# ---- msg_entry_writer_flat ----
msg_entry_writer_flat, M4 wires:
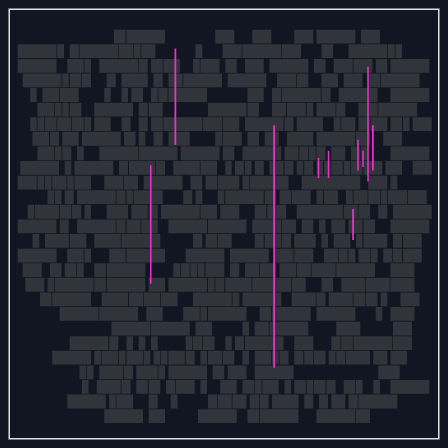

--- src/rtl/msg_pkg.sv ---
// Shared character codes, message geometry and writer states for the HEX message path.
// The display decoder and the scroller import this package alongside the writer.
package msg_pkg;
  localparam int MSG_LEN = 6;
  localparam int CW      = 2;
  localparam int PW      = 3;

  typedef logic [CW-1:0]         char_t;
  typedef logic [MSG_LEN*CW-1:0] msg_t;
  typedef logic [PW-1:0]         ptr_t;

  localparam char_t CH_D     = 2'b00;
  localparam char_t CH_E     = 2'b01;
  localparam char_t CH_L     = 2'b10;
  localparam char_t CH_BLANK = 2'b11;

  localparam msg_t MSG_BLANK = '1;
  localparam ptr_t PTR_MAX   = PW'(MSG_LEN);

  typedef enum logic [1:0] {IDLE, ENTRY, COMMITTED} state_t;

  // Slot 0 is the leftmost digit and sits in the most significant bits.
  function automatic msg_t put_char(msg_t m, ptr_t slot, char_t c);
    msg_t r;
    r = m;
    r[(MSG_LEN-1-int'(slot))*CW +: CW] = c;
    return r;
  endfunction

  function automatic msg_t blank_from(msg_t m, ptr_t ptr);
    msg_t r;
    r = m;
    for (int i = 0; i < MSG_LEN; i++) begin
      if (i >= int'(ptr)) r[(MSG_LEN-1-i)*CW +: CW] = CH_BLANK;
    end
    return r;
  endfunction
endpackage

--- src/rtl/msg_entry_writer_if.sv ---
// Switch/button inputs and committed-message outputs of the message writer.
// The slave side is the writer; the master side is whatever drives the keys.
interface msg_entry_writer_if;
  import msg_pkg::*;

  char_t char_in;
  logic  wr_key_n;
  logic  commit_key_n;
  msg_t  msg;
  logic  msg_valid;
  ptr_t  wr_ptr;
  logic  full;
  logic  overflow;

  modport slave (
    input  char_in, wr_key_n, commit_key_n,
    output msg, msg_valid, wr_ptr, full, overflow
  );

  modport master (
    output char_in, wr_key_n, commit_key_n,
    input  msg, msg_valid, wr_ptr, full, overflow
  );
endinterface

--- src/rtl/key_debounce.sv ---
// Two-flop synchronizer plus stability counter; one-cycle pulse on an accepted press.
// Press accepted DEBOUNCE_CYCLES+2 cycles after the raw level first samples low.
module key_debounce #(
  parameter int DEBOUNCE_CYCLES = 500000
) (
  input  logic clk,
  input  logic rst,
  input  logic key_n,
  output logic press
);
  localparam int CNTW = $clog2(DEBOUNCE_CYCLES + 1);

  logic            sync1;
  logic            sync2;
  logic            level;
  logic [CNTW-1:0] cnt;

  always_ff @(posedge clk) begin
    if (rst) begin
      sync1 <= 1'b1;
      sync2 <= 1'b1;
      level <= 1'b1;
      cnt   <= '0;
      press <= 1'b0;
    end else begin
      sync1 <= key_n;
      sync2 <= sync1;
      press <= 1'b0;
      // Any bounce back to the accepted level restarts the stability window.
      if (sync2 == level) begin
        cnt <= '0;
      end else if (cnt == CNTW'(DEBOUNCE_CYCLES)) begin
        level <= sync2;
        cnt   <= '0;
        press <= ~sync2;
      end else begin
        cnt <= cnt + CNTW'(1);
      end
    end
  end
endmodule

--- src/rtl/msg_entry_writer.sv ---
// Builds a 6-character message from debounced write presses and publishes it on commit.
// The committed register only changes on a commit, so readers never see a partial message.
module msg_entry_writer
  import msg_pkg::*;
#(
  parameter int DEBOUNCE_CYCLES = 500000
) (
  input logic                CLOCK_50,
  input logic                clr,
  msg_entry_writer_if.slave  bus
);
  logic   wr_pulse;
  logic   commit_pulse;

  state_t state_q, state_nxt;
  msg_t   ent_q, ent_nxt;
  ptr_t   ptr_q, ptr_nxt;
  logic   ovf_q, ovf_nxt;
  msg_t   msg_q, msg_nxt;
  logic   vld_q, vld_nxt;

  key_debounce #(.DEBOUNCE_CYCLES(DEBOUNCE_CYCLES)) u_wr_key (
    .clk   (CLOCK_50),
    .rst   (clr),
    .key_n (bus.wr_key_n),
    .press (wr_pulse)
  );

  key_debounce #(.DEBOUNCE_CYCLES(DEBOUNCE_CYCLES)) u_commit_key (
    .clk   (CLOCK_50),
    .rst   (clr),
    .key_n (bus.commit_key_n),
    .press (commit_pulse)
  );

  always_ff @(posedge CLOCK_50) begin
    if (clr) begin
      state_q <= IDLE;
      ent_q   <= MSG_BLANK;
      ptr_q   <= '0;
      ovf_q   <= 1'b0;
      msg_q   <= MSG_BLANK;
      vld_q   <= 1'b0;
    end else begin
      state_q <= state_nxt;
      ent_q   <= ent_nxt;
      ptr_q   <= ptr_nxt;
      ovf_q   <= ovf_nxt;
      msg_q   <= msg_nxt;
      vld_q   <= vld_nxt;
    end
  end

  always_comb begin
    state_nxt = state_q;
    ent_nxt   = ent_q;
    ptr_nxt   = ptr_q;
    ovf_nxt   = ovf_q;
    msg_nxt   = msg_q;
    vld_nxt   = vld_q;

    if (wr_pulse) begin
      unique case (state_q)
        IDLE, COMMITTED: begin
          ent_nxt   = put_char(MSG_BLANK, '0, bus.char_in);
          ptr_nxt   = PW'(1);
          ovf_nxt   = 1'b0;
          state_nxt = ENTRY;
        end
        ENTRY: begin
          if (ptr_q == PTR_MAX) begin
            ovf_nxt = 1'b1;
          end else begin
            ent_nxt = put_char(ent_q, ptr_q, bus.char_in);
            ptr_nxt = ptr_q + PW'(1);
          end
        end
        default: ;
      endcase
    end

    // Commit looks at the post-write buffer so a same-cycle write is included.
    if (commit_pulse && state_nxt == ENTRY) begin
      msg_nxt   = blank_from(ent_nxt, ptr_nxt);
      vld_nxt   = 1'b1;
      state_nxt = COMMITTED;
    end
  end

  assign bus.msg       = msg_q;
  assign bus.msg_valid = vld_q;
  assign bus.wr_ptr    = ptr_q;
  assign bus.full      = (ptr_q == PTR_MAX);
  assign bus.overflow  = ovf_q;
endmodule
--- src/flat_wrapper.sv ---
// flat-port wrapper written by rule: the top's interface ports become plain ports
module msg_entry_writer_flat import msg_pkg::*;
#(
  parameter int DEBOUNCE_CYCLES = 500000
)
  (CLOCK_50, clr, bus_char_in, bus_wr_key_n, bus_commit_key_n, bus_msg, bus_msg_valid, bus_wr_ptr, bus_full, bus_overflow);
  msg_entry_writer_if bus_i ();
  input logic CLOCK_50;
  input logic clr;
  input wire logic [$bits(bus_i.char_in)-1:0] bus_char_in;
  input wire logic [$bits(bus_i.wr_key_n)-1:0] bus_wr_key_n;
  input wire logic [$bits(bus_i.commit_key_n)-1:0] bus_commit_key_n;
  output wire logic [$bits(bus_i.msg)-1:0] bus_msg;
  output wire logic [$bits(bus_i.msg_valid)-1:0] bus_msg_valid;
  output wire logic [$bits(bus_i.wr_ptr)-1:0] bus_wr_ptr;
  output wire logic [$bits(bus_i.full)-1:0] bus_full;
  output wire logic [$bits(bus_i.overflow)-1:0] bus_overflow;
  assign bus_i.char_in = bus_char_in;
  assign bus_i.wr_key_n = bus_wr_key_n;
  assign bus_i.commit_key_n = bus_commit_key_n;
  assign bus_msg = bus_i.msg;
  assign bus_msg_valid = bus_i.msg_valid;
  assign bus_wr_ptr = bus_i.wr_ptr;
  assign bus_full = bus_i.full;
  assign bus_overflow = bus_i.overflow;
  msg_entry_writer #(.DEBOUNCE_CYCLES(DEBOUNCE_CYCLES)) u_core (.CLOCK_50(CLOCK_50), .clr(clr), .bus(bus_i));
endmodule
--- config.mk ---
export PLATFORM = sky130hd
export DESIGN_NAME = msg_entry_writer_flat
export DESIGN_NICKNAME = d
export VERILOG_FILES = /design/src/rtl/msg_pkg.sv /design/src/rtl/msg_entry_writer_if.sv /design/src/rtl/key_debounce.sv /design/src/rtl/msg_entry_writer.sv /design/src/flat_wrapper.sv
export SDC_FILE = /design/constraint.sdc
export NUM_CORES = 1
export LEC_CHECK = 0
export CAP_MARGIN = 30
export CORE_UTILIZATION = 62
export DETAILED_ROUTE_END_ITERATION = 6
export PLACE_DENSITY_LB_ADDON = 0.3
export SLEW_MARGIN = 20
export SYNTH_ARGS = -nofsm -noshare
export SYNTH_HDL_FRONTEND = slang
export SYNTH_HIERARCHICAL = 1
export SYNTH_SLANG_ARGS = --single-unit
--- constraint.sdc ---
create_clock -name CLOCK_50 -period 3.89 [get_ports CLOCK_50]
set_input_delay 0.778 -clock CLOCK_50 [delete_from_list [all_inputs] [get_ports CLOCK_50]]
set_output_delay 0.778 -clock CLOCK_50 [all_outputs]
set_load 0.03 [all_outputs]
# ---- input_fifo ----
[src/rtl/input_fifo.sv]
// Router input buffer: circular flit FIFO with first-word-fall-through head,
// per-read credit return to the upstream link and sticky misuse flags.
`timescale 1ns/1ps
`ifndef DATA_WIDTH
`define DATA_WIDTH 8
`endif

module input_fifo #(
  parameter int DEPTH = 4
) (
  input  logic                      clk,
  input  logic                      rst,
  input  logic [`DATA_WIDTH-1:0]    datain,
  input  logic                      validin,
  input  logic                      read_en,
  output logic [`DATA_WIDTH-1:0]    dataout,
  output logic                      empty,
  output logic                      full,
  output logic [$clog2(DEPTH):0]    count,
  output logic                      credit_out,
  output logic                      overflow,
  output logic                      underflow
);

  localparam int AW = $clog2(DEPTH);
  localparam int CW = AW + 1;

  logic [`DATA_WIDTH-1:0] mem_q [DEPTH];
  logic [AW-1:0]          wr_ptr_q, wr_ptr_d;
  logic [AW-1:0]          rd_ptr_q, rd_ptr_d;
  logic [CW-1:0]          count_q, count_d;
  logic                   credit_q, credit_d;
  logic                   overflow_q, overflow_d;
  logic                   underflow_q, underflow_d;
  logic                   wr_acc, rd_acc;

  // Acceptance is decided purely on registered occupancy, so a full FIFO
  // drops a same-cycle write and an empty FIFO ignores a same-cycle read.
  assign empty  = (count_q == '0);
  assign full   = (count_q == CW'(DEPTH));
  assign wr_acc = validin && !full;
  assign rd_acc = read_en && !empty;

  always_comb begin
    wr_ptr_d    = wr_ptr_q;
    rd_ptr_d    = rd_ptr_q;
    count_d     = count_q;
    credit_d    = 1'b0;
    overflow_d  = overflow_q  || (validin && full);
    underflow_d = underflow_q || (read_en && empty);
    if (wr_acc) wr_ptr_d = wr_ptr_q + AW'(1);
    if (rd_acc) begin
      rd_ptr_d = rd_ptr_q + AW'(1);
      credit_d = 1'b1;
    end
    if (wr_acc && !rd_acc)      count_d = count_q + CW'(1);
    else if (rd_acc && !wr_acc) count_d = count_q - CW'(1);
  end

  always_ff @(posedge clk) begin
    if (rst) begin
      wr_ptr_q    <= '0;
      rd_ptr_q    <= '0;
      count_q     <= '0;
      credit_q    <= 1'b0;
      overflow_q  <= 1'b0;
      underflow_q <= 1'b0;
    end else begin
      wr_ptr_q    <= wr_ptr_d;
      rd_ptr_q    <= rd_ptr_d;
      count_q     <= count_d;
      credit_q    <= credit_d;
      overflow_q  <= overflow_d;
      underflow_q <= underflow_d;
    end
  end

  // Storage is not cleared on reset; the zeroed count hides stale entries.
  always_ff @(posedge clk) begin
    if (!rst && wr_acc) mem_q[wr_ptr_q] <= datain;
  end

  assign dataout    = empty ? '0 : mem_q[rd_ptr_q];
  assign count      = count_q;
  assign credit_out = credit_q;
  assign overflow   = overflow_q;
  assign underflow  = underflow_q;

endmodule

[config.mk]
export PLATFORM = sky130hd
export DESIGN_NAME = input_fifo
export DESIGN_NICKNAME = d
export VERILOG_FILES = /design/src/rtl/input_fifo.sv
export SDC_FILE = /design/constraint.sdc
export NUM_CORES = 1
export LEC_CHECK = 0
export ABC_CLOCK_PERIOD_IN_PS = 2000
export CORE_UTILIZATION = 49
export CTS_BUF_LIST = sky130_fd_sc_hd__clkbuf_8
export DETAILED_ROUTE_END_ITERATION = 10
export PLACE_DENSITY = 0.77
export REMOVE_ABC_BUFFERS = 1
export SLEW_MARGIN = 25
export SYNTH_ARGS = -nofsm -noshare
export SYNTH_HDL_FRONTEND = slang
export SYNTH_SLANG_ARGS = --single-unit
[constraint.sdc]
create_clock -name clk -period 2 [get_ports clk]
set_input_delay 0.4 -clock clk [delete_from_list [all_inputs] [get_ports clk]]
set_output_delay 0.4 -clock clk [all_outputs]
set_load 0.01 [all_outputs]
# ---- operador_aritmetico ----
--- src/rtl/operador_pkg.sv ---
// Shared types for the arithmetic operator: FSM states and operation codes.
package operador_pkg;

    typedef enum logic [1:0] {
        IDLE = 2'b00,
        CALC = 2'b01,
        FIN  = 2'b10
    } state_t;

    typedef enum logic [1:0] {
        SUMA    = 2'b00,
        RESTA   = 2'b01,
        ACUMULA = 2'b10,
        BORRA   = 2'b11
    } op_t;

endpackage

--- src/rtl/detector_flanco.sv ---
// Rising-edge detector for a level request; pulses for one cycle per low-to-high transition.
module detector_flanco (
    input  logic clk,
    input  logic rst,
    input  logic sig,
    output logic pulso
);

    logic sig_q;
    logic armado;

    // armado stays low until sig has been seen low once after reset, so a
    // request already held high when reset is released never fires.
    always_ff @(posedge clk or posedge rst) begin
        if (rst) begin
            sig_q  <= 1'b0;
            armado <= 1'b0;
        end else begin
            sig_q  <= sig;
            armado <= armado | ~sig;
        end
    end

    assign pulso = sig & ~sig_q & armado;

endmodule

--- src/rtl/operador_aritmetico.sv ---
// Multi-cycle unsigned arithmetic unit: add, subtract, saturating accumulate and clear,
// launched by the rising edge of start and sequenced by an IDLE/CALC/FIN FSM.
module operador_aritmetico
    import operador_pkg::*;
#(
    parameter int WIDTH = 12
) (
    input  logic             clk,
    input  logic             rst,
    input  logic             start,
    input  logic [1:0]       op,
    input  logic [WIDTH-1:0] num1,
    input  logic [WIDTH-1:0] num2,
    output logic [WIDTH:0]   resultado,
    output logic             desborde,
    output logic             ocupado,
    output logic             listo
);

    state_t           estado;
    state_t           estado_sig;
    logic             lanzar;

    op_t              op_r;
    logic [WIDTH-1:0] a_r;
    logic [WIDTH-1:0] b_r;
    logic [WIDTH:0]   acc;

    logic [WIDTH:0]   res_calc;
    logic             desb_calc;
    logic [WIDTH:0]   acc_calc;
    logic [WIDTH+1:0] suma_acc;

    detector_flanco u_detector (
        .clk   (clk),
        .rst   (rst),
        .sig   (start),
        .pulso (lanzar)
    );

    always_ff @(posedge clk or posedge rst) begin
        if (rst) begin
            estado <= IDLE;
        end else begin
            estado <= estado_sig;
        end
    end

    always_comb begin
        estado_sig = IDLE;
        ocupado    = 1'b0;
        listo      = 1'b0;
        case (estado)
            IDLE: estado_sig = lanzar ? CALC : IDLE;
            CALC: begin
                estado_sig = FIN;
                ocupado    = 1'b1;
            end
            FIN: begin
                estado_sig = IDLE;
                ocupado    = 1'b1;
                listo      = 1'b1;
            end
            default: estado_sig = IDLE;
        endcase
    end

    // Operands are frozen at launch; later input activity cannot reach the result.
    always_ff @(posedge clk or posedge rst) begin
        if (rst) begin
            op_r <= SUMA;
            a_r  <= '0;
            b_r  <= '0;
        end else if (estado == IDLE && lanzar) begin
            op_r <= op_t'(op);
            a_r  <= num1;
            b_r  <= num2;
        end
    end

    always_comb begin
        res_calc  = '0;
        desb_calc = 1'b0;
        acc_calc  = acc;
        suma_acc  = {1'b0, acc} + {2'b00, a_r};
        case (op_r)
            SUMA: begin
                res_calc = {1'b0, a_r} + {1'b0, b_r};
            end
            RESTA: begin
                // The extra MSB of the (WIDTH+1)-bit difference is exactly the borrow.
                res_calc  = {1'b0, a_r} - {1'b0, b_r};
                desb_calc = (a_r < b_r);
            end
            ACUMULA: begin
                if (suma_acc[WIDTH+1]) begin
                    acc_calc  = '1;
                    desb_calc = 1'b1;
                end else begin
                    acc_calc = suma_acc[WIDTH:0];
                end
                res_calc = acc_calc;
            end
            BORRA: begin
                acc_calc = '0;
            end
            default: begin
                res_calc = '0;
            end
        endcase
    end

    always_ff @(posedge clk or posedge rst) begin
        if (rst) begin
            resultado <= '0;
            desborde  <= 1'b0;
            acc       <= '0;
        end else if (estado == CALC) begin
            resultado <= res_calc;
            desborde  <= desb_calc;
            acc       <= acc_calc;
        end
    end

endmodule

--- config.mk ---
export PLATFORM = sky130hd
export DESIGN_NAME = operador_aritmetico
export DESIGN_NICKNAME = d
export VERILOG_FILES = /design/src/rtl/operador_pkg.sv /design/src/rtl/detector_flanco.sv /design/src/rtl/operador_aritmetico.sv
export SDC_FILE = /design/constraint.sdc
export NUM_CORES = 1
export LEC_CHECK = 0
export ABC_AREA = 1
export CAP_MARGIN = 25
export CORE_ASPECT_RATIO = 0.6
export CORE_MARGIN = 1.5
export CORE_UTILIZATION = 61
export CTS_BUF_LIST = sky130_fd_sc_hd__clkbuf_8
export DETAILED_ROUTE_END_ITERATION = 10
export PLACE_DENSITY = 0.84
export SLEW_MARGIN = 25
export SYNTH_ARGS = -nofsm -noshare
export SYNTH_HDL_FRONTEND = slang
export SYNTH_HIERARCHICAL = 1
export SYNTH_SLANG_ARGS = --single-unit
--- constraint.sdc ---
create_clock -name clk -period 5.05 [get_ports clk]
set_clock_uncertainty 0.15 [all_clocks]
set_input_delay 0.505 -clock clk [delete_from_list [all_inputs] [get_ports clk]]
set_output_delay 0.505 -clock clk [all_outputs]
set_load 0.05 [all_outputs]
# ---- current_pwm_driver ----
[config.mk]
export PLATFORM = sky130hd
export DESIGN_NAME = current_pwm_driver
export DESIGN_NICKNAME = d
export VERILOG_FILES = /design/src/rtl/current_pwm_driver.sv
export SDC_FILE = /design/constraint.sdc
export NUM_CORES = 1
export LEC_CHECK = 0
export ABC_AREA = 1
export CAP_MARGIN = 20
export CORE_MARGIN = 2
export CORE_UTILIZATION = 60
export DETAILED_ROUTE_END_ITERATION = 8
export HOLD_SLACK_MARGIN = 0.12
export MAX_ROUTING_LAYER = met4
export PLACE_DENSITY = 0.82
export SLEW_MARGIN = 20
export SYNTH_ARGS = -nofsm -noshare
export SYNTH_HDL_FRONTEND = slang
export SYNTH_SLANG_ARGS = --single-unit
[constraint.sdc]
create_clock -name clk -period 2.9 [get_ports clk]
set_clock_uncertainty 0.15 [all_clocks]
set_input_delay 0.435 -clock clk [delete_from_list [all_inputs] [get_ports clk]]
set_output_delay 0.435 -clock clk [all_outputs]
set_load 0.02 [all_outputs]
[src/rtl/current_pwm_driver.sv]
// current_pwm_driver: complementary half-bridge PWM with dead time, driven by a signed current command.
// Commands are double-buffered so duty/direction only change at period boundaries.
module current_pwm_driver #(
    parameter int PERIOD = 2500,
    parameter int DEAD   = 25,
    parameter int CNT_W  = 12
) (
    input  logic               clk,
    input  logic               rst_n,
    input  logic               en,
    input  logic signed [31:0] i_current,
    input  logic               cmd_valid,
    output logic               pwm_h,
    output logic               pwm_l,
    output logic               dir,
    output logic               sat,
    output logic               period_start
);
    localparam logic [31:0] P = PERIOD;
    localparam logic [31:0] D = DEAD;
    localparam logic [CNT_W-1:0] LAST = CNT_W'(PERIOD - 1);

    logic [CNT_W-1:0] cnt;
    logic [31:0]      shadow, mag, duty_next, act_duty, c;
    logic             act_dir, act_sat, load;

    always_comb begin
        mag       = shadow[31] ? -shadow : shadow;
        duty_next = (mag >= P) ? P : mag;
        load      = !en || cnt == LAST;
        c         = 32'(cnt);
    end

    always_ff @(posedge clk or negedge rst_n) begin
        if (!rst_n) begin
            cnt      <= '0;
            shadow   <= '0;
            act_duty <= '0;
            act_dir  <= 1'b0;
            act_sat  <= 1'b0;
        end else begin
            if (cmd_valid)
                shadow <= i_current;
            if (load) begin
                act_duty <= duty_next;
                act_dir  <= shadow[31];
                act_sat  <= mag > P;
            end
            cnt <= load ? '0 : cnt + 1'b1;
        end
    end

    // dir/sat are delayed with the gate decode so a direction flip lands in the dead band
    always_ff @(posedge clk or negedge rst_n) begin
        if (!rst_n) begin
            pwm_h        <= 1'b0;
            pwm_l        <= 1'b0;
            period_start <= 1'b0;
            dir          <= 1'b0;
            sat          <= 1'b0;
        end else begin
            pwm_h        <= en && c >= D && c < act_duty;
            pwm_l        <= en && c >= act_duty + D && c < P;
            period_start <= en && cnt == '0;
            dir          <= act_dir;
            sat          <= act_sat;
        end
    end
endmodule

# ---- lc3b_mem_unit ----
==> config.mk <==
export PLATFORM = sky130hd
export DESIGN_NAME = lc3b_mem_unit
export DESIGN_NICKNAME = d
export VERILOG_FILES = /design/src/rtl/lc3b_mem_unit.sv
export SDC_FILE = /design/constraint.sdc
export NUM_CORES = 1
export LEC_CHECK = 0
export ABC_CLOCK_PERIOD_IN_PS = 3800
export CORE_MARGIN = 2
export CORE_UTILIZATION = 50
export CTS_CLUSTER_DIAMETER = 150
export DETAILED_ROUTE_END_ITERATION = 6
export GPL_ROUTABILITY_DRIVEN = 0
export PLACE_DENSITY_LB_ADDON = 0.1
export SLEW_MARGIN = 20
export SYNTH_ARGS = -nofsm -noshare
export SYNTH_HDL_FRONTEND = slang
export SYNTH_SLANG_ARGS = --single-unit
==> constraint.sdc <==
create_clock -name clk -period 3.8 [get_ports clk]
set_input_delay 1.14 -clock clk [delete_from_list [all_inputs] [get_ports clk]]
set_output_delay 1.14 -clock clk [all_outputs]
set_load 0.02 [all_outputs]
==> src/rtl/lc3b_mem_unit.sv <==
// LC-3b memory-access sequencer: effective address, LDB/STB byte lanes, LDI/STI indirection.
// Optional alignment fault reporting is enabled by defining LC3B_MEM_ALIGN_CHECK_EN.
module lc3b_mem_unit #(
    parameter bit LDB_SEXT = 1'b1
) (
    input  logic        clk,
    input  logic        rst,
    input  logic        start,
    input  logic [3:0]  opcode,
    input  logic [15:0] base,
    input  logic [5:0]  offset6,
    input  logic [15:0] sr_data,
    output logic [15:0] load_data,
    output logic        done,
    output logic        busy,
    output logic        misaligned,
    output logic [15:0] mem_address,
    output logic [15:0] mem_wdata,
    output logic        mem_read,
    output logic        mem_write,
    output logic [1:0]  mem_byte_enable,
    input  logic [15:0] mem_rdata,
    input  logic        mem_resp
);

    localparam logic [1:0] S_IDLE   = 2'd0;
    localparam logic [1:0] S_PTR    = 2'd1;
    localparam logic [1:0] S_ACCESS = 2'd2;
    localparam logic [1:0] S_DONE   = 2'd3;

    localparam logic [3:0] OP_LDB = 4'b0010;
    localparam logic [3:0] OP_STB = 4'b0011;
    localparam logic [3:0] OP_LDR = 4'b0110;
    localparam logic [3:0] OP_STR = 4'b0111;
    localparam logic [3:0] OP_LDI = 4'b1010;
    localparam logic [3:0] OP_STI = 4'b1011;

    function automatic logic is_byte(input logic [3:0] op);
        return (op == OP_LDB) || (op == OP_STB);
    endfunction

    function automatic logic is_word(input logic [3:0] op);
        return (op == OP_LDR) || (op == OP_STR) || (op == OP_LDI) || (op == OP_STI);
    endfunction

    function automatic logic is_store(input logic [3:0] op);
        return (op == OP_STR) || (op == OP_STB) || (op == OP_STI);
    endfunction

    function automatic logic is_load(input logic [3:0] op);
        return (op == OP_LDR) || (op == OP_LDB) || (op == OP_LDI);
    endfunction

    function automatic logic is_indirect(input logic [3:0] op);
        return (op == OP_LDI) || (op == OP_STI);
    endfunction

    logic [1:0]  state_q, state_d;
    logic [3:0]  op_q, op_d;
    logic [15:0] ea_q, ea_d;
    logic [15:0] sr_q, sr_d;
    logic [15:0] load_data_q, load_data_d;
    logic        mem_read_q, mem_read_d;
    logic        mem_write_q, mem_write_d;
    logic [15:0] mem_address_q, mem_address_d;
    logic [15:0] mem_wdata_q, mem_wdata_d;
    logic [1:0]  mem_be_q, mem_be_d;

    logic [15:0] ea_new;
    logic [3:0]  acc_op;
    logic [15:0] acc_ea, acc_sr, acc_addr, acc_wdata;
    logic [1:0]  acc_be;
    logic [7:0]  ld_byte;
    logic [15:0] ld_word;
    logic        start_fault, ptr_fault;

    assign ea_new = is_byte(opcode) ? base + {{10{offset6[5]}}, offset6}
                                    : base + {{9{offset6[5]}}, offset6, 1'b0};

`ifdef LC3B_MEM_ALIGN_CHECK_EN
    logic misaligned_q, misaligned_d;
    assign start_fault = is_word(opcode) && ea_new[0];
    assign ptr_fault   = mem_rdata[0];
    assign misaligned  = misaligned_q;
`else
    assign start_fault = 1'b0;
    assign ptr_fault   = 1'b0;
    assign misaligned  = 1'b0;
`endif

    // Request setup is shared by IDLE->ACCESS (fresh ea) and PTR->ACCESS (pointer just returned).
    always_comb begin
        acc_op = op_q;
        acc_ea = mem_rdata;
        acc_sr = sr_q;
        if (state_q == S_IDLE) begin
            acc_op = opcode;
            acc_ea = ea_new;
            acc_sr = sr_data;
        end
        acc_addr  = is_byte(acc_op) ? acc_ea : {acc_ea[15:1], 1'b0};
        acc_wdata = is_byte(acc_op) ? {acc_sr[7:0], acc_sr[7:0]} : acc_sr;
        acc_be    = 2'b11;
        if (is_byte(acc_op) && is_store(acc_op))
            acc_be = acc_ea[0] ? 2'b10 : 2'b01;
    end

    always_comb begin
        ld_byte = ea_q[0] ? mem_rdata[15:8] : mem_rdata[7:0];
        ld_word = mem_rdata;
        if (is_byte(op_q))
            ld_word = LDB_SEXT ? {{8{ld_byte[7]}}, ld_byte} : {8'h00, ld_byte};
    end

    always_comb begin
        state_d       = state_q;
        op_d          = op_q;
        ea_d          = ea_q;
        sr_d          = sr_q;
        load_data_d   = load_data_q;
        mem_read_d    = mem_read_q;
        mem_write_d   = mem_write_q;
        mem_address_d = mem_address_q;
        mem_wdata_d   = mem_wdata_q;
        mem_be_d      = mem_be_q;
`ifdef LC3B_MEM_ALIGN_CHECK_EN
        misaligned_d  = 1'b0;
`endif
        case (state_q)
            S_IDLE: begin
                if (start) begin
                    op_d = opcode;
                    ea_d = ea_new;
                    sr_d = sr_data;
                    if (!is_word(opcode) && !is_byte(opcode)) begin
                        state_d = S_DONE;
                    end else if (start_fault) begin
                        state_d = S_DONE;
`ifdef LC3B_MEM_ALIGN_CHECK_EN
                        misaligned_d = 1'b1;
`endif
                    end else if (is_indirect(opcode)) begin
                        state_d       = S_PTR;
                        mem_read_d    = 1'b1;
                        mem_address_d = {ea_new[15:1], 1'b0};
                        mem_be_d      = 2'b11;
                    end else begin
                        state_d       = S_ACCESS;
                        mem_read_d    = !is_store(acc_op);
                        mem_write_d   = is_store(acc_op);
                        mem_address_d = acc_addr;
                        mem_wdata_d   = acc_wdata;
                        mem_be_d      = acc_be;
                    end
                end
            end
            S_PTR: begin
                if (mem_resp) begin
                    mem_read_d = 1'b0;
                    ea_d       = mem_rdata;
                    if (ptr_fault) begin
                        state_d = S_DONE;
`ifdef LC3B_MEM_ALIGN_CHECK_EN
                        misaligned_d = 1'b1;
`endif
                    end else begin
                        state_d       = S_ACCESS;
                        mem_read_d    = !is_store(acc_op);
                        mem_write_d   = is_store(acc_op);
                        mem_address_d = acc_addr;
                        mem_wdata_d   = acc_wdata;
                        mem_be_d      = acc_be;
                    end
                end
            end
            S_ACCESS: begin
                if (mem_resp) begin
                    mem_read_d  = 1'b0;
                    mem_write_d = 1'b0;
                    if (is_load(op_q))
                        load_data_d = ld_word;
                    state_d = S_DONE;
                end
            end
            default: state_d = S_IDLE;
        endcase
    end

    always_ff @(posedge clk or posedge rst) begin
        if (rst) begin
            state_q       <= S_IDLE;
            op_q          <= '0;
            ea_q          <= '0;
            sr_q          <= '0;
            load_data_q   <= '0;
            mem_read_q    <= 1'b0;
            mem_write_q   <= 1'b0;
            mem_address_q <= '0;
            mem_wdata_q   <= '0;
            mem_be_q      <= 2'b11;
`ifdef LC3B_MEM_ALIGN_CHECK_EN
            misaligned_q  <= 1'b0;
`endif
        end else begin
            state_q       <= state_d;
            op_q          <= op_d;
            ea_q          <= ea_d;
            sr_q          <= sr_d;
            load_data_q   <= load_data_d;
            mem_read_q    <= mem_read_d;
            mem_write_q   <= mem_write_d;
            mem_address_q <= mem_address_d;
            mem_wdata_q   <= mem_wdata_d;
            mem_be_q      <= mem_be_d;
`ifdef LC3B_MEM_ALIGN_CHECK_EN
            misaligned_q  <= misaligned_d;
`endif
        end
    end

    assign load_data       = load_data_q;
    assign done            = (state_q == S_DONE);
    assign busy            = (state_q != S_IDLE);
    assign mem_read        = mem_read_q;
    assign mem_write       = mem_write_q;
    assign mem_address     = mem_address_q;
    assign mem_wdata       = mem_wdata_q;
    assign mem_byte_enable = mem_be_q;

endmodule


==> notes/layouts.md <==
Pictures saved along the way, in no particular order.

Cells coloured by class.
picture 1
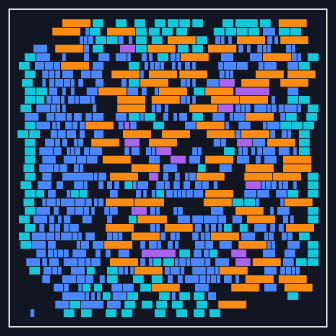
picture 2
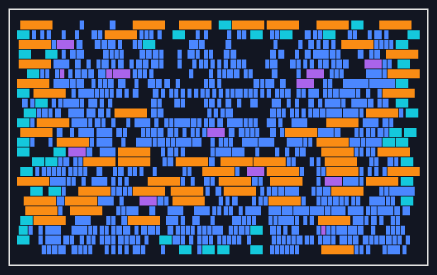
picture 3
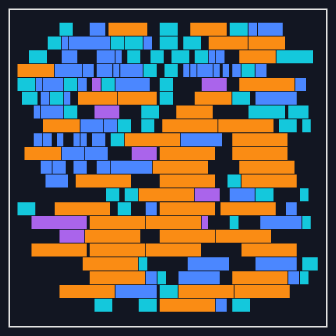
picture 4
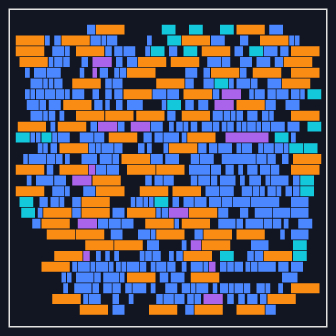
picture 5
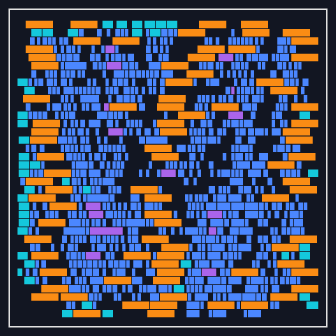
lc3b_mem_unit -> picture 1
input_fifo -> picture 3
operador_aritmetico -> picture 2
msg_entry_writer_flat -> picture 4
current_pwm_driver -> picture 5
- fewest cells: picture 3
- most cells: picture 5

Key to picture 4:
colour	class	cells	share of their area
purple	clock drivers and dummy loads	15	4.4%
orange	flops	77	38%
blue	combinational and other logic	325	52%
cyan	other buffers and delay cells	24	5.8%

input_fifo, clock wires, drivers and flops:
Scale bar: 20 um.
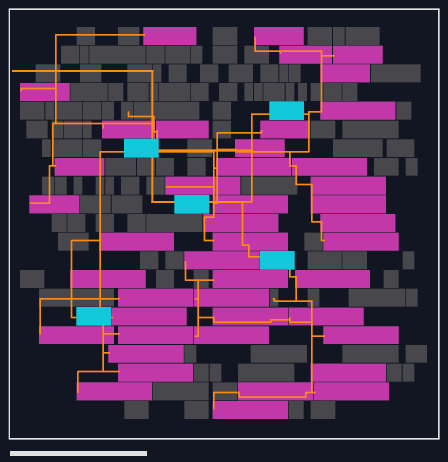
[magenta] flip-flops | count: 44
[orange] clock wires | length: 449 um
[cyan] clock drivers | count: 5
routed clock nets	6

==> run summary, input_fifo <==
Flow results are below.

- The run finished, with violations left.
- The final reports fail on setup timing.
- The count of cells resized by post-cts repair is 41, for reference.
- After layout, the worst setup slack is -0.0116 ns.
- In the finished layout, the clock tree contains a buffer count of 5.
- The last timing report of the flow puts the setup violation total at 1.
- The pre-antenna-repair detailed-routing pass consisted of 4 iterations.
- The post-CTS clock slew at the launch and capture registers of the worst setup and hold paths is 0.08 ns, for reference.
- The max-slew headroom at the worst pin is 0.765, for reference.
- The worst-case reg-to-reg setup slack stands at -0.01 ns.
- The average wire per cell in the routed design is 15.3 um, for reference.
- The weighted congestion at the end of routability-driven global placement is 0.747, for reference.
- The area fraction in mux cells is 0.107, for reference.
- The power consumed by the clock network is 0.643 mW, for reference.
- The layout report gives the register share of total cell area as 0.504.
- The first global-routing pass estimated 5.23 mm of wire.
- Tracing the worst setup path back leads to its startpoint at count[2].
- The y dimension of the die is 62.3 um, for reference.
- The total number of nets in the final design is 181, for reference.
- The floorplan step set the die width to 62.3 um.
input_fifo: cell usage after synthesis (all sizes together) (3+ instances only):
library cell / n / area [um^2]
nor2: 7 / 26.3
ha: 5 / 62.6
o21ai: 3 / 15.0
a21oi: 5 / 25.0
nor2b: 8 / 50.1
dfxtp: 12 / 240
inv: 6 / 22.5
xor2: 3 / 26.3
mux4: 8 / 180
edfxtp: 32 / 961
or3: 3 / 18.8
nor3b: 5 / 48.8
input_fifo: critical path, cell delays in order, from the launching register on:
cell and delay (ns):
sky130_fd_sc_hd__dfxtp_2 0.34, sky130_fd_sc_hd__nor3b_4 0.15, sky130_fd_sc_hd__or2b_4 0.25, sky130_fd_sc_hd__inv_2 0.06
sky130_fd_sc_hd__ha_2 0.17, sky130_fd_sc_hd__inv_1 0.05, sky130_fd_sc_hd__fa_2 0.33, sky130_fd_sc_hd__xor2_1 0.15
sky130_fd_sc_hd__or3_1 0.33, sky130_fd_sc_hd__a21oi_2 0.13
input_fifo: routing by layer:
metal,wire length [um],track usage,vias to the layer above
met5,0,0,-
li1,-,-,510
met2,1710,0.306,23
met1,1360,0.227,546
met4,19,0.0669,0
met3,116,0.0607,2
msg_entry_writer_flat, routed metal per tile:
The die is cut into 16 by 16 equal tiles; dark blue is low, red is high, scaled to the fullest tile. Values are wire area over tile area, all layers added.
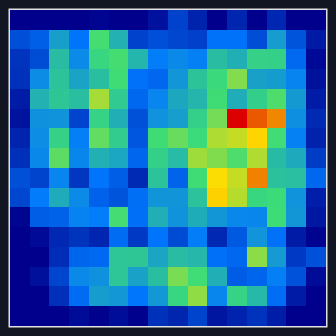
tiles over half the peak	14%
nearly empty tiles	11%
densest ninth of the die	right middle
emptiest ninth of the die	bottom left
fullest tile	0.72
mean over tiles	0.20

About 'M4 wires' of msg_entry_writer_flat:
nets with wire on the layer	9
longest straight run	44.9 um
wire length on this layer	135 um
share of all routed wire	1.7%
main direction	vertical

==> run summary, msg_entry_writer_flat <==
Flow results are below.

- In this run the VDD rail shows a maximum IR drop of 0.259 mV.
- The most congested layer reported by global routing is met2, for reference.
- The power report attributes to the sequential group a share of 0.570.
- Dividing total power by cell area gives a power density of 334 mW/mm^2.
- Per the cell usage report, the commonest logic cells after layout are 77 x sky130_fd_sc_hd__dfxtp_1, 45 x sky130_fd_sc_hd__nor2_1, 28 x sky130_fd_sc_hd__nand2_1.
- The design received a total of 72 well taps at floorplan.
- The largest net degree at the start of global routing is 34, for reference.
- The average wire per cell in the routed design is 15.7 um, for reference.
- The total count of hold-check failures in the final report is 0, for reference.
- Leaving out filler cells and counting taps, the final layout contains 513.
- The number of enable flip-flop cells is 0, for reference.
- The vias per cell is 6.23, for reference.
- The final wirelength is 8.06 mm, for reference.
- The placed wire-length estimate after detailed placement is 5.60 mm, for reference.
- In this run the worst path has a maximum fanout of 12.
- The share of cell area taken by multi-input logic gates is 0.491, for reference.
- The net count of the finished layout is 458.
- The cell type that accounts for the most area after synthesis is sky130_fd_sc_hd__dfxtp_1.
- Of the cells placed in the final design, the portion with a size suffix greater than 1 is 0.104.
- The launch point of the worst min-delay path is recorded as u_core/u_commit_key/sync1.
- The number of warning messages in the logs is 33, for reference.
- The flow ran to the end, and the final reports show no timing, DRC or antenna violations.
- The number of search-and-repair iterations in the first detailed-routing pass is 5, for reference.
- The time the final worst path needs with I/O delays and setup is 3.10 ns, for reference.
- In this run the register-to-register setup slack is 1.03 ns.
- By area, combinational gates come first.
- The net count after synthesis is 439.
==> msg_entry_writer_flat: routing by layer <==
layer | vias up | routed length, um
met1 | 1519 | 3560
li1 | 1533 | -
met5 | - | 0
met4 | 0 | 135
met2 | 121 | 3960
met3 | 21 | 409
==> msg_entry_writer_flat: flip-flops by register name (all words and copies together), names as in the netlist, 2 cells and up <==
signal                   cells
u_core/state_q               2
u_core/u_commit_key/cnt     19
u_core/bus.msg              12
u_core/ent_q                12
u_core/bus.wr_ptr            3
u_core/u_wr_key/cnt         19
==> msg_entry_writer_flat: kinds of logic after synthesis <==
group,after synthesis,synth area share
buffers and inverters,34,0.0437
multiplexers,3,0.00801
flip-flops,77,0.411
AND-OR/OR-AND,82,0.156
AND/OR/NAND/NOR,185,0.278
XOR/XNOR,22,0.0514
adder cells (fa/ha/maj),15,0.0521
==> msg_entry_writer_flat: worst max-delay path, stage by stage, from the launching register on <==
cell and delay (ns):
sky130_fd_sc_hd__dfxtp_1 0.61, sky130_fd_sc_hd__inv_1 0.18, sky130_fd_sc_hd__ha_1 0.29, sky130_fd_sc_hd__nand2_1 0.19, sky130_fd_sc_hd__inv_1 0.11, sky130_fd_sc_hd__clkdlybuf4s50_1 0.61
operador_aritmetico, M4 wires:
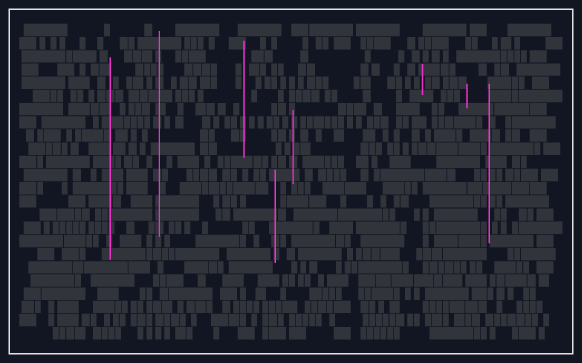
wire length on this layer	185 um
share of all routed wire	1.4%
nets with wire on the layer	6
main direction	vertical
longest straight run	42.2 um

==> run summary, operador_aritmetico <==
Flow results are below.

- The run finished with clean final reports.
- The main area contributors are sky130_fd_sc_hd__dfrtp_1 31%, sky130_fd_sc_hd__nand2_1 21%, sky130_fd_sc_hd__ha_1 12%.
- Of the total power, registers draw 0.251.
- TritonCTS built the clock tree.
- The final hold violation count recorded for this run is 0.
- The post-CTS clock slew at the launch and capture registers of the worst setup and hold paths is 0.06 ns, for reference.
- Relative to the synthesized area, the layout overhead comes to 13.7%.
- The clock reaches the later pin of the worst-skew pair after 0.36 ns.
- Entering global routing, the biggest net connects 56 pins.
- The first routing iteration left 495 violations.
- The main flop type after synthesis is sky130_fd_sc_hd__dfrtp_1, for reference.
- Power spread over the standard cell area amounts to 530 mW/mm^2.
- The area fraction in compound gates after synthesis is 0.0946, for reference.
- In this run the horizontal extent of the chip is 116 um.
- The synthesized netlist handed to floorplanning was reported with a cell count of 705.
- The startpoint identified for the worst register-to-register timing path is op_r[0].
- The share of total power dissipated in the clock network is 0.128.
- Warnings reported by Yosys during synthesis add up to 6.
- The minimum hold slack is 0.200 ns, for reference.
- Of the total synthesized cell area, the portion taken by full adders, half adders and majority gates is 0.131.
- Counting I/O delays and the setup requirement, the final critical path takes 2.86 ns.
- Per the synthesis report, the simple-gate share of the synthesized area is 0.359.
- In the finished design, the share of the clock period the worst path needs comes to 0.566.
- The area occupied by multi-input gates is 0.00276 mm^2, for reference.
- Looking at the critical path, the highest net fanout was 14.
- The destination of the worst register-to-register timing path is acc[11], for reference.
- Pins over their slew limit in the final report were tallied at 0.
- The floorplan utilization is 0.637, for reference.
- Setup repair after global routing left no endpoint under its margin.
- The detailed router put a total of 6.31 mm of wire on met1.
- The initial antenna violation count is 0, for reference.
[operador_aritmetico: layout make-up]
type,count,area share
Timing Repair Buffer,45,0.0843
Tap cell,104,0.0245
Inverter,107,0.0756
Clock buffer,10,0.0259
Sequential cell,57,0.268
Multi-Input combinational cell,523,0.519
Clock inverter,3,0.00236
[operador_aritmetico: flip-flops by register name (all words and copies together), names as in the netlist, 2 cells and up]
name       flops
resultado     13
acc           13
b_r           12
op_r           2
a_r           12
estado         2
[operador_aritmetico: worst max-delay path by stage]
stage,from,end,slack (ns),cells past startpoint
global route,op_r[0],acc[12],1.94,8
detailed placement,start,b_r[7],2.17,6
floorplan,rst,a_r[0],3.05,1
CTS,op_r[0],acc[11],2.23,8
global placement,start,a_r[4],2.29,7
finish,op_r[0],acc[11],2.19,8
[operador_aritmetico: through the flow]
| stage | utilization | worst slack, ns | cell area [um^2] | std cells |
|---|---|---|---|---|
| final | 0.725 | 2.19 | 5310 | 849 |
| after global routing | 0.725 | 1.94 | 5310 | 849 |
| after CTS | 0.725 | 2.23 | 5310 | 849 |
| after detailed placement | 0.704 | 2.17 | 5160 | 836 |
| after global placement | 0.704 | 2.29 | 5160 | 836 |
| after floorplan | - | 3.05 | 4670 | 705 |
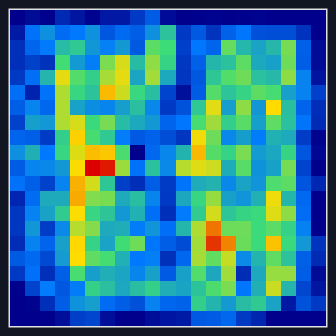
current_pwm_driver: routed metal per tile
The die is cut into 21 by 21 equal tiles; dark blue is low, red is high, scaled to the fullest tile. Values are wire area over tile area, all layers added.
mean over tiles	0.21
nearly empty tiles	7.5%
fullest tile	0.62
tiles over half the peak	22%
densest ninth of the die	left middle

current_pwm_driver, M4 wires:
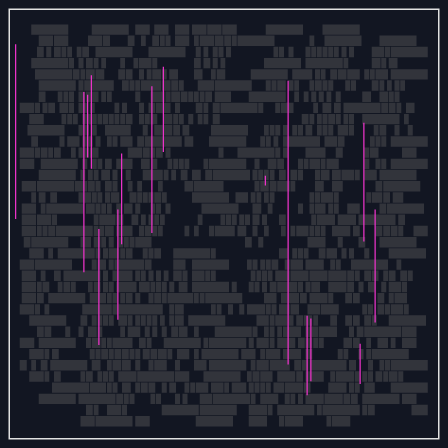
main direction	vertical
share of all routed wire	3.0%

==> run summary, current_pwm_driver <==
Flow results are below.

- The run finished with clean final reports.
- For this run, the register share of the synthesized area comes to 0.346.
- Per the layout area report, the combinational gate area comes to 0.00341 mm^2.
- Per the final report, the share of cell area in non-clock buffers is 0.0641.
- The largest registers in the layout are act_duty: 32 flops, shadow: 32 flops, cnt: 12 flops.
- The worst register-to-register path begins at act_duty[0].
- Wires add up to 14.0 mm.
- The tally of yosys warning messages is 0, for reference.
- The classification of the worst-slack hold path is flip-flop to flip-flop, for reference.
- The destination of the worst register-to-register timing path is pwm_l, for reference.
- Nets still carrying antenna violations after routing amount to 0.
- The area fraction in mux cells is 0, for reference.
- The global-route met2 utilization is 0.481, for reference.
- Across the whole layout, storage elements account for 0.00208 mm^2.
- met1 track demand over resource after global routing is 0.336.
- The cell chosen for the clock root is sky130_fd_sc_hd__clkbuf_8, for reference.
- For the pin with the worst max-slew slack, the measured transition is 0.854 ns.
- In the synthesis report, Yosys lists the chip area as 0.00601 mm^2.
- Of the total standard cell area in the layout, the sequential portion is 0.310.
- The area fraction in compound gates after synthesis is 0.0854, for reference.
- The detailed router finished its first iteration with 230 violations.
- The number of buffers created by CTS is 9, for reference.
- The first-pass GRT wire length is 24.4 mm, for reference.
- TritonCTS built the clock tree.
- The layout contains a multi-input combinational cell count of 642.
- In the setup report, the worst path falls into the class flip-flop to flip-flop.
- For reference, the critical path is launched at act_duty[0].
==> current_pwm_driver: worst min-delay path by stage <==
stage	start	to	slack, ns	cells past startpoint
after detailed placement	act_sat	sat	0.22	0
after global routing	act_sat	sat	0.24	0
after CTS	rst_n	cnt[5]	0.13	1
after global placement	act_sat	sat	0.21	0
after floorplan	rst_n	act_dir	-0.01	0
final	act_sat	sat	0.23	0
==> current_pwm_driver: through the flow <==
step	cells	utilization	power [mW]	area (um^2)	hold slack, ns
after floorplan	854	-	1.62	6010	-0.0106
after global placement	1011	0.666	1.75	6480	0.212
after detailed placement	1011	0.666	1.77	6480	0.216
after CTS	1026	0.686	2.62	6670	0.133
after global routing	1027	0.688	2.74	6690	0.237
final	1027	0.688	2.61	6690	0.228
==> current_pwm_driver: power breakdown <==
group | internal (mW) | switching (mW) | leakage [nW]
Combinational | 0.181 | 0.319 | 2.11
Sequential | 1.21 | 0.0518 | 1.06
Clock | 0.417 | 0.434 | 0.0954
Total | 1.80 | 0.804 | 3.26
==> current_pwm_driver: routing by layer <==
metal / vias up / part of all wire
li1: 2795 / -
met2: 120 / 0.50
met4: 0 / 0.030
met5: - / 0
met3: 38 / 0.036
met1: 2525 / 0.43
lc3b_mem_unit, clock wiring as the flow saved it:
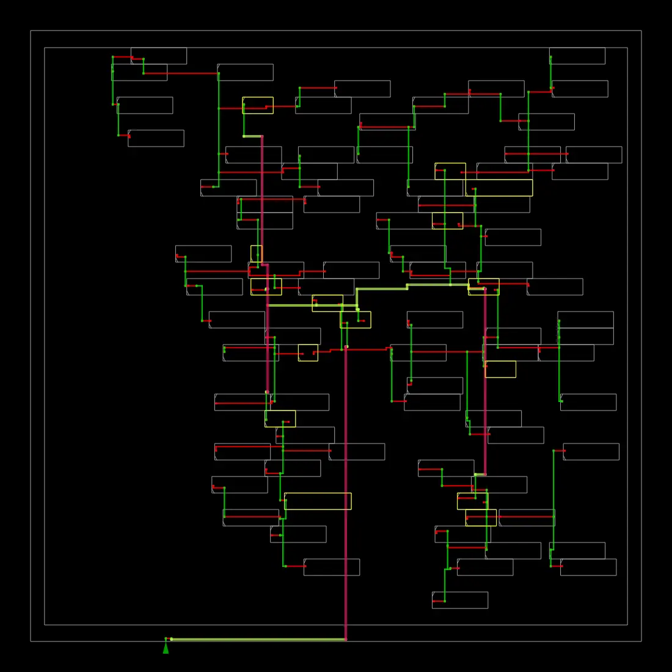
clock net sink count: 75
clock latency at the later pin of the worst-skew pair: 0.35 ns
number of buffers inserted during clock tree synthesis: 9

lc3b_mem_unit, routed metal per tile:
The die is cut into 20 by 20 equal tiles; dark blue is low, red is high, scaled to the fullest tile. Values are wire area over tile area, all layers added.
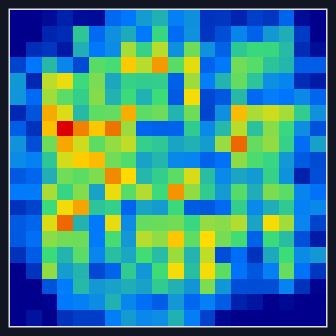
nearly empty tiles	6.8%
emptiest ninth of the die	bottom right
fullest tile	0.53
mean over tiles	0.19

==> run summary, lc3b_mem_unit <==
Flow results are below.

- The cell type with the largest total area is sky130_fd_sc_hd__dfrtp_1, for reference.
- The share of total power consumed by net switching is 0.409, for reference.
- The power report attributes to the clock group a share of 0.148.
- The run finished with clean final reports.
- The H-tree was split into 3 levels.
- In this run the clock root is driven by a sky130_fd_sc_hd__clkbuf_8.
- The worst setup path is captured at a flip-flop.
- The startpoint identified for the worst hold timing path is mem_wdata[6].
- The first-pass GRT wire length is 19.9 mm, for reference.
- The area of the die is 0.0101 mm^2, for reference.
- The minimum hold slack is 0.482 ns, for reference.
- The critical path's slowest cell is sky130_fd_sc_hd__clkdlybuf4s50_1, for reference.
- In this run, synthesis inferred 0 flip-flops with an integrated enable.
- TritonRoute output was used to compute an average wire per cell of 16.6 um.
- The register share after synthesis is 0.402, for reference.
- The share of final layout cell area taken by clock buffers and inverters is 0.0362, for reference.
- The power consumed by the clock network is 0.690 mW, for reference.
- In this design, the stage delay of the slowest critical-path cell is 0.48 ns.
-- lc3b_mem_unit: per-layer routing --
layer | part of all wire | track usage | wire (um) | up-vias
li1 | - | - | - | 2048
met1 | 0.43 | 0.300 | 5230 | 2043
met2 | 0.50 | 0.432 | 6100 | 138
met3 | 0.043 | 0.0222 | 529 | 30
met4 | 0.035 | 0.142 | 427 | 0
met5 | 0 | 0 | 0 | -
-- lc3b_mem_unit: kinds of logic (layout without fill, tap and decap cells) --
logic type	Yosys count	count (layout)	synth area share
fa+ha+maj	27	27	0.0754
flops	75	75	0.402
simple gates	144	144	0.139
other cells	1	1	0.000801
compound gates	156	156	0.205
buf+inv	42	161	0.0366
mux	52	52	0.119
xor+xnor	12	12	0.0225
-- lc3b_mem_unit: worst max-delay path by stage --
stage,from,to,slack [ns],depth (start not counted)
2_1_floorplan,base[1],mem_address[13],0.73,9
3_3_place_gp,offset6[0],mem_address[13],0.12,11
3_5_place_dp,base[1],mem_address[13],0.07,11
4_1_cts,base[1],mem_address[13],0.42,11
5_1_grt,base[1],mem_address[13],0.12,11
6_report,base[1],mem_address[13],0.42,11

# ---- ex_mem_latch_flat ----
ex_mem_latch_flat, clock wires, drivers and flops:
Scale bar: 50 um.
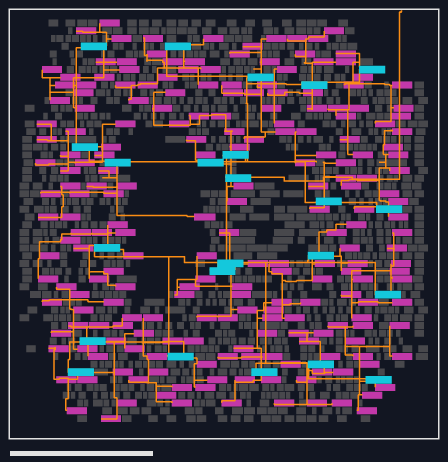

### src/rtl/ex_mem_if.sv
// EX/MEM pipeline bus: valid/ready handshake plus the EX-stage result payload.
// master drives valid and the payload; slave returns ready.
interface ex_mem_if #(
  parameter int unsigned DATA_W = 32,
  parameter int unsigned REG_W  = 5
);
  logic              valid;
  logic              ready;
  logic [1:0]        ctlwb;
  logic [2:0]        ctlm;
  logic [DATA_W-1:0] adder;
  logic              aluzero;
  logic [DATA_W-1:0] aluout;
  logic [DATA_W-1:0] readdat2;
  logic [REG_W-1:0]  muxout;

  modport master (
    output valid, ctlwb, ctlm, adder, aluzero, aluout, readdat2, muxout,
    input  ready
  );

  modport slave (
    input  valid, ctlwb, ctlm, adder, aluzero, aluout, readdat2, muxout,
    output ready
  );
endinterface

### src/rtl/ex_mem_latch.sv
// EX/MEM elastic pipeline register with a 2-entry skid buffer, branch flush and
// forwarding taps taken from the oldest held entry.
module ex_mem_latch #(
  parameter int unsigned DATA_W = 32,
  parameter int unsigned REG_W  = 5
) (
  input  logic             clk,
  input  logic             rst,
  input  logic             flush,
  ex_mem_if.slave          ex_i,
  ex_mem_if.master         mem_o,
  output logic             fwd_regwrite,
  output logic [REG_W-1:0] fwd_dest
);

  typedef struct packed {
    logic [1:0]        ctlwb;
    logic [2:0]        ctlm;
    logic [DATA_W-1:0] adder;
    logic              aluzero;
    logic [DATA_W-1:0] aluout;
    logic [DATA_W-1:0] readdat2;
    logic [REG_W-1:0]  muxout;
  } entry_t;

  typedef enum logic [1:0] {
    S_EMPTY = 2'd0,
    S_FULL  = 2'd1,
    S_SKID  = 2'd2
  } state_e;

  state_e state_q, state_d;
  logic   in_ready_q, out_valid_q;
  logic   in_fire, out_fire;
  entry_t main_q, main_d;
  entry_t skid_q, skid_d;
  entry_t in_entry;
  logic   load_main_in, load_main_skid, load_skid;

  assign in_fire  = ex_i.valid & in_ready_q & ~flush;
  assign out_fire = out_valid_q & mem_o.ready;

  // Pack the incoming EX-stage fields into one entry.
  always_comb begin
    in_entry          = '0;
    in_entry.ctlwb    = ex_i.ctlwb;
    in_entry.ctlm     = ex_i.ctlm;
    in_entry.adder    = ex_i.adder;
    in_entry.aluzero  = ex_i.aluzero;
    in_entry.aluout   = ex_i.aluout;
    in_entry.readdat2 = ex_i.readdat2;
    in_entry.muxout   = ex_i.muxout;
  end

  // State register; handshake flags are registered from the next state.
  always_ff @(posedge clk) begin
    if (!rst) begin
      state_q     <= S_EMPTY;
      in_ready_q  <= 1'b1;
      out_valid_q <= 1'b0;
    end else begin
      state_q     <= state_d;
      in_ready_q  <= (state_d != S_SKID);
      out_valid_q <= (state_d != S_EMPTY);
    end
  end

  // Next-state logic; flush wins over any transfer.
  always_comb begin
    state_d = state_q;
    if (flush) begin
      state_d = S_EMPTY;
    end else begin
      case (state_q)
        S_EMPTY: if (in_fire) state_d = S_FULL;
        S_FULL: begin
          if (in_fire && !out_fire)      state_d = S_SKID;
          else if (!in_fire && out_fire) state_d = S_EMPTY;
        end
        S_SKID:  if (out_fire) state_d = S_FULL;
        default: state_d = S_EMPTY;
      endcase
    end
  end

  // Datapath load enables and next values for the main and skid entries.
  always_comb begin
    load_main_in   = 1'b0;
    load_main_skid = 1'b0;
    load_skid      = 1'b0;
    main_d         = main_q;
    skid_d         = skid_q;
    if (!flush) begin
      case (state_q)
        S_EMPTY: load_main_in = in_fire;
        S_FULL: begin
          load_main_in = in_fire & out_fire;
          load_skid    = in_fire & ~out_fire;
        end
        S_SKID:  load_main_skid = out_fire;
        default: ;
      endcase
    end
    if (load_main_in)        main_d = in_entry;
    else if (load_main_skid) main_d = skid_q;
    if (load_skid)           skid_d = in_entry;
  end

  // Payload storage; flush leaves stale data behind, masked by out_valid.
  always_ff @(posedge clk) begin
    if (!rst) begin
      main_q <= '0;
      skid_q <= '0;
    end else begin
      main_q <= main_d;
      skid_q <= skid_d;
    end
  end

  assign ex_i.ready     = in_ready_q;
  assign mem_o.valid    = out_valid_q;
  // A write to register 0 is never a real write-back.
  assign mem_o.ctlwb    = {main_q.ctlwb[1] & (main_q.muxout != '0), main_q.ctlwb[0]};
  assign mem_o.ctlm     = main_q.ctlm;
  assign mem_o.adder    = main_q.adder;
  assign mem_o.aluzero  = main_q.aluzero;
  assign mem_o.aluout   = main_q.aluout;
  assign mem_o.readdat2 = main_q.readdat2;
  assign mem_o.muxout   = main_q.muxout;

  assign fwd_regwrite = out_valid_q & main_q.ctlwb[1] & (main_q.muxout != '0);
  assign fwd_dest     = main_q.muxout;

endmodule
### src/flat_wrapper.sv
// flat-port wrapper written by rule: the top's interface ports become plain ports
module ex_mem_latch_flat 
#(
  parameter int unsigned DATA_W = 32,
  parameter int unsigned REG_W  = 5
)
  (clk, rst, flush, fwd_regwrite, fwd_dest, ex_i_valid, ex_i_ctlwb, ex_i_ctlm, ex_i_adder, ex_i_aluzero, ex_i_aluout, ex_i_readdat2, ex_i_muxout, ex_i_ready, mem_o_valid, mem_o_ctlwb, mem_o_ctlm, mem_o_adder, mem_o_aluzero, mem_o_aluout, mem_o_readdat2, mem_o_muxout, mem_o_ready);
  ex_mem_if #(.DATA_W(DATA_W), .REG_W(REG_W)) ex_i_i ();
  ex_mem_if #(.DATA_W(DATA_W), .REG_W(REG_W)) mem_o_i ();
  input  logic clk;
  input  logic rst;
  input  logic flush;
  output logic fwd_regwrite;
  output logic [REG_W-1:0] fwd_dest;
  input wire logic [$bits(ex_i_i.valid)-1:0] ex_i_valid;
  input wire logic [$bits(ex_i_i.ctlwb)-1:0] ex_i_ctlwb;
  input wire logic [$bits(ex_i_i.ctlm)-1:0] ex_i_ctlm;
  input wire logic [$bits(ex_i_i.adder)-1:0] ex_i_adder;
  input wire logic [$bits(ex_i_i.aluzero)-1:0] ex_i_aluzero;
  input wire logic [$bits(ex_i_i.aluout)-1:0] ex_i_aluout;
  input wire logic [$bits(ex_i_i.readdat2)-1:0] ex_i_readdat2;
  input wire logic [$bits(ex_i_i.muxout)-1:0] ex_i_muxout;
  output wire logic [$bits(ex_i_i.ready)-1:0] ex_i_ready;
  output wire logic [$bits(mem_o_i.valid)-1:0] mem_o_valid;
  output wire logic [$bits(mem_o_i.ctlwb)-1:0] mem_o_ctlwb;
  output wire logic [$bits(mem_o_i.ctlm)-1:0] mem_o_ctlm;
  output wire logic [$bits(mem_o_i.adder)-1:0] mem_o_adder;
  output wire logic [$bits(mem_o_i.aluzero)-1:0] mem_o_aluzero;
  output wire logic [$bits(mem_o_i.aluout)-1:0] mem_o_aluout;
  output wire logic [$bits(mem_o_i.readdat2)-1:0] mem_o_readdat2;
  output wire logic [$bits(mem_o_i.muxout)-1:0] mem_o_muxout;
  input wire logic [$bits(mem_o_i.ready)-1:0] mem_o_ready;
  assign ex_i_i.valid = ex_i_valid;
  assign ex_i_i.ctlwb = ex_i_ctlwb;
  assign ex_i_i.ctlm = ex_i_ctlm;
  assign ex_i_i.adder = ex_i_adder;
  assign ex_i_i.aluzero = ex_i_aluzero;
  assign ex_i_i.aluout = ex_i_aluout;
  assign ex_i_i.readdat2 = ex_i_readdat2;
  assign ex_i_i.muxout = ex_i_muxout;
  assign ex_i_ready = ex_i_i.ready;
  assign mem_o_valid = mem_o_i.valid;
  assign mem_o_ctlwb = mem_o_i.ctlwb;
  assign mem_o_ctlm = mem_o_i.ctlm;
  assign mem_o_adder = mem_o_i.adder;
  assign mem_o_aluzero = mem_o_i.aluzero;
  assign mem_o_aluout = mem_o_i.aluout;
  assign mem_o_readdat2 = mem_o_i.readdat2;
  assign mem_o_muxout = mem_o_i.muxout;
  assign mem_o_i.ready = mem_o_ready;
  ex_mem_latch #(.DATA_W(DATA_W), .REG_W(REG_W)) u_core (.clk(clk), .rst(rst), .flush(flush), .ex_i(ex_i_i), .mem_o(mem_o_i), .fwd_regwrite(fwd_regwrite), .fwd_dest(fwd_dest));
endmodule
### config.mk
export PLATFORM = sky130hd
export DESIGN_NAME = ex_mem_latch_flat
export DESIGN_NICKNAME = d
export VERILOG_FILES = /design/src/rtl/ex_mem_if.sv /design/src/rtl/ex_mem_latch.sv /design/src/flat_wrapper.sv
export SDC_FILE = /design/constraint.sdc
export NUM_CORES = 1
export LEC_CHECK = 0
export CAP_MARGIN = 20
export CORE_MARGIN = 3
export CORE_UTILIZATION = 52
export DETAILED_ROUTE_END_ITERATION = 10
export PLACE_DENSITY = 0.86
export SYNTH_ARGS = -nofsm -noshare
export SYNTH_HDL_FRONTEND = slang
export SYNTH_SLANG_ARGS = --single-unit
### constraint.sdc
create_clock -name clk -period 1.8 [get_ports clk]
set_input_delay 0.18 -clock clk [delete_from_list [all_inputs] [get_ports clk]]
set_output_delay 0.18 -clock clk [all_outputs]
set_load 0.02 [all_outputs]
# ---- bck_lp_det ----
### config.mk
export PLATFORM = sky130hd
export DESIGN_NAME = bck_lp_det
export DESIGN_NICKNAME = d
export VERILOG_FILES = /design/src/rtl/bck_lp_det.sv
export SDC_FILE = /design/constraint.sdc
export NUM_CORES = 1
export LEC_CHECK = 0
export CORE_ASPECT_RATIO = 1.5
export CORE_MARGIN = 2
export CORE_UTILIZATION = 54
export CTS_CLUSTER_DIAMETER = 40
export DETAILED_ROUTE_END_ITERATION = 12
export PLACE_DENSITY = 0.87
export SKIP_CTS_REPAIR_TIMING = 1
export SYNTH_ARGS = -nofsm -noshare
export SYNTH_HDL_FRONTEND = slang
export SYNTH_SLANG_ARGS = --single-unit
export TNS_END_PERCENT = 20
### constraint.sdc
create_clock -name clk -period 15.1 [get_ports clk]
set_input_delay 2.265 -clock clk [delete_from_list [all_inputs] [get_ports clk]]
set_output_delay 2.265 -clock clk [all_outputs]
set_load 0.02 [all_outputs]
### src/rtl/bck_lp_det.sv
`default_nettype none
// ============================================================================
// Module      : bck_lp_det
// Description : Backward-loop detector. Scans a 4-wide fetch bundle for short
//               backward conditional branches and filters them through a
//               small confidence table. The bundle is forwarded through one
//               register stage with a one-hot flag on a confirmed loop branch.
// Revision    : 1.0 - initial release
// ============================================================================
module bck_lp_det #(
    parameter logic [3:0] BR_OPCODE = 4'b1100,
    parameter int         MAX_BODY  = 64,
    parameter int         THRESH    = 2,
    parameter int         DEPTH     = 4
) (
    input  logic        clk,
    input  logic        rst,
    input  logic [63:0] inst_in,
    input  logic [63:0] pc_in,
    input  logic [3:0]  inst_valid_in,
    input  logic        stll_ftch_in,
    input  logic        mis_pred_in,
    input  logic [1:0]  lbd_state_in,
    output logic [63:0] inst_out,
    output logic [63:0] pc_out,
    output logic [3:0]  inst_valid_out,
    output logic [3:0]  bck_lp_bus_out,
    output logic [15:0] tgt_addr_out
);

    localparam int         c_AW       = (DEPTH > 1) ? $clog2(DEPTH) : 1;
    localparam int         c_MAG_CLIP = (MAX_BODY > 256) ? 256 : MAX_BODY;
    localparam logic [8:0] c_MAX_MAG  = 9'(c_MAG_CLIP);
    localparam logic [1:0] c_THRESH   = 2'(THRESH);
    localparam logic [1:0] c_IDLE     = 2'b00;
    localparam logic [1:0] c_CNT_MAX  = 2'd3;

    // Per-slot decode (slot index 0 is the oldest instruction, bits [63:48])
    logic [3:0]  w_op   [4];
    logic [7:0]  w_imm  [4];
    logic [15:0] w_pc   [4];
    logic [3:0]  w_cand;

    // Selected candidate
    logic        w_any;
    logic [1:0]  w_sel;
    logic [3:0]  w_keep;
    logic [7:0]  w_sel_imm;
    logic [15:0] w_sel_pc;
    logic [15:0] w_tgt;
    logic [3:0]  w_bus;

    // Confidence table
    logic [DEPTH-1:0] r_vld;
    logic [15:0]      r_tag [DEPTH];
    logic [1:0]       r_cnt [DEPTH];
    logic [c_AW-1:0]  r_alloc;
    logic [DEPTH-1:0] w_hit;
    logic             w_hit_any;
    logic [c_AW-1:0]  w_hit_idx;
    logic [1:0]       w_cur_cnt;
    logic [1:0]       w_new_cnt;
    logic             w_flag;

    // Output registers
    logic [63:0] r_inst;
    logic [63:0] r_pc;
    logic [3:0]  r_vout;
    logic [3:0]  r_bus;
    logic [15:0] r_tgt;

    genvar gi;
    generate
        for (gi = 0; gi < 4; gi++) begin : g_slot
            logic [8:0] w_mag;
            assign w_op[gi]  = inst_in[63-16*gi -: 4];
            assign w_imm[gi] = inst_in[63-16*gi-8 -: 8];
            assign w_pc[gi]  = pc_in[63-16*gi -: 16];
            // Magnitude of a negative imm8; only meaningful when bit 7 is set
            assign w_mag      = 9'd256 - {1'b0, w_imm[gi]};
            assign w_cand[gi] = inst_valid_in[3-gi] &&
                                (w_op[gi] == BR_OPCODE) &&
                                w_imm[gi][7] &&
                                (w_mag <= c_MAX_MAG);
        end
    endgenerate

    // Pick the oldest candidate and mask younger (wrong-path) slots
    always_comb begin
        w_any  = |w_cand;
        w_sel  = 2'd0;
        w_keep = 4'b1111;
        for (int i = 3; i >= 0; i--) begin
            if (w_cand[i]) w_sel = 2'(i);
        end
        for (int j = 0; j < 4; j++) begin
            if (w_any && (2'(j) > w_sel)) w_keep[3-j] = 1'b0;
        end
    end

    assign w_sel_imm = w_imm[w_sel];
    assign w_sel_pc  = w_pc[w_sel];
    assign w_tgt     = w_sel_pc + {{8{w_sel_imm[7]}}, w_sel_imm};
    assign w_bus     = 4'b1000 >> w_sel;

    generate
        for (gi = 0; gi < DEPTH; gi++) begin : g_ent
            assign w_hit[gi] = r_vld[gi] && (r_tag[gi] == w_sel_pc);
        end
    endgenerate

    // Tag lookup result and post-update confidence of the selected branch
    always_comb begin
        w_hit_any = |w_hit;
        w_hit_idx = '0;
        for (int e = DEPTH - 1; e >= 0; e--) begin
            if (w_hit[e]) w_hit_idx = c_AW'(e);
        end
        w_cur_cnt = r_cnt[w_hit_idx];
        if (!w_hit_any)
            w_new_cnt = 2'd1;
        else if (w_cur_cnt == c_CNT_MAX)
            w_new_cnt = c_CNT_MAX;
        else
            w_new_cnt = w_cur_cnt + 2'd1;
        w_flag = w_any && (w_new_cnt >= c_THRESH) && (lbd_state_in == c_IDLE);
    end

    // Confidence table: bump on hit, round-robin allocate on miss
    always_ff @(posedge clk) begin
        if (!rst) begin
            r_vld   <= '0;
            r_alloc <= '0;
            for (int e = 0; e < DEPTH; e++) begin
                r_tag[e] <= 16'd0;
                r_cnt[e] <= 2'd0;
            end
        end else if (!mis_pred_in && !stll_ftch_in && w_any) begin
            if (w_hit_any) begin
                r_cnt[w_hit_idx] <= w_new_cnt;
            end else begin
                r_vld[r_alloc] <= 1'b1;
                r_tag[r_alloc] <= w_sel_pc;
                r_cnt[r_alloc] <= 2'd1;
                r_alloc        <= (r_alloc == c_AW'(DEPTH - 1)) ? '0 : r_alloc + 1'b1;
            end
        end
    end

    // Output stage: flush clears qualifiers, stall holds everything
    always_ff @(posedge clk) begin
        if (!rst) begin
            r_inst <= 64'd0;
            r_pc   <= 64'd0;
            r_vout <= 4'd0;
            r_bus  <= 4'd0;
            r_tgt  <= 16'd0;
        end else if (mis_pred_in) begin
            r_inst <= inst_in;
            r_pc   <= pc_in;
            r_vout <= 4'd0;
            r_bus  <= 4'd0;
            r_tgt  <= 16'd0;
        end else if (!stll_ftch_in) begin
            r_inst <= inst_in;
            r_pc   <= pc_in;
            r_vout <= inst_valid_in & w_keep;
            r_bus  <= w_flag ? w_bus : 4'd0;
            r_tgt  <= w_flag ? w_tgt : 16'd0;
        end
    end

    assign inst_out       = r_inst;
    assign pc_out         = r_pc;
    assign inst_valid_out = r_vout;
    assign bck_lp_bus_out = r_bus;
    assign tgt_addr_out   = r_tgt;

endmodule
`default_nettype wire

# ---- fifo_write_arbiter ----
**config.mk**
```make
export PLATFORM = sky130hd
export DESIGN_NAME = fifo_write_arbiter
export DESIGN_NICKNAME = d
export VERILOG_FILES = /design/src/rtl/fifo_write_arbiter.sv
export SDC_FILE = /design/constraint.sdc
export NUM_CORES = 1
export LEC_CHECK = 0
export CORE_UTILIZATION = 40
export DETAILED_ROUTE_END_ITERATION = 6
export GPL_TIMING_DRIVEN = 0
export PLACE_DENSITY = 0.81
export SYNTH_ARGS = -nofsm -noshare
export SYNTH_HDL_FRONTEND = slang
export SYNTH_SLANG_ARGS = --single-unit
```
**constraint.sdc**
```tcl
create_clock -name clk -period 3.2 [get_ports clk]
set_input_delay 0.96 -clock clk [delete_from_list [all_inputs] [get_ports clk]]
set_output_delay 0.96 -clock clk [all_outputs]
set_load 0.03 [all_outputs]
```
**src/rtl/fifo_write_arbiter.sv**
```systemverilog
// Two-requester write arbiter in front of a single FIFO write port.
// A requester owns the port for a tenure of up to BURST_MAX writes. A tenure
// ends early when its requester drops valid. A round-robin pointer decides
// contested grants. Words pass through combinationally, so an accepted word
// is written on the same edge as its handshake.
module fifo_write_arbiter #(
  parameter int DATA_W    = 8,
  parameter int BURST_MAX = 4
) (
  input  logic              clk,
  input  logic              reset,
  input  logic              req0_valid,
  input  logic [DATA_W-1:0] req0_data,
  output logic              req0_ready,
  input  logic              req1_valid,
  input  logic [DATA_W-1:0] req1_data,
  output logic              req1_ready,
  input  logic              fifo_full,
  output logic              write_e,
  output logic [DATA_W-1:0] data_in,
  output logic [1:0]        grant
);

  typedef enum logic [1:0] {
    IDLE = 2'd0,
    G0   = 2'd1,
    G1   = 2'd2
  } state_t;

  // Count value at which the current fire is the last one of the tenure.
  localparam logic [2:0] LAST_CNT = 3'(BURST_MAX - 1);

  state_t      state_q, state_d;
  logic        prio_q, prio_d;
  logic [2:0]  burst_cnt_q, burst_cnt_d;
  logic [1:0]  grant_q;

  logic        active_s;
  logic        cur_valid_s;
  logic        other_valid_s;
  logic [DATA_W-1:0] cur_data_s;
  logic        fire_s;
  logic        release_s;

  // One-hot owner code for a state.
  function automatic logic [1:0] grant_of(input state_t st);
    case (st)
      G0:      grant_of = 2'b01;
      G1:      grant_of = 2'b10;
      default: grant_of = 2'b00;
    endcase
  endfunction

  // Select the owning requester's signals and qualify the handshake.
  always_comb begin
    cur_valid_s   = 1'b0;
    other_valid_s = 1'b0;
    cur_data_s    = {DATA_W{1'b0}};
    case (state_q)
      G0: begin
        cur_valid_s   = req0_valid;
        other_valid_s = req1_valid;
        cur_data_s    = req0_data;
      end
      G1: begin
        cur_valid_s   = req1_valid;
        other_valid_s = req0_valid;
        cur_data_s    = req1_data;
      end
      default: begin
        cur_valid_s   = 1'b0;
        other_valid_s = 1'b0;
        cur_data_s    = {DATA_W{1'b0}};
      end
    endcase
    // Reset masks every handshake so nothing is accepted while it is held.
    active_s  = (state_q != IDLE) && !reset;
    fire_s    = active_s && cur_valid_s && !fifo_full;
    release_s = active_s && (!cur_valid_s || (fire_s && (burst_cnt_q == LAST_CNT)));
  end

  // Drive the zero-latency handshake and FIFO write port.
  always_comb begin
    req0_ready = !reset && (state_q == G0) && !fifo_full;
    req1_ready = !reset && (state_q == G1) && !fifo_full;
    write_e    = fire_s;
    if (fire_s) begin
      data_in = cur_data_s;
    end else begin
      data_in = {DATA_W{1'b0}};
    end
  end

  // Next-state, round-robin pointer and burst counter logic.
  always_comb begin
    state_d     = state_q;
    prio_d      = prio_q;
    burst_cnt_d = burst_cnt_q;
    case (state_q)
      IDLE: begin
        burst_cnt_d = 3'd0;
        if (req0_valid && req1_valid) begin
          state_d = prio_q ? G1 : G0;
        end else if (req0_valid) begin
          state_d = G0;
        end else if (req1_valid) begin
          state_d = G1;
        end else begin
          state_d = IDLE;
        end
      end
      G0, G1: begin
        if (release_s) begin
          burst_cnt_d = 3'd0;
          prio_d      = (state_q == G0) ? 1'b1 : 1'b0;
          if (other_valid_s) begin
            state_d = (state_q == G0) ? G1 : G0;
          end else begin
            state_d = IDLE;
          end
        end else if (fire_s) begin
          burst_cnt_d = burst_cnt_q + 3'd1;
        end else begin
          burst_cnt_d = burst_cnt_q;
        end
      end
      default: begin
        state_d     = IDLE;
        prio_d      = 1'b0;
        burst_cnt_d = 3'd0;
      end
    endcase
  end

  // Arbiter state register; grant is registered alongside the state it decodes.
  always_ff @(posedge clk) begin
    if (reset) begin
      state_q     <= IDLE;
      prio_q      <= 1'b0;
      burst_cnt_q <= 3'd0;
      grant_q     <= 2'b00;
    end else begin
      state_q     <= state_d;
      prio_q      <= prio_d;
      burst_cnt_q <= burst_cnt_d;
      grant_q     <= grant_of(state_d);
    end
  end

  assign grant = grant_q;

endmodule

```
# ---- mem_arbiter ----
[src/rtl/project_types.sv]
// Shared CPU-core types: memory byte-enable width and the memory arbiter FSM states.
package project_types;

  localparam int BYTE_SEL_W = 4;

  typedef enum logic [1:0] {
    ARB_IDLE = 2'd0,
    ARB_DATA = 2'd1,
    ARB_INST = 2'd2
  } arb_state_t;

endpackage

[src/rtl/mem_arbiter.sv]
// Shares one variable-latency memory port between instruction fetch and load/store,
// with data priority and per-requester done flags so a frozen requester is not re-served.
module mem_arbiter
  import project_types::*;
#(
  parameter int ADDR_W = 32,
  parameter int DATA_W = 32
) (
  input  logic                  clk,
  input  logic                  rst,
  input  logic                  inst_ce,
  input  logic [ADDR_W-1:0]     inst_addr,
  output logic [DATA_W-1:0]     inst_data,
  output logic                  inst_stallreq,
  input  logic                  inst_advance,
  input  logic                  data_ce,
  input  logic                  data_we,
  input  logic [BYTE_SEL_W-1:0] data_sel,
  input  logic [ADDR_W-1:0]     data_addr,
  input  logic [DATA_W-1:0]     data_wdata,
  output logic [DATA_W-1:0]     data_rdata,
  output logic                  data_stallreq,
  input  logic                  data_advance,
  output logic                  mem_req,
  output logic                  mem_we,
  output logic [BYTE_SEL_W-1:0] mem_sel,
  output logic [ADDR_W-1:0]     mem_addr,
  output logic [DATA_W-1:0]     mem_wdata,
  input  logic [DATA_W-1:0]     mem_rdata,
  input  logic                  mem_ack
);

  arb_state_t state;
  logic       inst_done;
  logic       data_done;
  logic       inst_pend;
  logic       data_pend;
  logic       grant_data;
  logic       grant_inst;
  logic       finish;
  logic       inst_ack;
  logic       data_ack;

  assign inst_pend = inst_ce & ~inst_done;
  assign data_pend = data_ce & ~data_done;

  assign inst_stallreq = ~rst & inst_pend;
  assign data_stallreq = ~rst & data_pend;

  assign inst_ack = (state == ARB_INST) & mem_ack;
  assign data_ack = (state == ARB_DATA) & mem_ack;
  assign finish   = inst_ack | data_ack;

  // On an ack the other requester is granted directly, so mem_req never drops between them
  assign grant_data = data_pend & ((state == ARB_IDLE) | inst_ack);
  assign grant_inst = inst_pend & (((state == ARB_IDLE) & ~data_pend) | data_ack);

  always_ff @(posedge clk or posedge rst) begin
    if (rst) begin
      state     <= ARB_IDLE;
      mem_req   <= 1'b0;
      mem_we    <= 1'b0;
      mem_sel   <= '0;
      mem_addr  <= '0;
      mem_wdata <= '0;
    end else if (grant_data) begin
      state     <= ARB_DATA;
      mem_req   <= 1'b1;
      mem_we    <= data_we;
      mem_sel   <= data_sel;
      mem_addr  <= data_addr;
      mem_wdata <= data_wdata;
    end else if (grant_inst) begin
      state     <= ARB_INST;
      mem_req   <= 1'b1;
      mem_we    <= 1'b0;
      mem_sel   <= '1;
      mem_addr  <= inst_addr;
      mem_wdata <= '0;
    end else if (finish) begin
      state     <= ARB_IDLE;
      mem_req   <= 1'b0;
    end
  end

  // Done flags hold off re-service until the owning stage advances
  always_ff @(posedge clk or posedge rst) begin
    if (rst) begin
      inst_done <= 1'b0;
      data_done <= 1'b0;
    end else begin
      if (inst_advance)  inst_done <= 1'b0;
      else if (inst_ack) inst_done <= 1'b1;
      if (data_advance)  data_done <= 1'b0;
      else if (data_ack) data_done <= 1'b1;
    end
  end

  always_ff @(posedge clk or posedge rst) begin
    if (rst) begin
      inst_data  <= '0;
      data_rdata <= '0;
    end else begin
      if (inst_ack)            inst_data  <= mem_rdata;
      if (data_ack && !mem_we) data_rdata <= mem_rdata;
    end
  end

endmodule

[config.mk]
export PLATFORM = sky130hd
export DESIGN_NAME = mem_arbiter
export DESIGN_NICKNAME = d
export VERILOG_FILES = /design/src/rtl/project_types.sv /design/src/rtl/mem_arbiter.sv
export SDC_FILE = /design/constraint.sdc
export NUM_CORES = 1
export LEC_CHECK = 0
export CAP_MARGIN = 20
export CORE_ASPECT_RATIO = 0.6
export CORE_UTILIZATION = 40
export CTS_BUF_LIST = sky130_fd_sc_hd__clkbuf_8 sky130_fd_sc_hd__clkbuf_16
export CTS_CLUSTER_DIAMETER = 60
export DETAILED_ROUTE_END_ITERATION = 6
export GPL_ROUTABILITY_DRIVEN = 0
export PLACE_DENSITY = 0.84
export SYNTH_ARGS = -nofsm -noshare
export SYNTH_HDL_FRONTEND = slang
export SYNTH_SLANG_ARGS = --single-unit
[constraint.sdc]
create_clock -name clk -period 6.14 [get_ports clk]
set_input_delay 1.535 -clock clk [delete_from_list [all_inputs] [get_ports clk]]
set_output_delay 1.535 -clock clk [all_outputs]
set_load 0.005 [all_outputs]
mem_arbiter, routed metal per tile:
The die is cut into 31 by 19 equal tiles; dark blue is low, red is high, scaled to the fullest tile. Values are wire area over tile area, all layers added.
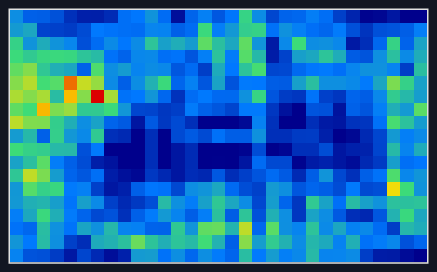
fullest tile	0.63
tiles over half the peak	7.6%
nearly empty tiles	5.6%
mean over tiles	0.17
emptiest ninth of the die	middle

mem_arbiter, clock wires, drivers and flops:
Scale bar: 50 um.
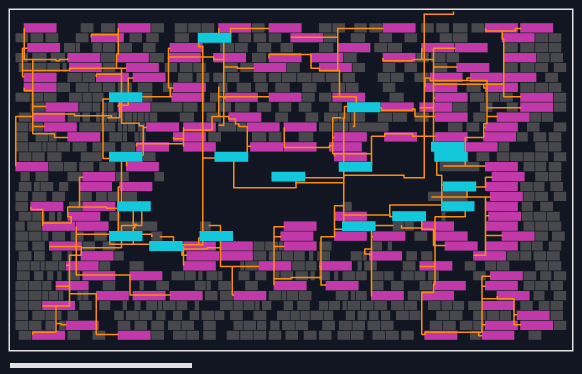
[cyan] clock drivers | count: 17
[orange] clock wires | length: 1730 um
[magenta] flip-flops | count: 138
flops lie	widely spread

==> run summary, mem_arbiter <==
Flow results are below.

- The adder-cell share of the synthesized area is 0, for reference.
- The area of the die is 0.0144 mm^2, for reference.
- The count of cells resized by post-cts repair is 0, for reference.
- The cell chosen for the clock root is sky130_fd_sc_hd__clkbuf_16, for reference.
- The worst register-to-register path has a depth of 3.
- The floorplan utilization is 0.422, for reference.
- The flow ran to the end, and the final reports show no timing, DRC or antenna violations.
- In this run, placement finished with an instance count of 814.
- TritonCTS built the clock tree.
- The tally of yosys warning messages is 0, for reference.
- Per the post-CTS timing run, clock transition at the registers of the reported paths is 0.06 ns.
- The initial antenna violation count is 0, for reference.
- The cell repeated most along the worst path is sky130_fd_sc_hd__clkdlybuf4s50_1, for reference.
- The power report puts the net switching power at 1.38 mW.
- For reference, the final report shows the hold violation count at 0.
==> mem_arbiter: flip-flops by register name (all words and copies together) (netlist names) <==
signal,cells
mem_sel,4
data_rdata,32
mem_we,1
mem_addr,32
mem_req,1
data_done,1
inst_data,32
mem_wdata,32
state,2
inst_done,1
==> mem_arbiter: area by class of cell <==
cell class | count | area share
timing repair buffer | 281 | 0.311
sequential | 138 | 0.384
clock inverter | 14 | 0.0217
tap | 170 | 0.0237
clock buffer | 18 | 0.0489
multi-input combinational | 194 | 0.197
inverter | 31 | 0.0135
==> mem_arbiter: power groups by stage <==
| stage | clock network, mW | logic [mW] | registers [mW] |
|---|---|---|---|
| floorplan | 0 | 0.836 | 1.63 |
| global placement | 0 | 1.92 | 1.61 |
| detailed placement | 0 | 1.96 | 1.64 |
| CTS | 1.11 | 1.97 | 1.63 |
| global route | 1.15 | 2.09 | 1.69 |
| finish | 1.09 | 1.94 | 1.63 |
==> mem_arbiter: layer usage <==
layer,vias up,share of wire
met5,-,0
met4,0,0.015
met3,18,0.076
met2,176,0.49
met1,2091,0.42
li1,1952,-
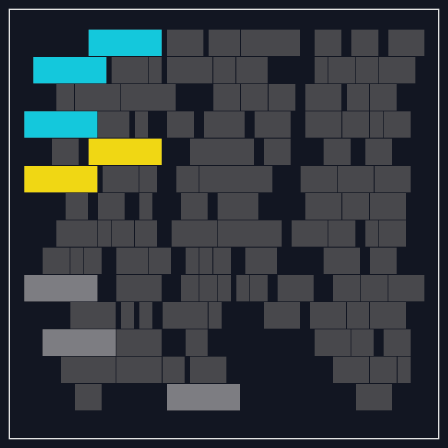
fifo_write_arbiter: register map, names as in the netlist
Other sequential cells in the stronger grey, the rest of the logic in the fainter grey.
colour	signal	flops
yellow	grant	2
cyan	burst_cnt_q	3
not coloured	3

fifo_write_arbiter, routed metal per tile:
The die is cut into 9 by 9 equal tiles; dark blue is low, red is high, scaled to the fullest tile. Values are wire area over tile area, all layers added.
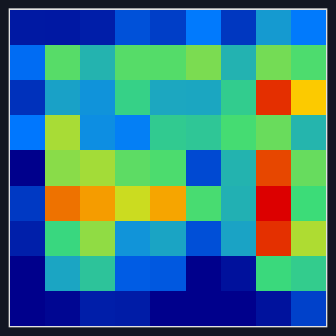
nearly empty tiles	9.9%
densest ninth of the die	right middle
emptiest ninth of the die	bottom middle

==> run summary, fifo_write_arbiter <==
Flow results are below.

- The run finished with clean final reports.
- The count of state elements after synthesis is 8, for reference.
- The tree is rooted in a sky130_fd_sc_hd__clkbuf_4.
- The power share of the sequential group is 0.368, for reference.
- The final worst slack is 0.0919 ns, for reference.
- The level count of the clock H-tree is 1, for reference.
- The area fraction of the largest cell type after synthesis is 0.242.
- The most frequently used library cell after synthesis is sky130_fd_sc_hd__nor2_1.
- Dividing the detail-routed via count by the number of cells gives 5.38.
- The number of different library cells used by synthesis comes to 29.
- The number of buffers created by CTS is 3, for reference.
- Yosys reports a chip area of 663 um^2.
- The part of the total power dissipated in the clock network is 0.263, for reference.
- The number of top-level pins is 34, for reference.
- The count of nets left with antenna violations once routing finished came out at 0.
- Of the total synthesized cell area, the portion taken by AND, OR, NAND and NOR gates is 0.221.
- In this run the core area contains 14 standard-cell rows.
- The classification of the worst-slack hold path is flip-flop to flip-flop, for reference.
- The remaining design rule violation count is 0, for reference.
- The area fraction in mux cells is 0.0302, for reference.
- The critical path launch point is fifo_full, for reference.
- The weighted congestion at the end of routability-driven global placement is 0.845, for reference.
- The final-report setup violation count is 0, for reference.
- The achievable clock frequency is 322 MHz, for reference.
- The number of search-and-repair iterations in the first detailed-routing pass is 4, for reference.
- For this run the detailed placement stage logged an HPWL of 1.30 mm.
- Across all hold checks on the routed design, the worst slack comes to 0.491 ns.
- The amount of wire on met3 after detailed routing is 206 um, for reference.
- Across every metal layer, demand over resource in global routing totals 0.211.
- The largest voltage drop on the vdd net is 0.242 mV, for reference.
- Walking the worst path, the cells encountered are clkdlybuf4s50_1 > nor3_4 > nand3_2 > nor2_1 > buf_4.
- The transition time recorded at the tightest slew-check pin is 0.408 ns.
- The area of the core is 0.00152 mm^2, for reference.
- 0 antenna diodes ended up in the layout.
==> fifo_write_arbiter: per-stage QoR <==
stage                     utilization  cell area [um^2]
after global routing            0.699              1060
after CTS                       0.671              1020
after global placement          0.665              1010
after floorplan                     -               663
after detailed placement        0.665              1010
final                           0.699              1060
==> fifo_write_arbiter: power by group through the flow <==
| stage | logic [mW] | registers, mW | clock network (mW) |
|---|---|---|---|
| 2_1_floorplan | 0.0550 | 0.113 | 0 |
| 3_3_place_gp | 0.0988 | 0.110 | 0 |
| 3_5_place_dp | 0.100 | 0.110 | 0 |
| 4_1_cts | 0.107 | 0.108 | 0.0817 |
| 5_1_grt | 0.118 | 0.108 | 0.0865 |
| 6_report | 0.108 | 0.108 | 0.0769 |
==> fifo_write_arbiter: state kept, by name, summed over array words and instances, names as in the netlist <==
signal	count
grant	2
state_q	2
prio_q	1
burst_cnt_q	3
==> fifo_write_arbiter: area by class of cell <==
cell class                 instances  area [um^2]
tap                               16         20.0
sequential                         8          160
multi-input combinational         60          487
timing repair buffer              35          323
fill                             129          459
clock buffer                       3         22.5
buffer                             4         31.3
inverter                           5         21.3
bck_lp_det, M4 wires:
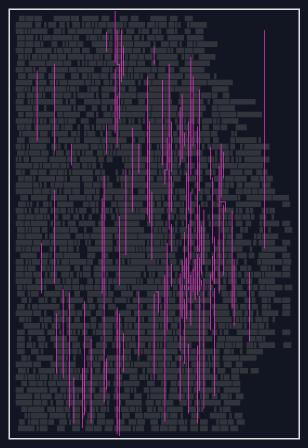
wire length on this layer	2670 um
share of all routed wire	6.8%
main direction	vertical
nets with wire on the layer	82
longest straight run	95.9 um

==> run summary, bck_lp_det <==
Flow results are below.

- The critical path launch point is inst_valid_in[0], for reference.
- The share of total power consumed by net switching is 0.263, for reference.
- Counting along the longest clock path gives a buffer depth of 3.
- The report gives the cell count of the worst hold path as 2.
- The combinational fraction of design power is 0.157, for reference.
- After detailed routing, the number of remaining DRC violations is 0.
- The final worst slack is 7.16 ns, for reference.
- The library cell with the highest instance count after synthesis is sky130_fd_sc_hd__nand2_1, for reference.
- The met1 routed wirelength after detailed routing is 12.9 mm, for reference.
- The die is 182 um tall.
- The report lists the cells along the critical path as clkdlybuf4s50_1 > nand4b_1 > or3_1 > a31oi_4 > o2bb2ai_1 > nor2_1 > nand4bb_1 > nor4_1 > nand4b_1 > o2111ai_1 > nor2_1 > nand3_1 > nand2_1.
- The pre-CTS setup check shows a worst slack of 6.78 ns.
- The analysis attributes to cell leakage a power of 5.91 nW.
- Per the final layout report, the fraction of cells sized above drive strength 1 comes to 0.0660.
- Looking at the reg2reg group, the worst path starts from r_tag[0][2].
- The endpoint of the most critical setup path is r_tag[0][8], for reference.
- The run finished with clean final reports.
- The share of the synthesized area in the top cell type is 0.278, for reference.
==> bck_lp_det: per-stage QoR <==
| step | power [mW] | instance area (um^2) |
|---|---|---|
| floorplan | 0.815 | 11400 |
| global placement | 0.931 | 14400 |
| detailed placement | 0.937 | 14400 |
| CTS | 1.60 | 15300 |
| global route | 1.64 | 15300 |
| finish | 1.60 | 15300 |
==> bck_lp_det: flip-flops by register name, summed over array words and instances (netlist names) <==
register / cells
r_tag: 64
r_cnt: 8
inst_valid_out: 4
inst_out: 64
bck_lp_bus_out: 4
tgt_addr_out: 16
r_vld: 4
pc_out: 64
r_alloc: 2
==> bck_lp_det: cell families after synthesis <==
group	share of synthesized area
AND/OR/NAND/NOR	0.220
AND-OR/OR-AND	0.193
flip-flops	0.468
buffers and inverters	0.0421
XOR/XNOR	0.0516
adder cells (fa/ha/maj)	0.0227
multiplexers	0.00187
==> bck_lp_det: tightest hold or removal path: stages, from the launching register on <==
cell and delay, ns:
sky130_fd_sc_hd__dfxtp_1 0.32, sky130_fd_sc_hd__nand2_1 0.05, sky130_fd_sc_hd__o31ai_1 0.05
ex_mem_latch_flat, cells coloured by class:
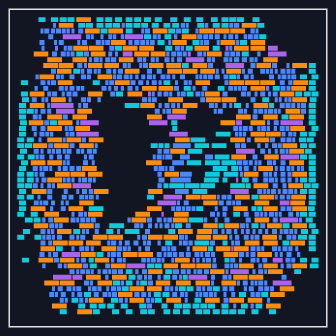
colour	class	cells	share of their area
blue	combinational and other logic	772	38%
cyan	other buffers and delay cells	264	22%
orange	flops	218	34%
purple	clock drivers and dummy loads	39	6.0%

ex_mem_latch_flat, M4 wires:
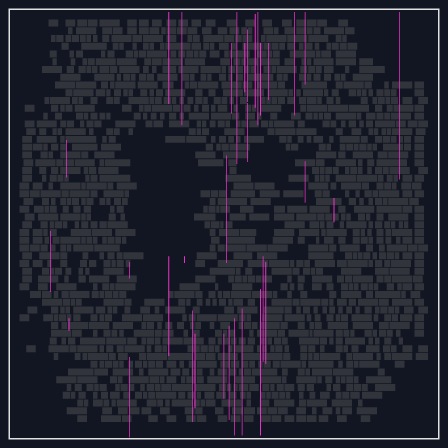
longest straight run	58.5 um
main direction	vertical
nets with wire on the layer	30
wire length on this layer	944 um
share of all routed wire	3.2%

## Picture notes: 'clock wires, drivers and flops' of ex_mem_latch_flat
[magenta] flip-flops | count: 218
[orange] clock wires | length: 2580 um
[cyan] clock drivers | count: 23
flops lie	widely spread
routed clock nets	24

==> run summary, ex_mem_latch_flat <==
Flow results are below.

- The run finished, with violations left.
- The final reports fail on setup timing.
- The share of final layout cell area taken by non-clock buffers is 0.215, for reference.
- The total of plain and repair buffers excluding clock buffers is 264, for reference.
- The sum of buffers and inverters on the critical path is 1, for reference.
- Of all the cell area in the finished design, the clock network holds 0.0583.
- The last timing report of the flow puts the setup violation total at 2.
- Per the post-synthesis report, the nets total 1368.
- The final max-slew violation count recorded for this run is 0.
- The weighted congestion at the end of routability-driven global placement is 0.767, for reference.
- The antenna cell count is 2, for reference.
- The tool flagged a number of max-cap violations equal to 0.
- The final worst slack is -0.199 ns, for reference.
- Traced cell by cell, the critical path runs through or4_1 > o21a_1 > and2_4 > buf_6.
- The critical path starts at u_core.fwd_dest[1].
- The worst clock skew is 0.00633 ns, for reference.
- The utilization after layout is 0.653, for reference.
- The sequential cell count of the final layout is 218, for reference.
- The count of inverters other than clock inverters in the layout is 0, for reference.
==> ex_mem_latch_flat: report_power, final <==
group	internal (mW)	switching, mW
clock network	2.97	1.89
registers	5.02	0.109
logic	0.845	0.932
total	8.84	2.93
==> ex_mem_latch_flat: stage by stage <==
step / TNS [ns] / cells
floorplan: 0 / 1256
global placement: -0.109 / 1523
detailed placement: -0.109 / 1523
CTS: -0.440 / 1563
global route: -0.457 / 1565
finish: -0.373 / 1565
==> ex_mem_latch_flat: layer usage <==
layer  vias up  global-route usage  wire length [um]
met3        68              0.0430              2290
met4         2              0.0878               943
met2       411               0.398             14100
li1       4588                   -                 -
met5         -                   0                20
met1      4653               0.323             12000
==> ex_mem_latch_flat: sequential cells by signal (all words and copies together) (netlist names) <==
name	cells
u_core.mem_o.aluzero	1
u_core.mem_o.ctlwb	1
u_core.main_q	1
u_core.mem_o.valid	1
u_core.mem_o.adder	32
u_core.fwd_dest	5
u_core.skid_q	107
u_core.mem_o.aluout	32
u_core.mem_o.readdat2	32
u_core.state_q	2
u_core.mem_o.ctlm	3
u_core.ex_i.ready	1

# ---- vend_change_dispenser ----
vend_change_dispenser, clock wiring as the flow saved it:
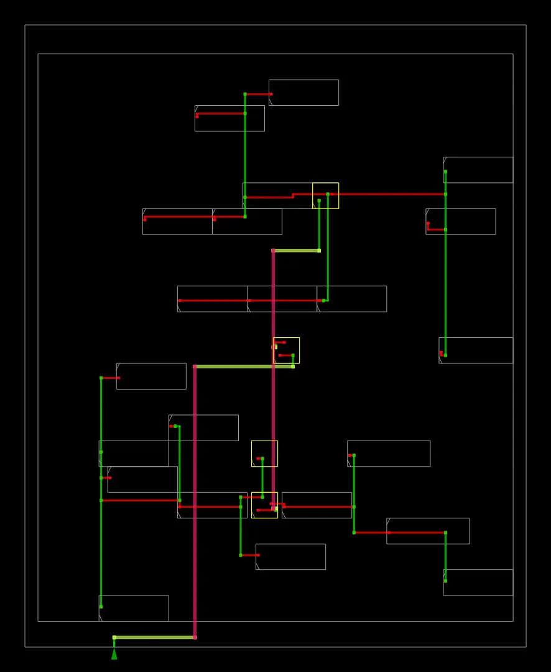

## config.mk

```make
export PLATFORM = sky130hd
export DESIGN_NAME = vend_change_dispenser
export DESIGN_NICKNAME = d
export VERILOG_FILES = /design/src/rtl/vend_pkg.sv /design/src/rtl/vend_coin_tube.sv /design/src/rtl/vend_change_dispenser.sv
export SDC_FILE = /design/constraint.sdc
export NUM_CORES = 1
export LEC_CHECK = 0
export CORE_ASPECT_RATIO = 1.25
export CORE_UTILIZATION = 50
export CTS_BUF_LIST = sky130_fd_sc_hd__clkbuf_4 sky130_fd_sc_hd__clkbuf_8 sky130_fd_sc_hd__clkbuf_16
export DETAILED_ROUTE_END_ITERATION = 16
export PLACE_DENSITY = 0.87
export SLEW_MARGIN = 20
export SYNTH_ARGS = -nofsm -noshare
export SYNTH_HDL_FRONTEND = slang
export SYNTH_HIERARCHICAL = 1
export SYNTH_SLANG_ARGS = --single-unit
```

## constraint.sdc

```tcl
create_clock -name clk -period 2.6 [get_ports clk]
set_clock_uncertainty 0.05 [all_clocks]
set_input_delay 0.39 -clock clk [delete_from_list [all_inputs] [get_ports clk]]
set_output_delay 0.39 -clock clk [all_outputs]
set_load 0.05 [all_outputs]
```

## src/rtl/vend_pkg.sv

```systemverilog
// Shared definitions for the vending change dispenser: FSM states, coin
// identities and values, and coin-tube geometry.
package vend_pkg;

    localparam int TUBE_W = 4;
    localparam logic [TUBE_W-1:0] TUBE_MAX = 4'd15;

    // Coin values expressed in nickel units
    localparam logic [4:0] Q_VAL = 5'd5;
    localparam logic [4:0] D_VAL = 5'd2;
    localparam logic [4:0] N_VAL = 5'd1;

    typedef enum logic [2:0] {
        S_IDLE  = 3'd0,
        S_PICK  = 3'd1,
        S_PULSE = 3'd2,
        S_GAP   = 3'd3,
        S_DONE  = 3'd4,
        S_SHORT = 3'd5
    } vend_state_t;

    typedef enum logic [1:0] {
        COIN_NONE = 2'd0,
        COIN_N    = 2'd1,
        COIN_D    = 2'd2,
        COIN_Q    = 2'd3
    } coin_t;

    function automatic logic [4:0] coin_value(input coin_t c);
        logic [4:0] v;
        case (c)
            COIN_Q:  v = Q_VAL;
            COIN_D:  v = D_VAL;
            COIN_N:  v = N_VAL;
            default: v = 5'd0;
        endcase
        return v;
    endfunction

endpackage

```

## src/rtl/vend_coin_tube.sv

```systemverilog
// One coin tube: saturating up/down count of coins held, with a fill-to-max.
module vend_coin_tube
    import vend_pkg::*;
(
    input  logic              clk,
    input  logic              reset,
    input  logic              inc,
    input  logic              dec,
    input  logic              fill,
    output logic [TUBE_W-1:0] count
);

    // Simultaneous deposit and eject cancel; fill takes precedence over both.
    always_ff @(posedge clk) begin
        if (reset) begin
            count <= '0;
        end else if (fill) begin
            count <= TUBE_MAX;
        end else if (inc && !dec) begin
            if (count != TUBE_MAX) begin
                count <= count + 1'b1;
            end
        end else if (dec && !inc) begin
            if (count != '0) begin
                count <= count - 1'b1;
            end
        end
    end

endmodule

```

## src/rtl/vend_change_dispenser.sv

```systemverilog
// Greedy change dispenser: pays rem_nk in Q/D/N coins from three tubes,
// one coin every three cycles, ending with a done or short strobe.
module vend_change_dispenser
    import vend_pkg::*;
(
    input  logic              clk,
    input  logic              reset,
    input  logic              start,
    input  logic [4:0]        change_nk,
    input  logic              N_in,
    input  logic              D_in,
    input  logic              Q_in,
    input  logic              refill,
    output logic              N_out,
    output logic              D_out,
    output logic              Q_out,
    output logic              busy,
    output logic              done,
    output logic              short,
    output logic [4:0]        rem_nk,
    output logic [TUBE_W-1:0] N_cnt,
    output logic [TUBE_W-1:0] D_cnt,
    output logic [TUBE_W-1:0] Q_cnt,
    output vend_state_t       state_dbg
);

    // Handshake: start is a one-cycle strobe accepted only while busy is low;
    // there is no back-pressure, so a start seen while busy is dropped.

    vend_state_t state, state_next;
    coin_t       coin_sel, coin_next;
    logic        tube_fill;

    always_ff @(posedge clk) begin
        if (reset) begin
            state    <= S_IDLE;
            coin_sel <= COIN_NONE;
        end else begin
            state    <= state_next;
            coin_sel <= coin_next;
        end
    end

    always_comb begin
        state_next = state;
        coin_next  = coin_sel;
        case (state)
            S_IDLE: begin
                if (start) begin
                    state_next = S_PICK;
                end
            end
            S_PICK: begin
                coin_next = COIN_NONE;
                if (rem_nk == 5'd0) begin
                    state_next = S_DONE;
                end else if (rem_nk >= Q_VAL && Q_cnt != '0) begin
                    coin_next  = COIN_Q;
                    state_next = S_PULSE;
                end else if (rem_nk >= D_VAL && D_cnt != '0) begin
                    coin_next  = COIN_D;
                    state_next = S_PULSE;
                end else if (rem_nk >= N_VAL && N_cnt != '0) begin
                    coin_next  = COIN_N;
                    state_next = S_PULSE;
                end else begin
                    state_next = S_SHORT;
                end
            end
            S_PULSE: state_next = S_GAP;
            S_GAP:   state_next = S_PICK;
            S_DONE:  state_next = S_IDLE;
            S_SHORT: state_next = S_IDLE;
            default: state_next = S_IDLE;
        endcase
    end

    // rem_nk is left untouched on SHORT so the unpaid amount stays visible.
    always_ff @(posedge clk) begin
        if (reset) begin
            rem_nk <= 5'd0;
        end else if (state == S_IDLE && start) begin
            rem_nk <= change_nk;
        end else if (state == S_PULSE) begin
            rem_nk <= rem_nk - coin_value(coin_sel);
        end
    end

    always_comb begin
        busy      = (state != S_IDLE);
        done      = (state == S_DONE);
        short     = (state == S_SHORT);
        Q_out     = (state == S_PULSE) && (coin_sel == COIN_Q);
        D_out     = (state == S_PULSE) && (coin_sel == COIN_D);
        N_out     = (state == S_PULSE) && (coin_sel == COIN_N);
        tube_fill = refill && (state == S_IDLE);
        state_dbg = state;
    end

    vend_coin_tube u_tube_n (
        .clk   (clk),
        .reset (reset),
        .inc   (N_in),
        .dec   (N_out),
        .fill  (tube_fill),
        .count (N_cnt)
    );

    vend_coin_tube u_tube_d (
        .clk   (clk),
        .reset (reset),
        .inc   (D_in),
        .dec   (D_out),
        .fill  (tube_fill),
        .count (D_cnt)
    );

    vend_coin_tube u_tube_q (
        .clk   (clk),
        .reset (reset),
        .inc   (Q_in),
        .dec   (Q_out),
        .fill  (tube_fill),
        .count (Q_cnt)
    );

endmodule

```

# ---- axis_skid_pipeline ----
$ cat src/rtl/axis_skid_pipeline.sv
// axis_skid_pipeline: D-stage AXI-Stream register pipeline for {data, last, user}.
// REG_READY=0 builds bubble-collapsing stages whose ready ripples combinationally
// from m_rdy; REG_READY=1 builds skid-buffered stages whose ready comes from a flop.
// A synchronous flush drops every held beat, and occ tracks the beats held.
module axis_skid_pipeline #(
    parameter int unsigned D         = 1,
    parameter int unsigned W         = 32,
    parameter int unsigned U         = 1,
    parameter int unsigned REG_READY = 1
) (
    input  logic         clk,
    input  logic         rst,
    input  logic         flush,
    input  logic [W-1:0] s_data,
    input  logic         s_last,
    input  logic [U-1:0] s_user,
    input  logic         s_vld,
    output logic         s_rdy,
    output logic [W-1:0] m_data,
    output logic         m_last,
    output logic [U-1:0] m_user,
    output logic         m_vld,
    input  logic         m_rdy,
    output logic [7:0]   occ
);
    localparam int unsigned P = W + 1 + U;

    generate
        if (D == 0) begin : g_pass
            assign m_data = s_data;
            assign m_last = s_last;
            assign m_user = s_user;
            assign m_vld  = s_vld;
            assign s_rdy  = m_rdy && !rst;
            assign occ    = '0;
        end else begin : g_pipe
            logic [P-1:0] s_pay;
            logic [P-1:0] main_pay [D];
            logic [P-1:0] skid_pay [D];
            logic [P-1:0] up_pay   [D];
            logic [D-1:0] main_v;
            logic [D-1:0] skid_v;
            logic [D-1:0] up_v;
            logic [D-1:0] rdy_in;
            logic [D-1:0] dn_rdy;
            logic         s_fire;
            logic         m_fire;

            assign s_pay  = {s_data, s_last, s_user};
            assign s_rdy  = rdy_in[0] && !flush && !rst;
            assign m_vld  = main_v[D-1];
            assign m_data = main_pay[D-1][P-1 -: W];
            assign m_last = main_pay[D-1][U];
            assign m_user = main_pay[D-1][U-1:0];
            assign s_fire = s_vld && s_rdy;
            assign m_fire = m_vld && m_rdy;

            // Upstream view of each stage: stage 0 sees the slave port, stage k sees stage k-1.
            always_comb begin
                up_v      = main_v << 1;
                up_v[0]   = s_vld;
                up_pay[0] = s_pay;
                for (int unsigned i = 1; i < D; i++) begin
                    up_pay[i] = main_pay[i-1];
                end
            end

            // Ready chain walked from the master end; a local carry keeps it free of self-loops.
            always_comb begin
                logic r;
                logic nr;
                int unsigned k;
                rdy_in = '0;
                dn_rdy = '0;
                r      = m_rdy;
                for (int unsigned i = 0; i < D; i++) begin
                    k         = D - 1 - i;
                    dn_rdy[k] = r;
                    nr        = (REG_READY != 0) ? !skid_v[k] : (!main_v[k] || r);
                    rdy_in[k] = nr;
                    r         = nr;
                end
            end

            // Stage registers: bubble-collapsing load or main/skid slot management.
            always_ff @(posedge clk or posedge rst) begin
                if (rst) begin
                    main_v <= '0;
                    skid_v <= '0;
                    for (int unsigned i = 0; i < D; i++) begin
                        main_pay[i] <= '0;
                        skid_pay[i] <= '0;
                    end
                end else if (flush) begin
                    main_v <= '0;
                    skid_v <= '0;
                end else begin
                    for (int unsigned i = 0; i < D; i++) begin
                        if (REG_READY == 0) begin
                            if (rdy_in[i]) begin
                                main_v[i]   <= up_v[i];
                                main_pay[i] <= up_pay[i];
                            end
                        end else if (main_v[i] && dn_rdy[i]) begin
                            // Draining: refill from skid first, otherwise from upstream.
                            if (skid_v[i]) begin
                                main_pay[i] <= skid_pay[i];
                                skid_v[i]   <= 1'b0;
                            end else begin
                                main_v[i]   <= up_v[i];
                                main_pay[i] <= up_pay[i];
                            end
                        end else if (!main_v[i]) begin
                            main_v[i]   <= up_v[i];
                            main_pay[i] <= up_pay[i];
                        end else if (up_v[i] && rdy_in[i]) begin
                            skid_v[i]   <= 1'b1;
                            skid_pay[i] <= up_pay[i];
                        end
                    end
                end
            end

            // Occupancy: +1 per accepted beat, -1 per delivered beat.
            always_ff @(posedge clk or posedge rst) begin
                if (rst) begin
                    occ <= '0;
                end else if (flush) begin
                    occ <= '0;
                end else if (s_fire && !m_fire) begin
                    occ <= occ + 8'd1;
                end else if (!s_fire && m_fire) begin
                    occ <= occ - 8'd1;
                end
            end
        end
    endgenerate
endmodule

$ cat config.mk
export PLATFORM = sky130hd
export DESIGN_NAME = axis_skid_pipeline
export DESIGN_NICKNAME = d
export VERILOG_FILES = /design/src/rtl/axis_skid_pipeline.sv
export SDC_FILE = /design/constraint.sdc
export NUM_CORES = 1
export LEC_CHECK = 0
export ABC_AREA = 1
export CORE_ASPECT_RATIO = 0.7
export CORE_UTILIZATION = 45
export CTS_CLUSTER_SIZE = 24
export DETAILED_ROUTE_END_ITERATION = 8
export PLACE_DENSITY = 0.84
export SYNTH_ARGS = -nofsm -noshare
export SYNTH_HDL_FRONTEND = slang
export SYNTH_SLANG_ARGS = --single-unit
$ cat constraint.sdc
create_clock -name clk -period 2.75 [get_ports clk]
set_clock_uncertainty 0.05 [all_clocks]
set_input_delay 0.55 -clock clk [delete_from_list [all_inputs] [get_ports clk]]
set_output_delay 0.55 -clock clk [all_outputs]
set_load 0.01 [all_outputs]
# ---- regfile_sb ----
### config.mk
export PLATFORM = sky130hd
export DESIGN_NAME = regfile_sb
export DESIGN_NICKNAME = d
export VERILOG_FILES = /design/src/rtl/regfile_pkg.sv /design/src/rtl/regfile_scoreboard.sv /design/src/rtl/regfile_sb.sv
export SDC_FILE = /design/constraint.sdc
export NUM_CORES = 1
export LEC_CHECK = 0
export CORE_MARGIN = 3
export CORE_UTILIZATION = 25
export DETAILED_ROUTE_END_ITERATION = 8
export SLEW_MARGIN = 20
export SYNTH_ARGS = -nofsm -noshare
export SYNTH_HDL_FRONTEND = slang
export SYNTH_SLANG_ARGS = --single-unit
### constraint.sdc
create_clock -name clock -period 4 [get_ports clock]
set_input_delay 0.4 -clock clock [delete_from_list [all_inputs] [get_ports clock]]
set_output_delay 0.4 -clock clock [all_outputs]
set_load 0.01 [all_outputs]
### src/rtl/regfile_pkg.sv
// Shared types and default sizing for the regfile_sb register file.
// Optional write-through forwarding in the top is enabled by REGFILE_BYPASS_EN.
package regfile_pkg;

  typedef enum logic [0:0] {
    StIdle,
    StClear
  } state_e;

  localparam int unsigned DefDataW = 16;
  localparam int unsigned DefAddrW = 3;

endpackage

### src/rtl/regfile_scoreboard.sv
// Per-register pending bits for load-use detection, with set, write-clear and sweep-clear paths
// plus two combinational pending lookups.
module regfile_scoreboard
  import regfile_pkg::*;
#(
  parameter int unsigned AddrW = DefAddrW
) (
  input  logic             clk_i,
  input  logic             rst_ni,
  input  logic             set_i,
  input  logic [AddrW-1:0] set_addr_i,
  input  logic             clr_i,
  input  logic [AddrW-1:0] clr_addr_i,
  input  logic             sweep_i,
  input  logic [AddrW-1:0] sweep_addr_i,
  input  logic [AddrW-1:0] rd_addr1_i,
  input  logic [AddrW-1:0] rd_addr2_i,
  output logic             pend1_o,
  output logic             pend2_o
);

  localparam int unsigned Depth = 2 ** AddrW;

  logic [Depth-1:0] pend_d, pend_q;

  always_comb begin
    pend_d = pend_q;
    if (sweep_i) begin
      pend_d[sweep_addr_i] = 1'b0;
    end else begin
      if (clr_i) pend_d[clr_addr_i] = 1'b0;
      // Set is applied last so a same-address load issue wins over the retiring write.
      if (set_i) pend_d[set_addr_i] = 1'b1;
    end
  end

  always_ff @(posedge clk_i or negedge rst_ni) begin
    if (!rst_ni) begin
      pend_q <= '0;
    end else begin
      pend_q <= pend_d;
    end
  end

  assign pend1_o = pend_q[rd_addr1_i];
  assign pend2_o = pend_q[rd_addr2_i];

endmodule

### src/rtl/regfile_sb.sv
// Parametrised 2R/1W register file with pending scoreboard and sequential soft-clear sweep.
// Define REGFILE_BYPASS_EN to forward same-cycle writes onto the read ports.
module regfile_sb
  import regfile_pkg::*;
#(
  parameter int unsigned DATA_W = DefDataW,
  parameter int unsigned ADDR_W = DefAddrW
) (
  input  logic              clock,
  input  logic              reset_n,
  input  logic [ADDR_W-1:0] rd_addr1,
  input  logic [ADDR_W-1:0] rd_addr2,
  output logic [DATA_W-1:0] rd_data1,
  output logic [DATA_W-1:0] rd_data2,
  output logic              rd_ready1,
  output logic              rd_ready2,
  input  logic              wr_en,
  input  logic [ADDR_W-1:0] wr_addr,
  input  logic [DATA_W-1:0] wr_data,
  input  logic              pend_set,
  input  logic [ADDR_W-1:0] pend_addr,
  input  logic              clr_req,
  output logic              busy
);

  localparam int unsigned       Depth   = 2 ** ADDR_W;
  localparam logic [ADDR_W-1:0] LastIdx = ADDR_W'(Depth - 1);

  state_e            state_q;
  logic [ADDR_W-1:0] cnt_q;
  logic              busy_q;
  logic [DATA_W-1:0] mem_q [Depth];
  logic              wr_go;
  logic              pend1, pend2;

  assign wr_go = wr_en && !busy_q;
  assign busy  = busy_q;

  always_ff @(posedge clock or negedge reset_n) begin
    if (!reset_n) begin
      state_q <= StIdle;
      cnt_q   <= '0;
      busy_q  <= 1'b0;
    end else begin
      unique case (state_q)
        StIdle: begin
          if (clr_req) begin
            state_q <= StClear;
            cnt_q   <= '0;
            busy_q  <= 1'b1;
          end
        end
        StClear: begin
          // Counter wraps to 0 on the same edge that returns to idle.
          cnt_q <= cnt_q + 1'b1;
          if (cnt_q == LastIdx) begin
            state_q <= StIdle;
            busy_q  <= 1'b0;
          end
        end
        default: begin
          state_q <= StIdle;
          busy_q  <= 1'b0;
        end
      endcase
    end
  end

  always_ff @(posedge clock or negedge reset_n) begin
    if (!reset_n) begin
      for (int unsigned i = 0; i < Depth; i++) mem_q[i] <= '0;
    end else if (busy_q) begin
      mem_q[cnt_q] <= '0;
    end else if (wr_go) begin
      mem_q[wr_addr] <= wr_data;
    end
  end

  regfile_scoreboard #(
    .AddrW (ADDR_W)
  ) u_scoreboard (
    .clk_i        (clock),
    .rst_ni       (reset_n),
    .set_i        (pend_set && !busy_q),
    .set_addr_i   (pend_addr),
    .clr_i        (wr_go),
    .clr_addr_i   (wr_addr),
    .sweep_i      (busy_q),
    .sweep_addr_i (cnt_q),
    .rd_addr1_i   (rd_addr1),
    .rd_addr2_i   (rd_addr2),
    .pend1_o      (pend1),
    .pend2_o      (pend2)
  );

  always_comb begin
    rd_data1  = mem_q[rd_addr1];
    rd_data2  = mem_q[rd_addr2];
    rd_ready1 = !pend1 && !busy_q;
    rd_ready2 = !pend2 && !busy_q;
`ifdef REGFILE_BYPASS_EN
    if (wr_go && (wr_addr == rd_addr1)) begin
      rd_data1  = wr_data;
      rd_ready1 = 1'b1;
    end
    if (wr_go && (wr_addr == rd_addr2)) begin
      rd_data2  = wr_data;
      rd_ready2 = 1'b1;
    end
`else
    // Reads see stored contents only; writes appear after the edge.
`endif
  end

endmodule


==> notes/layouts.md <==
Pictures saved along the way, in no particular order.

Clock wires, drivers and flops.
panel A
Scale bar: 20 um.
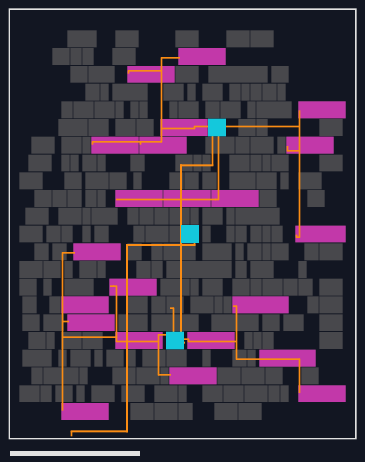
panel B
Scale bar: 50 um.
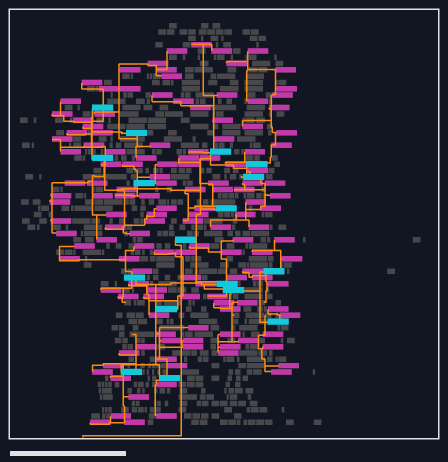
panel C
Scale bar: 20 um.
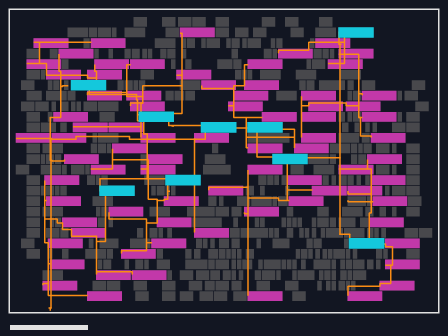
Panel B comes from regfile_sb.
Panel A comes from vend_change_dispenser.
Panel C comes from axis_skid_pipeline.
The one with the largest die is panel B.
The one with the most sequential cells is panel B.

regfile_sb, routed metal per tile:
The die is cut into 37 by 37 equal tiles; dark blue is low, red is high, scaled to the fullest tile. Values are wire area over tile area, all layers added.
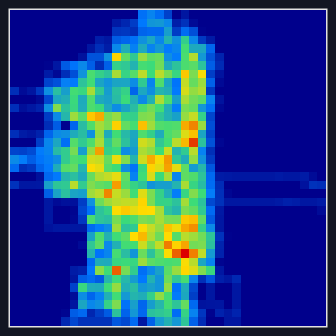
fullest tile	0.58
mean over tiles	0.12
nearly empty tiles	47%
densest ninth of the die	middle
tiles over half the peak	17%
emptiest ninth of the die	top right

regfile_sb, clock wiring as the flow saved it:
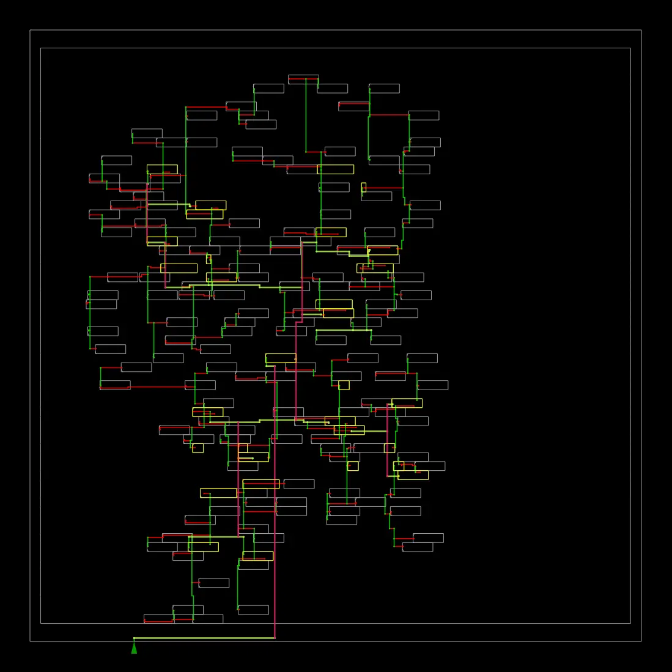
power in the clock group: 1.83 mW
clock latency at the later pin of the worst-skew pair: 0.43 ns
number of buffers inserted during clock tree synthesis: 17

==> run summary, regfile_sb <==
Flow results are below.

- The design draws 6.62 mW.
- The number of search-and-repair iterations in the first detailed-routing pass is 5, for reference.
- The cell type with the largest total area is sky130_fd_sc_hd__dfrtp_1, for reference.
- The largest voltage drop on the vdd net is 0.336 mV, for reference.
- The run finished with clean final reports.
- The power report lists the sequential group at 2.52 mW.
- Dividing total power by cell area gives a power density of 679 mW/mm^2.
- The met2 wire length is 12.7 mm, for reference.
- The layout clock buffer count is 19, for reference.
- The critical path launch point is rd_addr1[0], for reference.
- Measured along the y axis, the die boundary spans 185 um.
- The share of the synthesized area in the top cell type is 0.441, for reference.
- The cell class ranked first by area is combinational gates, for reference.
- The post-CTS clock slew at the launch and capture registers of the worst setup and hold paths is 0.06 ns, for reference.
- The share of final layout cell area taken by clock buffers and inverters is 0.0687, for reference.
- Of the total power, the share spent switching nets is 0.336.
- The final timing report lists a hold violation count of 0.
- In the layout the commonest cells are 141 x sky130_fd_sc_hd__dfrtp_1, 76 x sky130_fd_sc_hd__nand2_1, 72 x sky130_fd_sc_hd__mux2i_1.
- The number of cells reported by Yosys stat comes to 664.
-- regfile_sb: synth_stat cells (all sizes together) --
| library cell | n |
|---|---|
| a22oi | 8 |
| nand2 | 76 |
| nor3b | 1 |
| nand4b | 3 |
| nor2 | 6 |
| nand4 | 1 |
| mux4 | 66 |
| clkbuf | 40 |
| or2 | 5 |
| inv | 18 |
| and3b | 1 |
| o211ai | 64 |
| buf | 25 |
| nand3 | 2 |
| o21ai | 81 |
| nor2b | 4 |
| nand4bb | 3 |
| or4b | 1 |
| dfrtp | 141 |
| ha | 2 |
| a21oi | 3 |
| nand3b | 1 |
| or3 | 1 |
| mux2i | 72 |
| nand2b | 4 |
| or3b | 1 |
| mux2 | 32 |
| o31ai | 2 |
-- regfile_sb: state kept, by name, summed over array words and instances, names as in the netlist --
register,flops
u_scoreboard.pend_q,8
busy,1
cnt_q,3
mem_q,128
state_q,1
-- regfile_sb: cells by family after synthesis --
logic type	Yosys count	synth area share
flip-flops	141	0.441
AND-OR/OR-AND	158	0.124
buffers and inverters	83	0.0455
multiplexers	170	0.321
adder cells (fa/ha/maj)	2	0.00312
AND/OR/NAND/NOR	110	0.0661
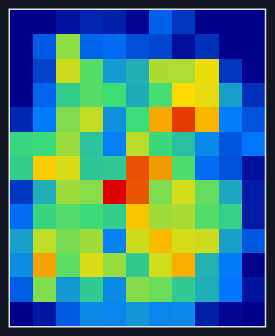
vend_change_dispenser: routed metal per tile
The die is cut into 11 by 13 equal tiles; dark blue is low, red is high, scaled to the fullest tile. Values are wire area over tile area, all layers added.
fullest tile	0.46
mean over tiles	0.18
nearly empty tiles	11%
densest ninth of the die	middle
tiles over half the peak	36%

Notes on 'clock wiring as the flow saved it' of vend_change_dispenser above:
clock net sink count: 22
clkbuf count: 4
number of sequential storage elements: 22

==> run summary, vend_change_dispenser <==
Flow results are below.

- Counting endpoints that fail hold in the final report gives 0.
- The met3 usage is 0.0231, for reference.
- On the worst path, the slowest cell contributes a delay of 0.56 ns.
- The dominant logic cell type in the layout is sky130_fd_sc_hd__clkdlybuf4s50_1, for reference.
- Per Yosys stat, the portion of area used by sequential elements is 0.272.
- CTS built an H-tree with a depth of 1.
- The post-route utilization of the core is recorded as 0.698.
- The number of cells after detailed placement is 269, for reference.
- Sorting the synthesized cells by area gives the leading types as sky130_fd_sc_hd__dfxtp_1 27%, sky130_fd_sc_hd__ha_1 7.0%, sky130_fd_sc_hd__nor2_1 6.3%.
- The number of buffers on the longest clock path is 2, for reference.
- Per the GRT congestion report, total overflow comes to 0.
- The area fraction in mux cells is 0.00618, for reference.
- By area, combinational gates come first.
- The routed layout has 1619 vias.
- The cell-mix breakdown from Yosys lists the compound-gate area share as 0.261.
- The total negative slack is 0 ns, for reference.
- According to the timing report, the arrival time at the worst endpoint equals 2.61 ns.
- The largest net degree at the start of global routing is 13, for reference.
- The amount of wire on met3 after detailed routing is 141 um, for reference.
- Looking at the VDD voltage map, the peak drop is 0.837 mV.
- The flow ran to the end, and the final reports show no timing, DRC or antenna violations.
- The weighted congestion at the end of routability-driven global placement is 0.810, for reference.
- Global routing put the most usage on met2.
- According to the floorplan report, the die height is 65.6 um.
## vend_change_dispenser: worst max-delay path by stage
stage | from | cells past startpoint | slack [ns] | end
2_1_floorplan | state_dbg[1] | 10 | -0.14 | u_tube_d/count[3]
3_3_place_gp | state_dbg[0] | 9 | 0.24 | u_tube_q/count[3]
3_5_place_dp | state_dbg[0] | 9 | 0.20 | u_tube_d/count[3]
4_1_cts | state_dbg[0] | 9 | 0.16 | u_tube_d/count[3]
5_1_grt | state_dbg[0] | 9 | 0.007 | u_tube_d/count[3]
6_report | state_dbg[0] | 9 | 0.18 | u_tube_d/count[3]
## vend_change_dispenser: where the power goes
| part | switching (mW) | internal (mW) |
|---|---|---|
| sequential | 0.228 | 0.455 |
| combinational | 0.943 | 0.634 |
| clock | 0.106 | 0.0705 |
| total | 1.28 | 1.16 |
## vend_change_dispenser: registers in the layout, summed over array words and instances, names as in the netlist
name            flops
u_tube_n/count      4
u_tube_d/count      4
state_dbg           3
coin_sel            2
rem_nk              5
u_tube_q/count      4
axis_skid_pipeline, clock wiring as the flow saved it:
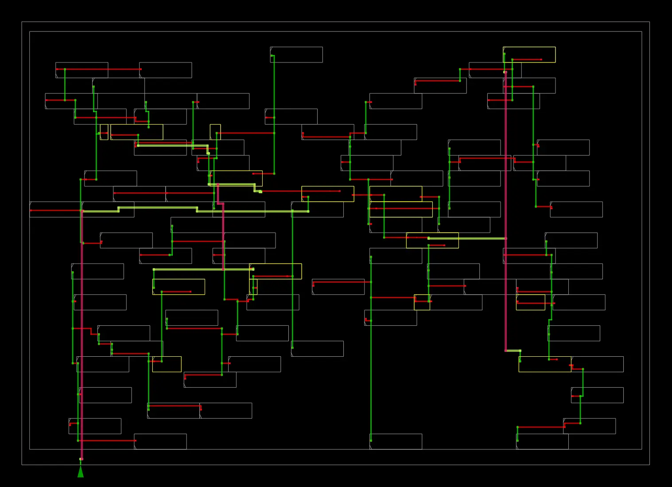
power in the clock group: 1.20 mW
clock latency at the later pin of the worst-skew pair: 0.33 ns
number of buffers inserted during clock tree synthesis: 9
clock net sink count: 78

axis_skid_pipeline, routed metal per tile:
The die is cut into 22 by 16 equal tiles; dark blue is low, red is high, scaled to the fullest tile. Values are wire area over tile area, all layers added.
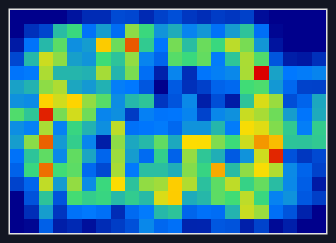
tiles over half the peak	25%
emptiest ninth of the die	top right
nearly empty tiles	6.8%
fullest tile	0.47
mean over tiles	0.16

==> run summary, axis_skid_pipeline <==
Flow results are below.

- The run finished with clean final reports.
- The family with the most delay on the worst path is buffers and inverters, for reference.
- Per the final layout report, the fraction of cells sized above drive strength 1 comes to 0.155.
- The first-pass GRT wire length is 14.5 mm, for reference.
- The cell class ranked first by area is sequential cells, for reference.
- Summing over the stages, the warning tally comes to 27.
- Counting instances, the worst hold path has a depth of 1.
- The worst path needs 2.49 ns of the cycle, external delays included.
- The switching portion of total power comes to 0.289.
- The final layout contains 492 nets.
- The detailed placer reported the number of placed instances as 536.
- The DRC violation total left in the routed layout is recorded as 0.
- The type of the setup path with the least slack is input port to output pin, for reference.
- Once the clock tree was built, the resizer swapped 0 gates to a different size.
- The top cell types in the final layout, fill and taps aside, are 82 x sky130_fd_sc_hd__clkdlybuf4s50_1, 78 x sky130_fd_sc_hd__dfrtp_1, 67 x sky130_fd_sc_hd__nand2_1.
- The dominant logic cell type in the layout is sky130_fd_sc_hd__clkdlybuf4s50_1, for reference.
- The worst setup slack before clock tree synthesis is 0.0126 ns, for reference.
- The number of fill cells is 660, for reference.
- The Yosys step of the flow raised 0 warnings.
- Registers take 0.00195 mm^2.
- The capturing element type of the critical path is an output pin, for reference.
- There are 78 flip-flops and latches.
[axis_skid_pipeline: worst max path at each step]
stage | startpoint | endpoint | slack (ns) | depth (start not counted)
final | flush | s_rdy | 0.26 | 4
after global routing | flush | s_rdy | 0.20 | 4
after CTS | flush | s_rdy | 0.24 | 4
after detailed placement | rst | occ[5] | 0.01 | 11
after global placement | rst | occ[5] | 0.06 | 11
after floorplan | rst | occ[5] | -0.62 | 10
[axis_skid_pipeline: layer usage]
metal  up-vias  routed length, um
met5         -                  0
li1       1400                  -
met2        77               4140
met3         9                387
met4         0                124
met1      1478               4210
[axis_skid_pipeline: power by group through the flow]
stage / logic [mW] / clock network, mW / registers [mW]
floorplan: 0.658 / 0 / 1.57
global placement: 1.08 / 0 / 1.55
detailed placement: 1.11 / 0 / 1.56
CTS: 1.12 / 1.22 / 1.55
global route: 1.24 / 1.26 / 1.57
finish: 1.12 / 1.20 / 1.55
[axis_skid_pipeline: metrics by stage]
step	instance area, um^2	utilization
final	4960	0.627
after global routing	4960	0.627
after CTS	4960	0.627
after detailed placement	4650	0.589
after global placement	4650	0.589
after floorplan	3710	-


==> screenshots <==
Register map, names as in the netlist.
Other sequential cells in the stronger grey, the rest of the logic in the fainter grey.
image #1
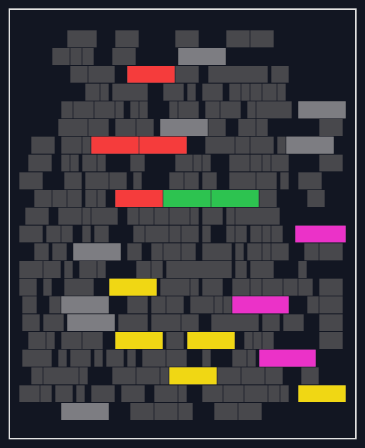
image #2
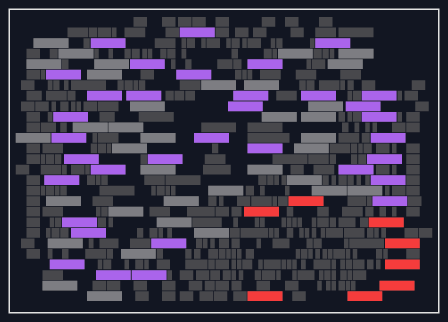
image #3
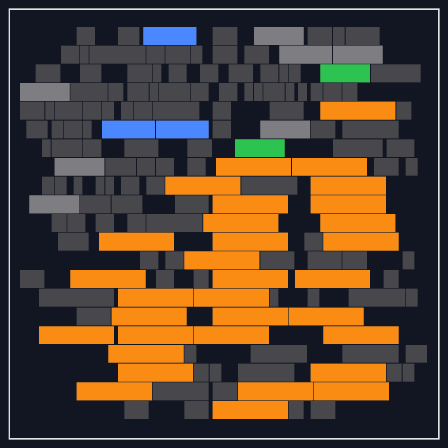
Image #1 comes from vend_change_dispenser.
Image #2 comes from axis_skid_pipeline.
Image #3 comes from input_fifo.

Key to image #1:
colour	signal	flops
yellow	rem_nk	5
magenta	state_dbg	3
green	coin_sel	2
red	u_tube_q/count	4
not coloured	8


## Gallery

Clock wires, drivers and flops.
(a)
Scale bar: 10 um.
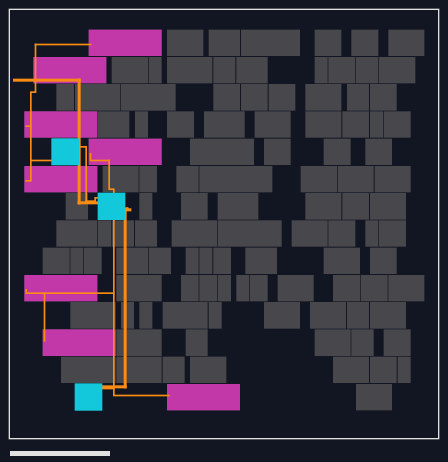
(b)
Scale bar: 20 um.
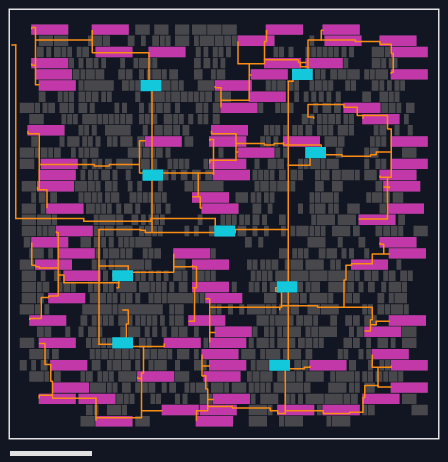
(c)
Scale bar: 20 um.
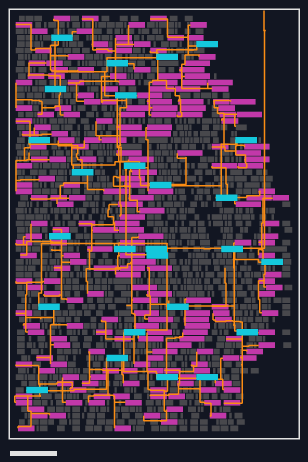
(d)
Scale bar: 20 um.
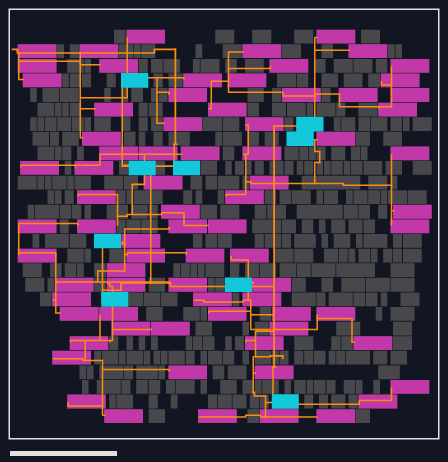
(e)
Scale bar: 20 um.
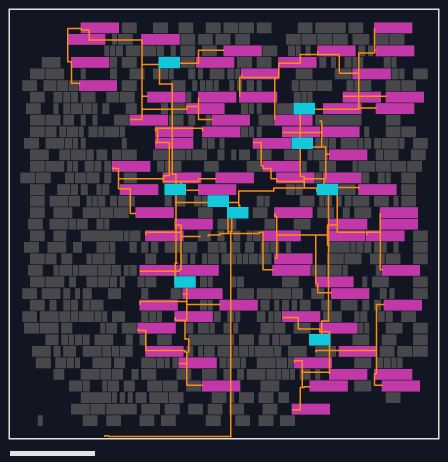
(f)
Scale bar: 20 um.
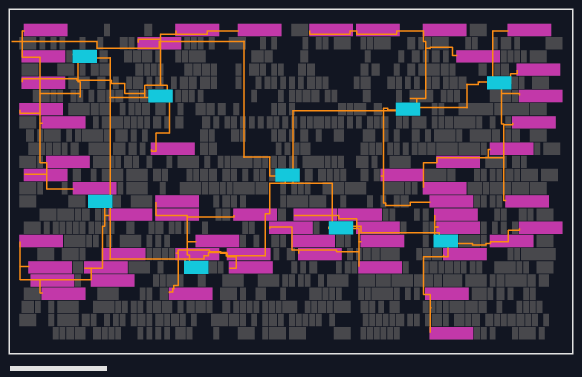
Of these, most sequential cells: (c)
Of these, fewest sequential cells: (a)
operador_aritmetico -> (f)
msg_entry_writer_flat -> (d)
fifo_write_arbiter -> (a)
current_pwm_driver -> (b)
bck_lp_det -> (c)
lc3b_mem_unit -> (e)

Key to (f):
[magenta] flip-flops | count: 57
[cyan] clock drivers | count: 9
[orange] clock wires | length: 866 um
routed clock nets	10

No activity file was given, so power comes from the tool's default toggle rates.
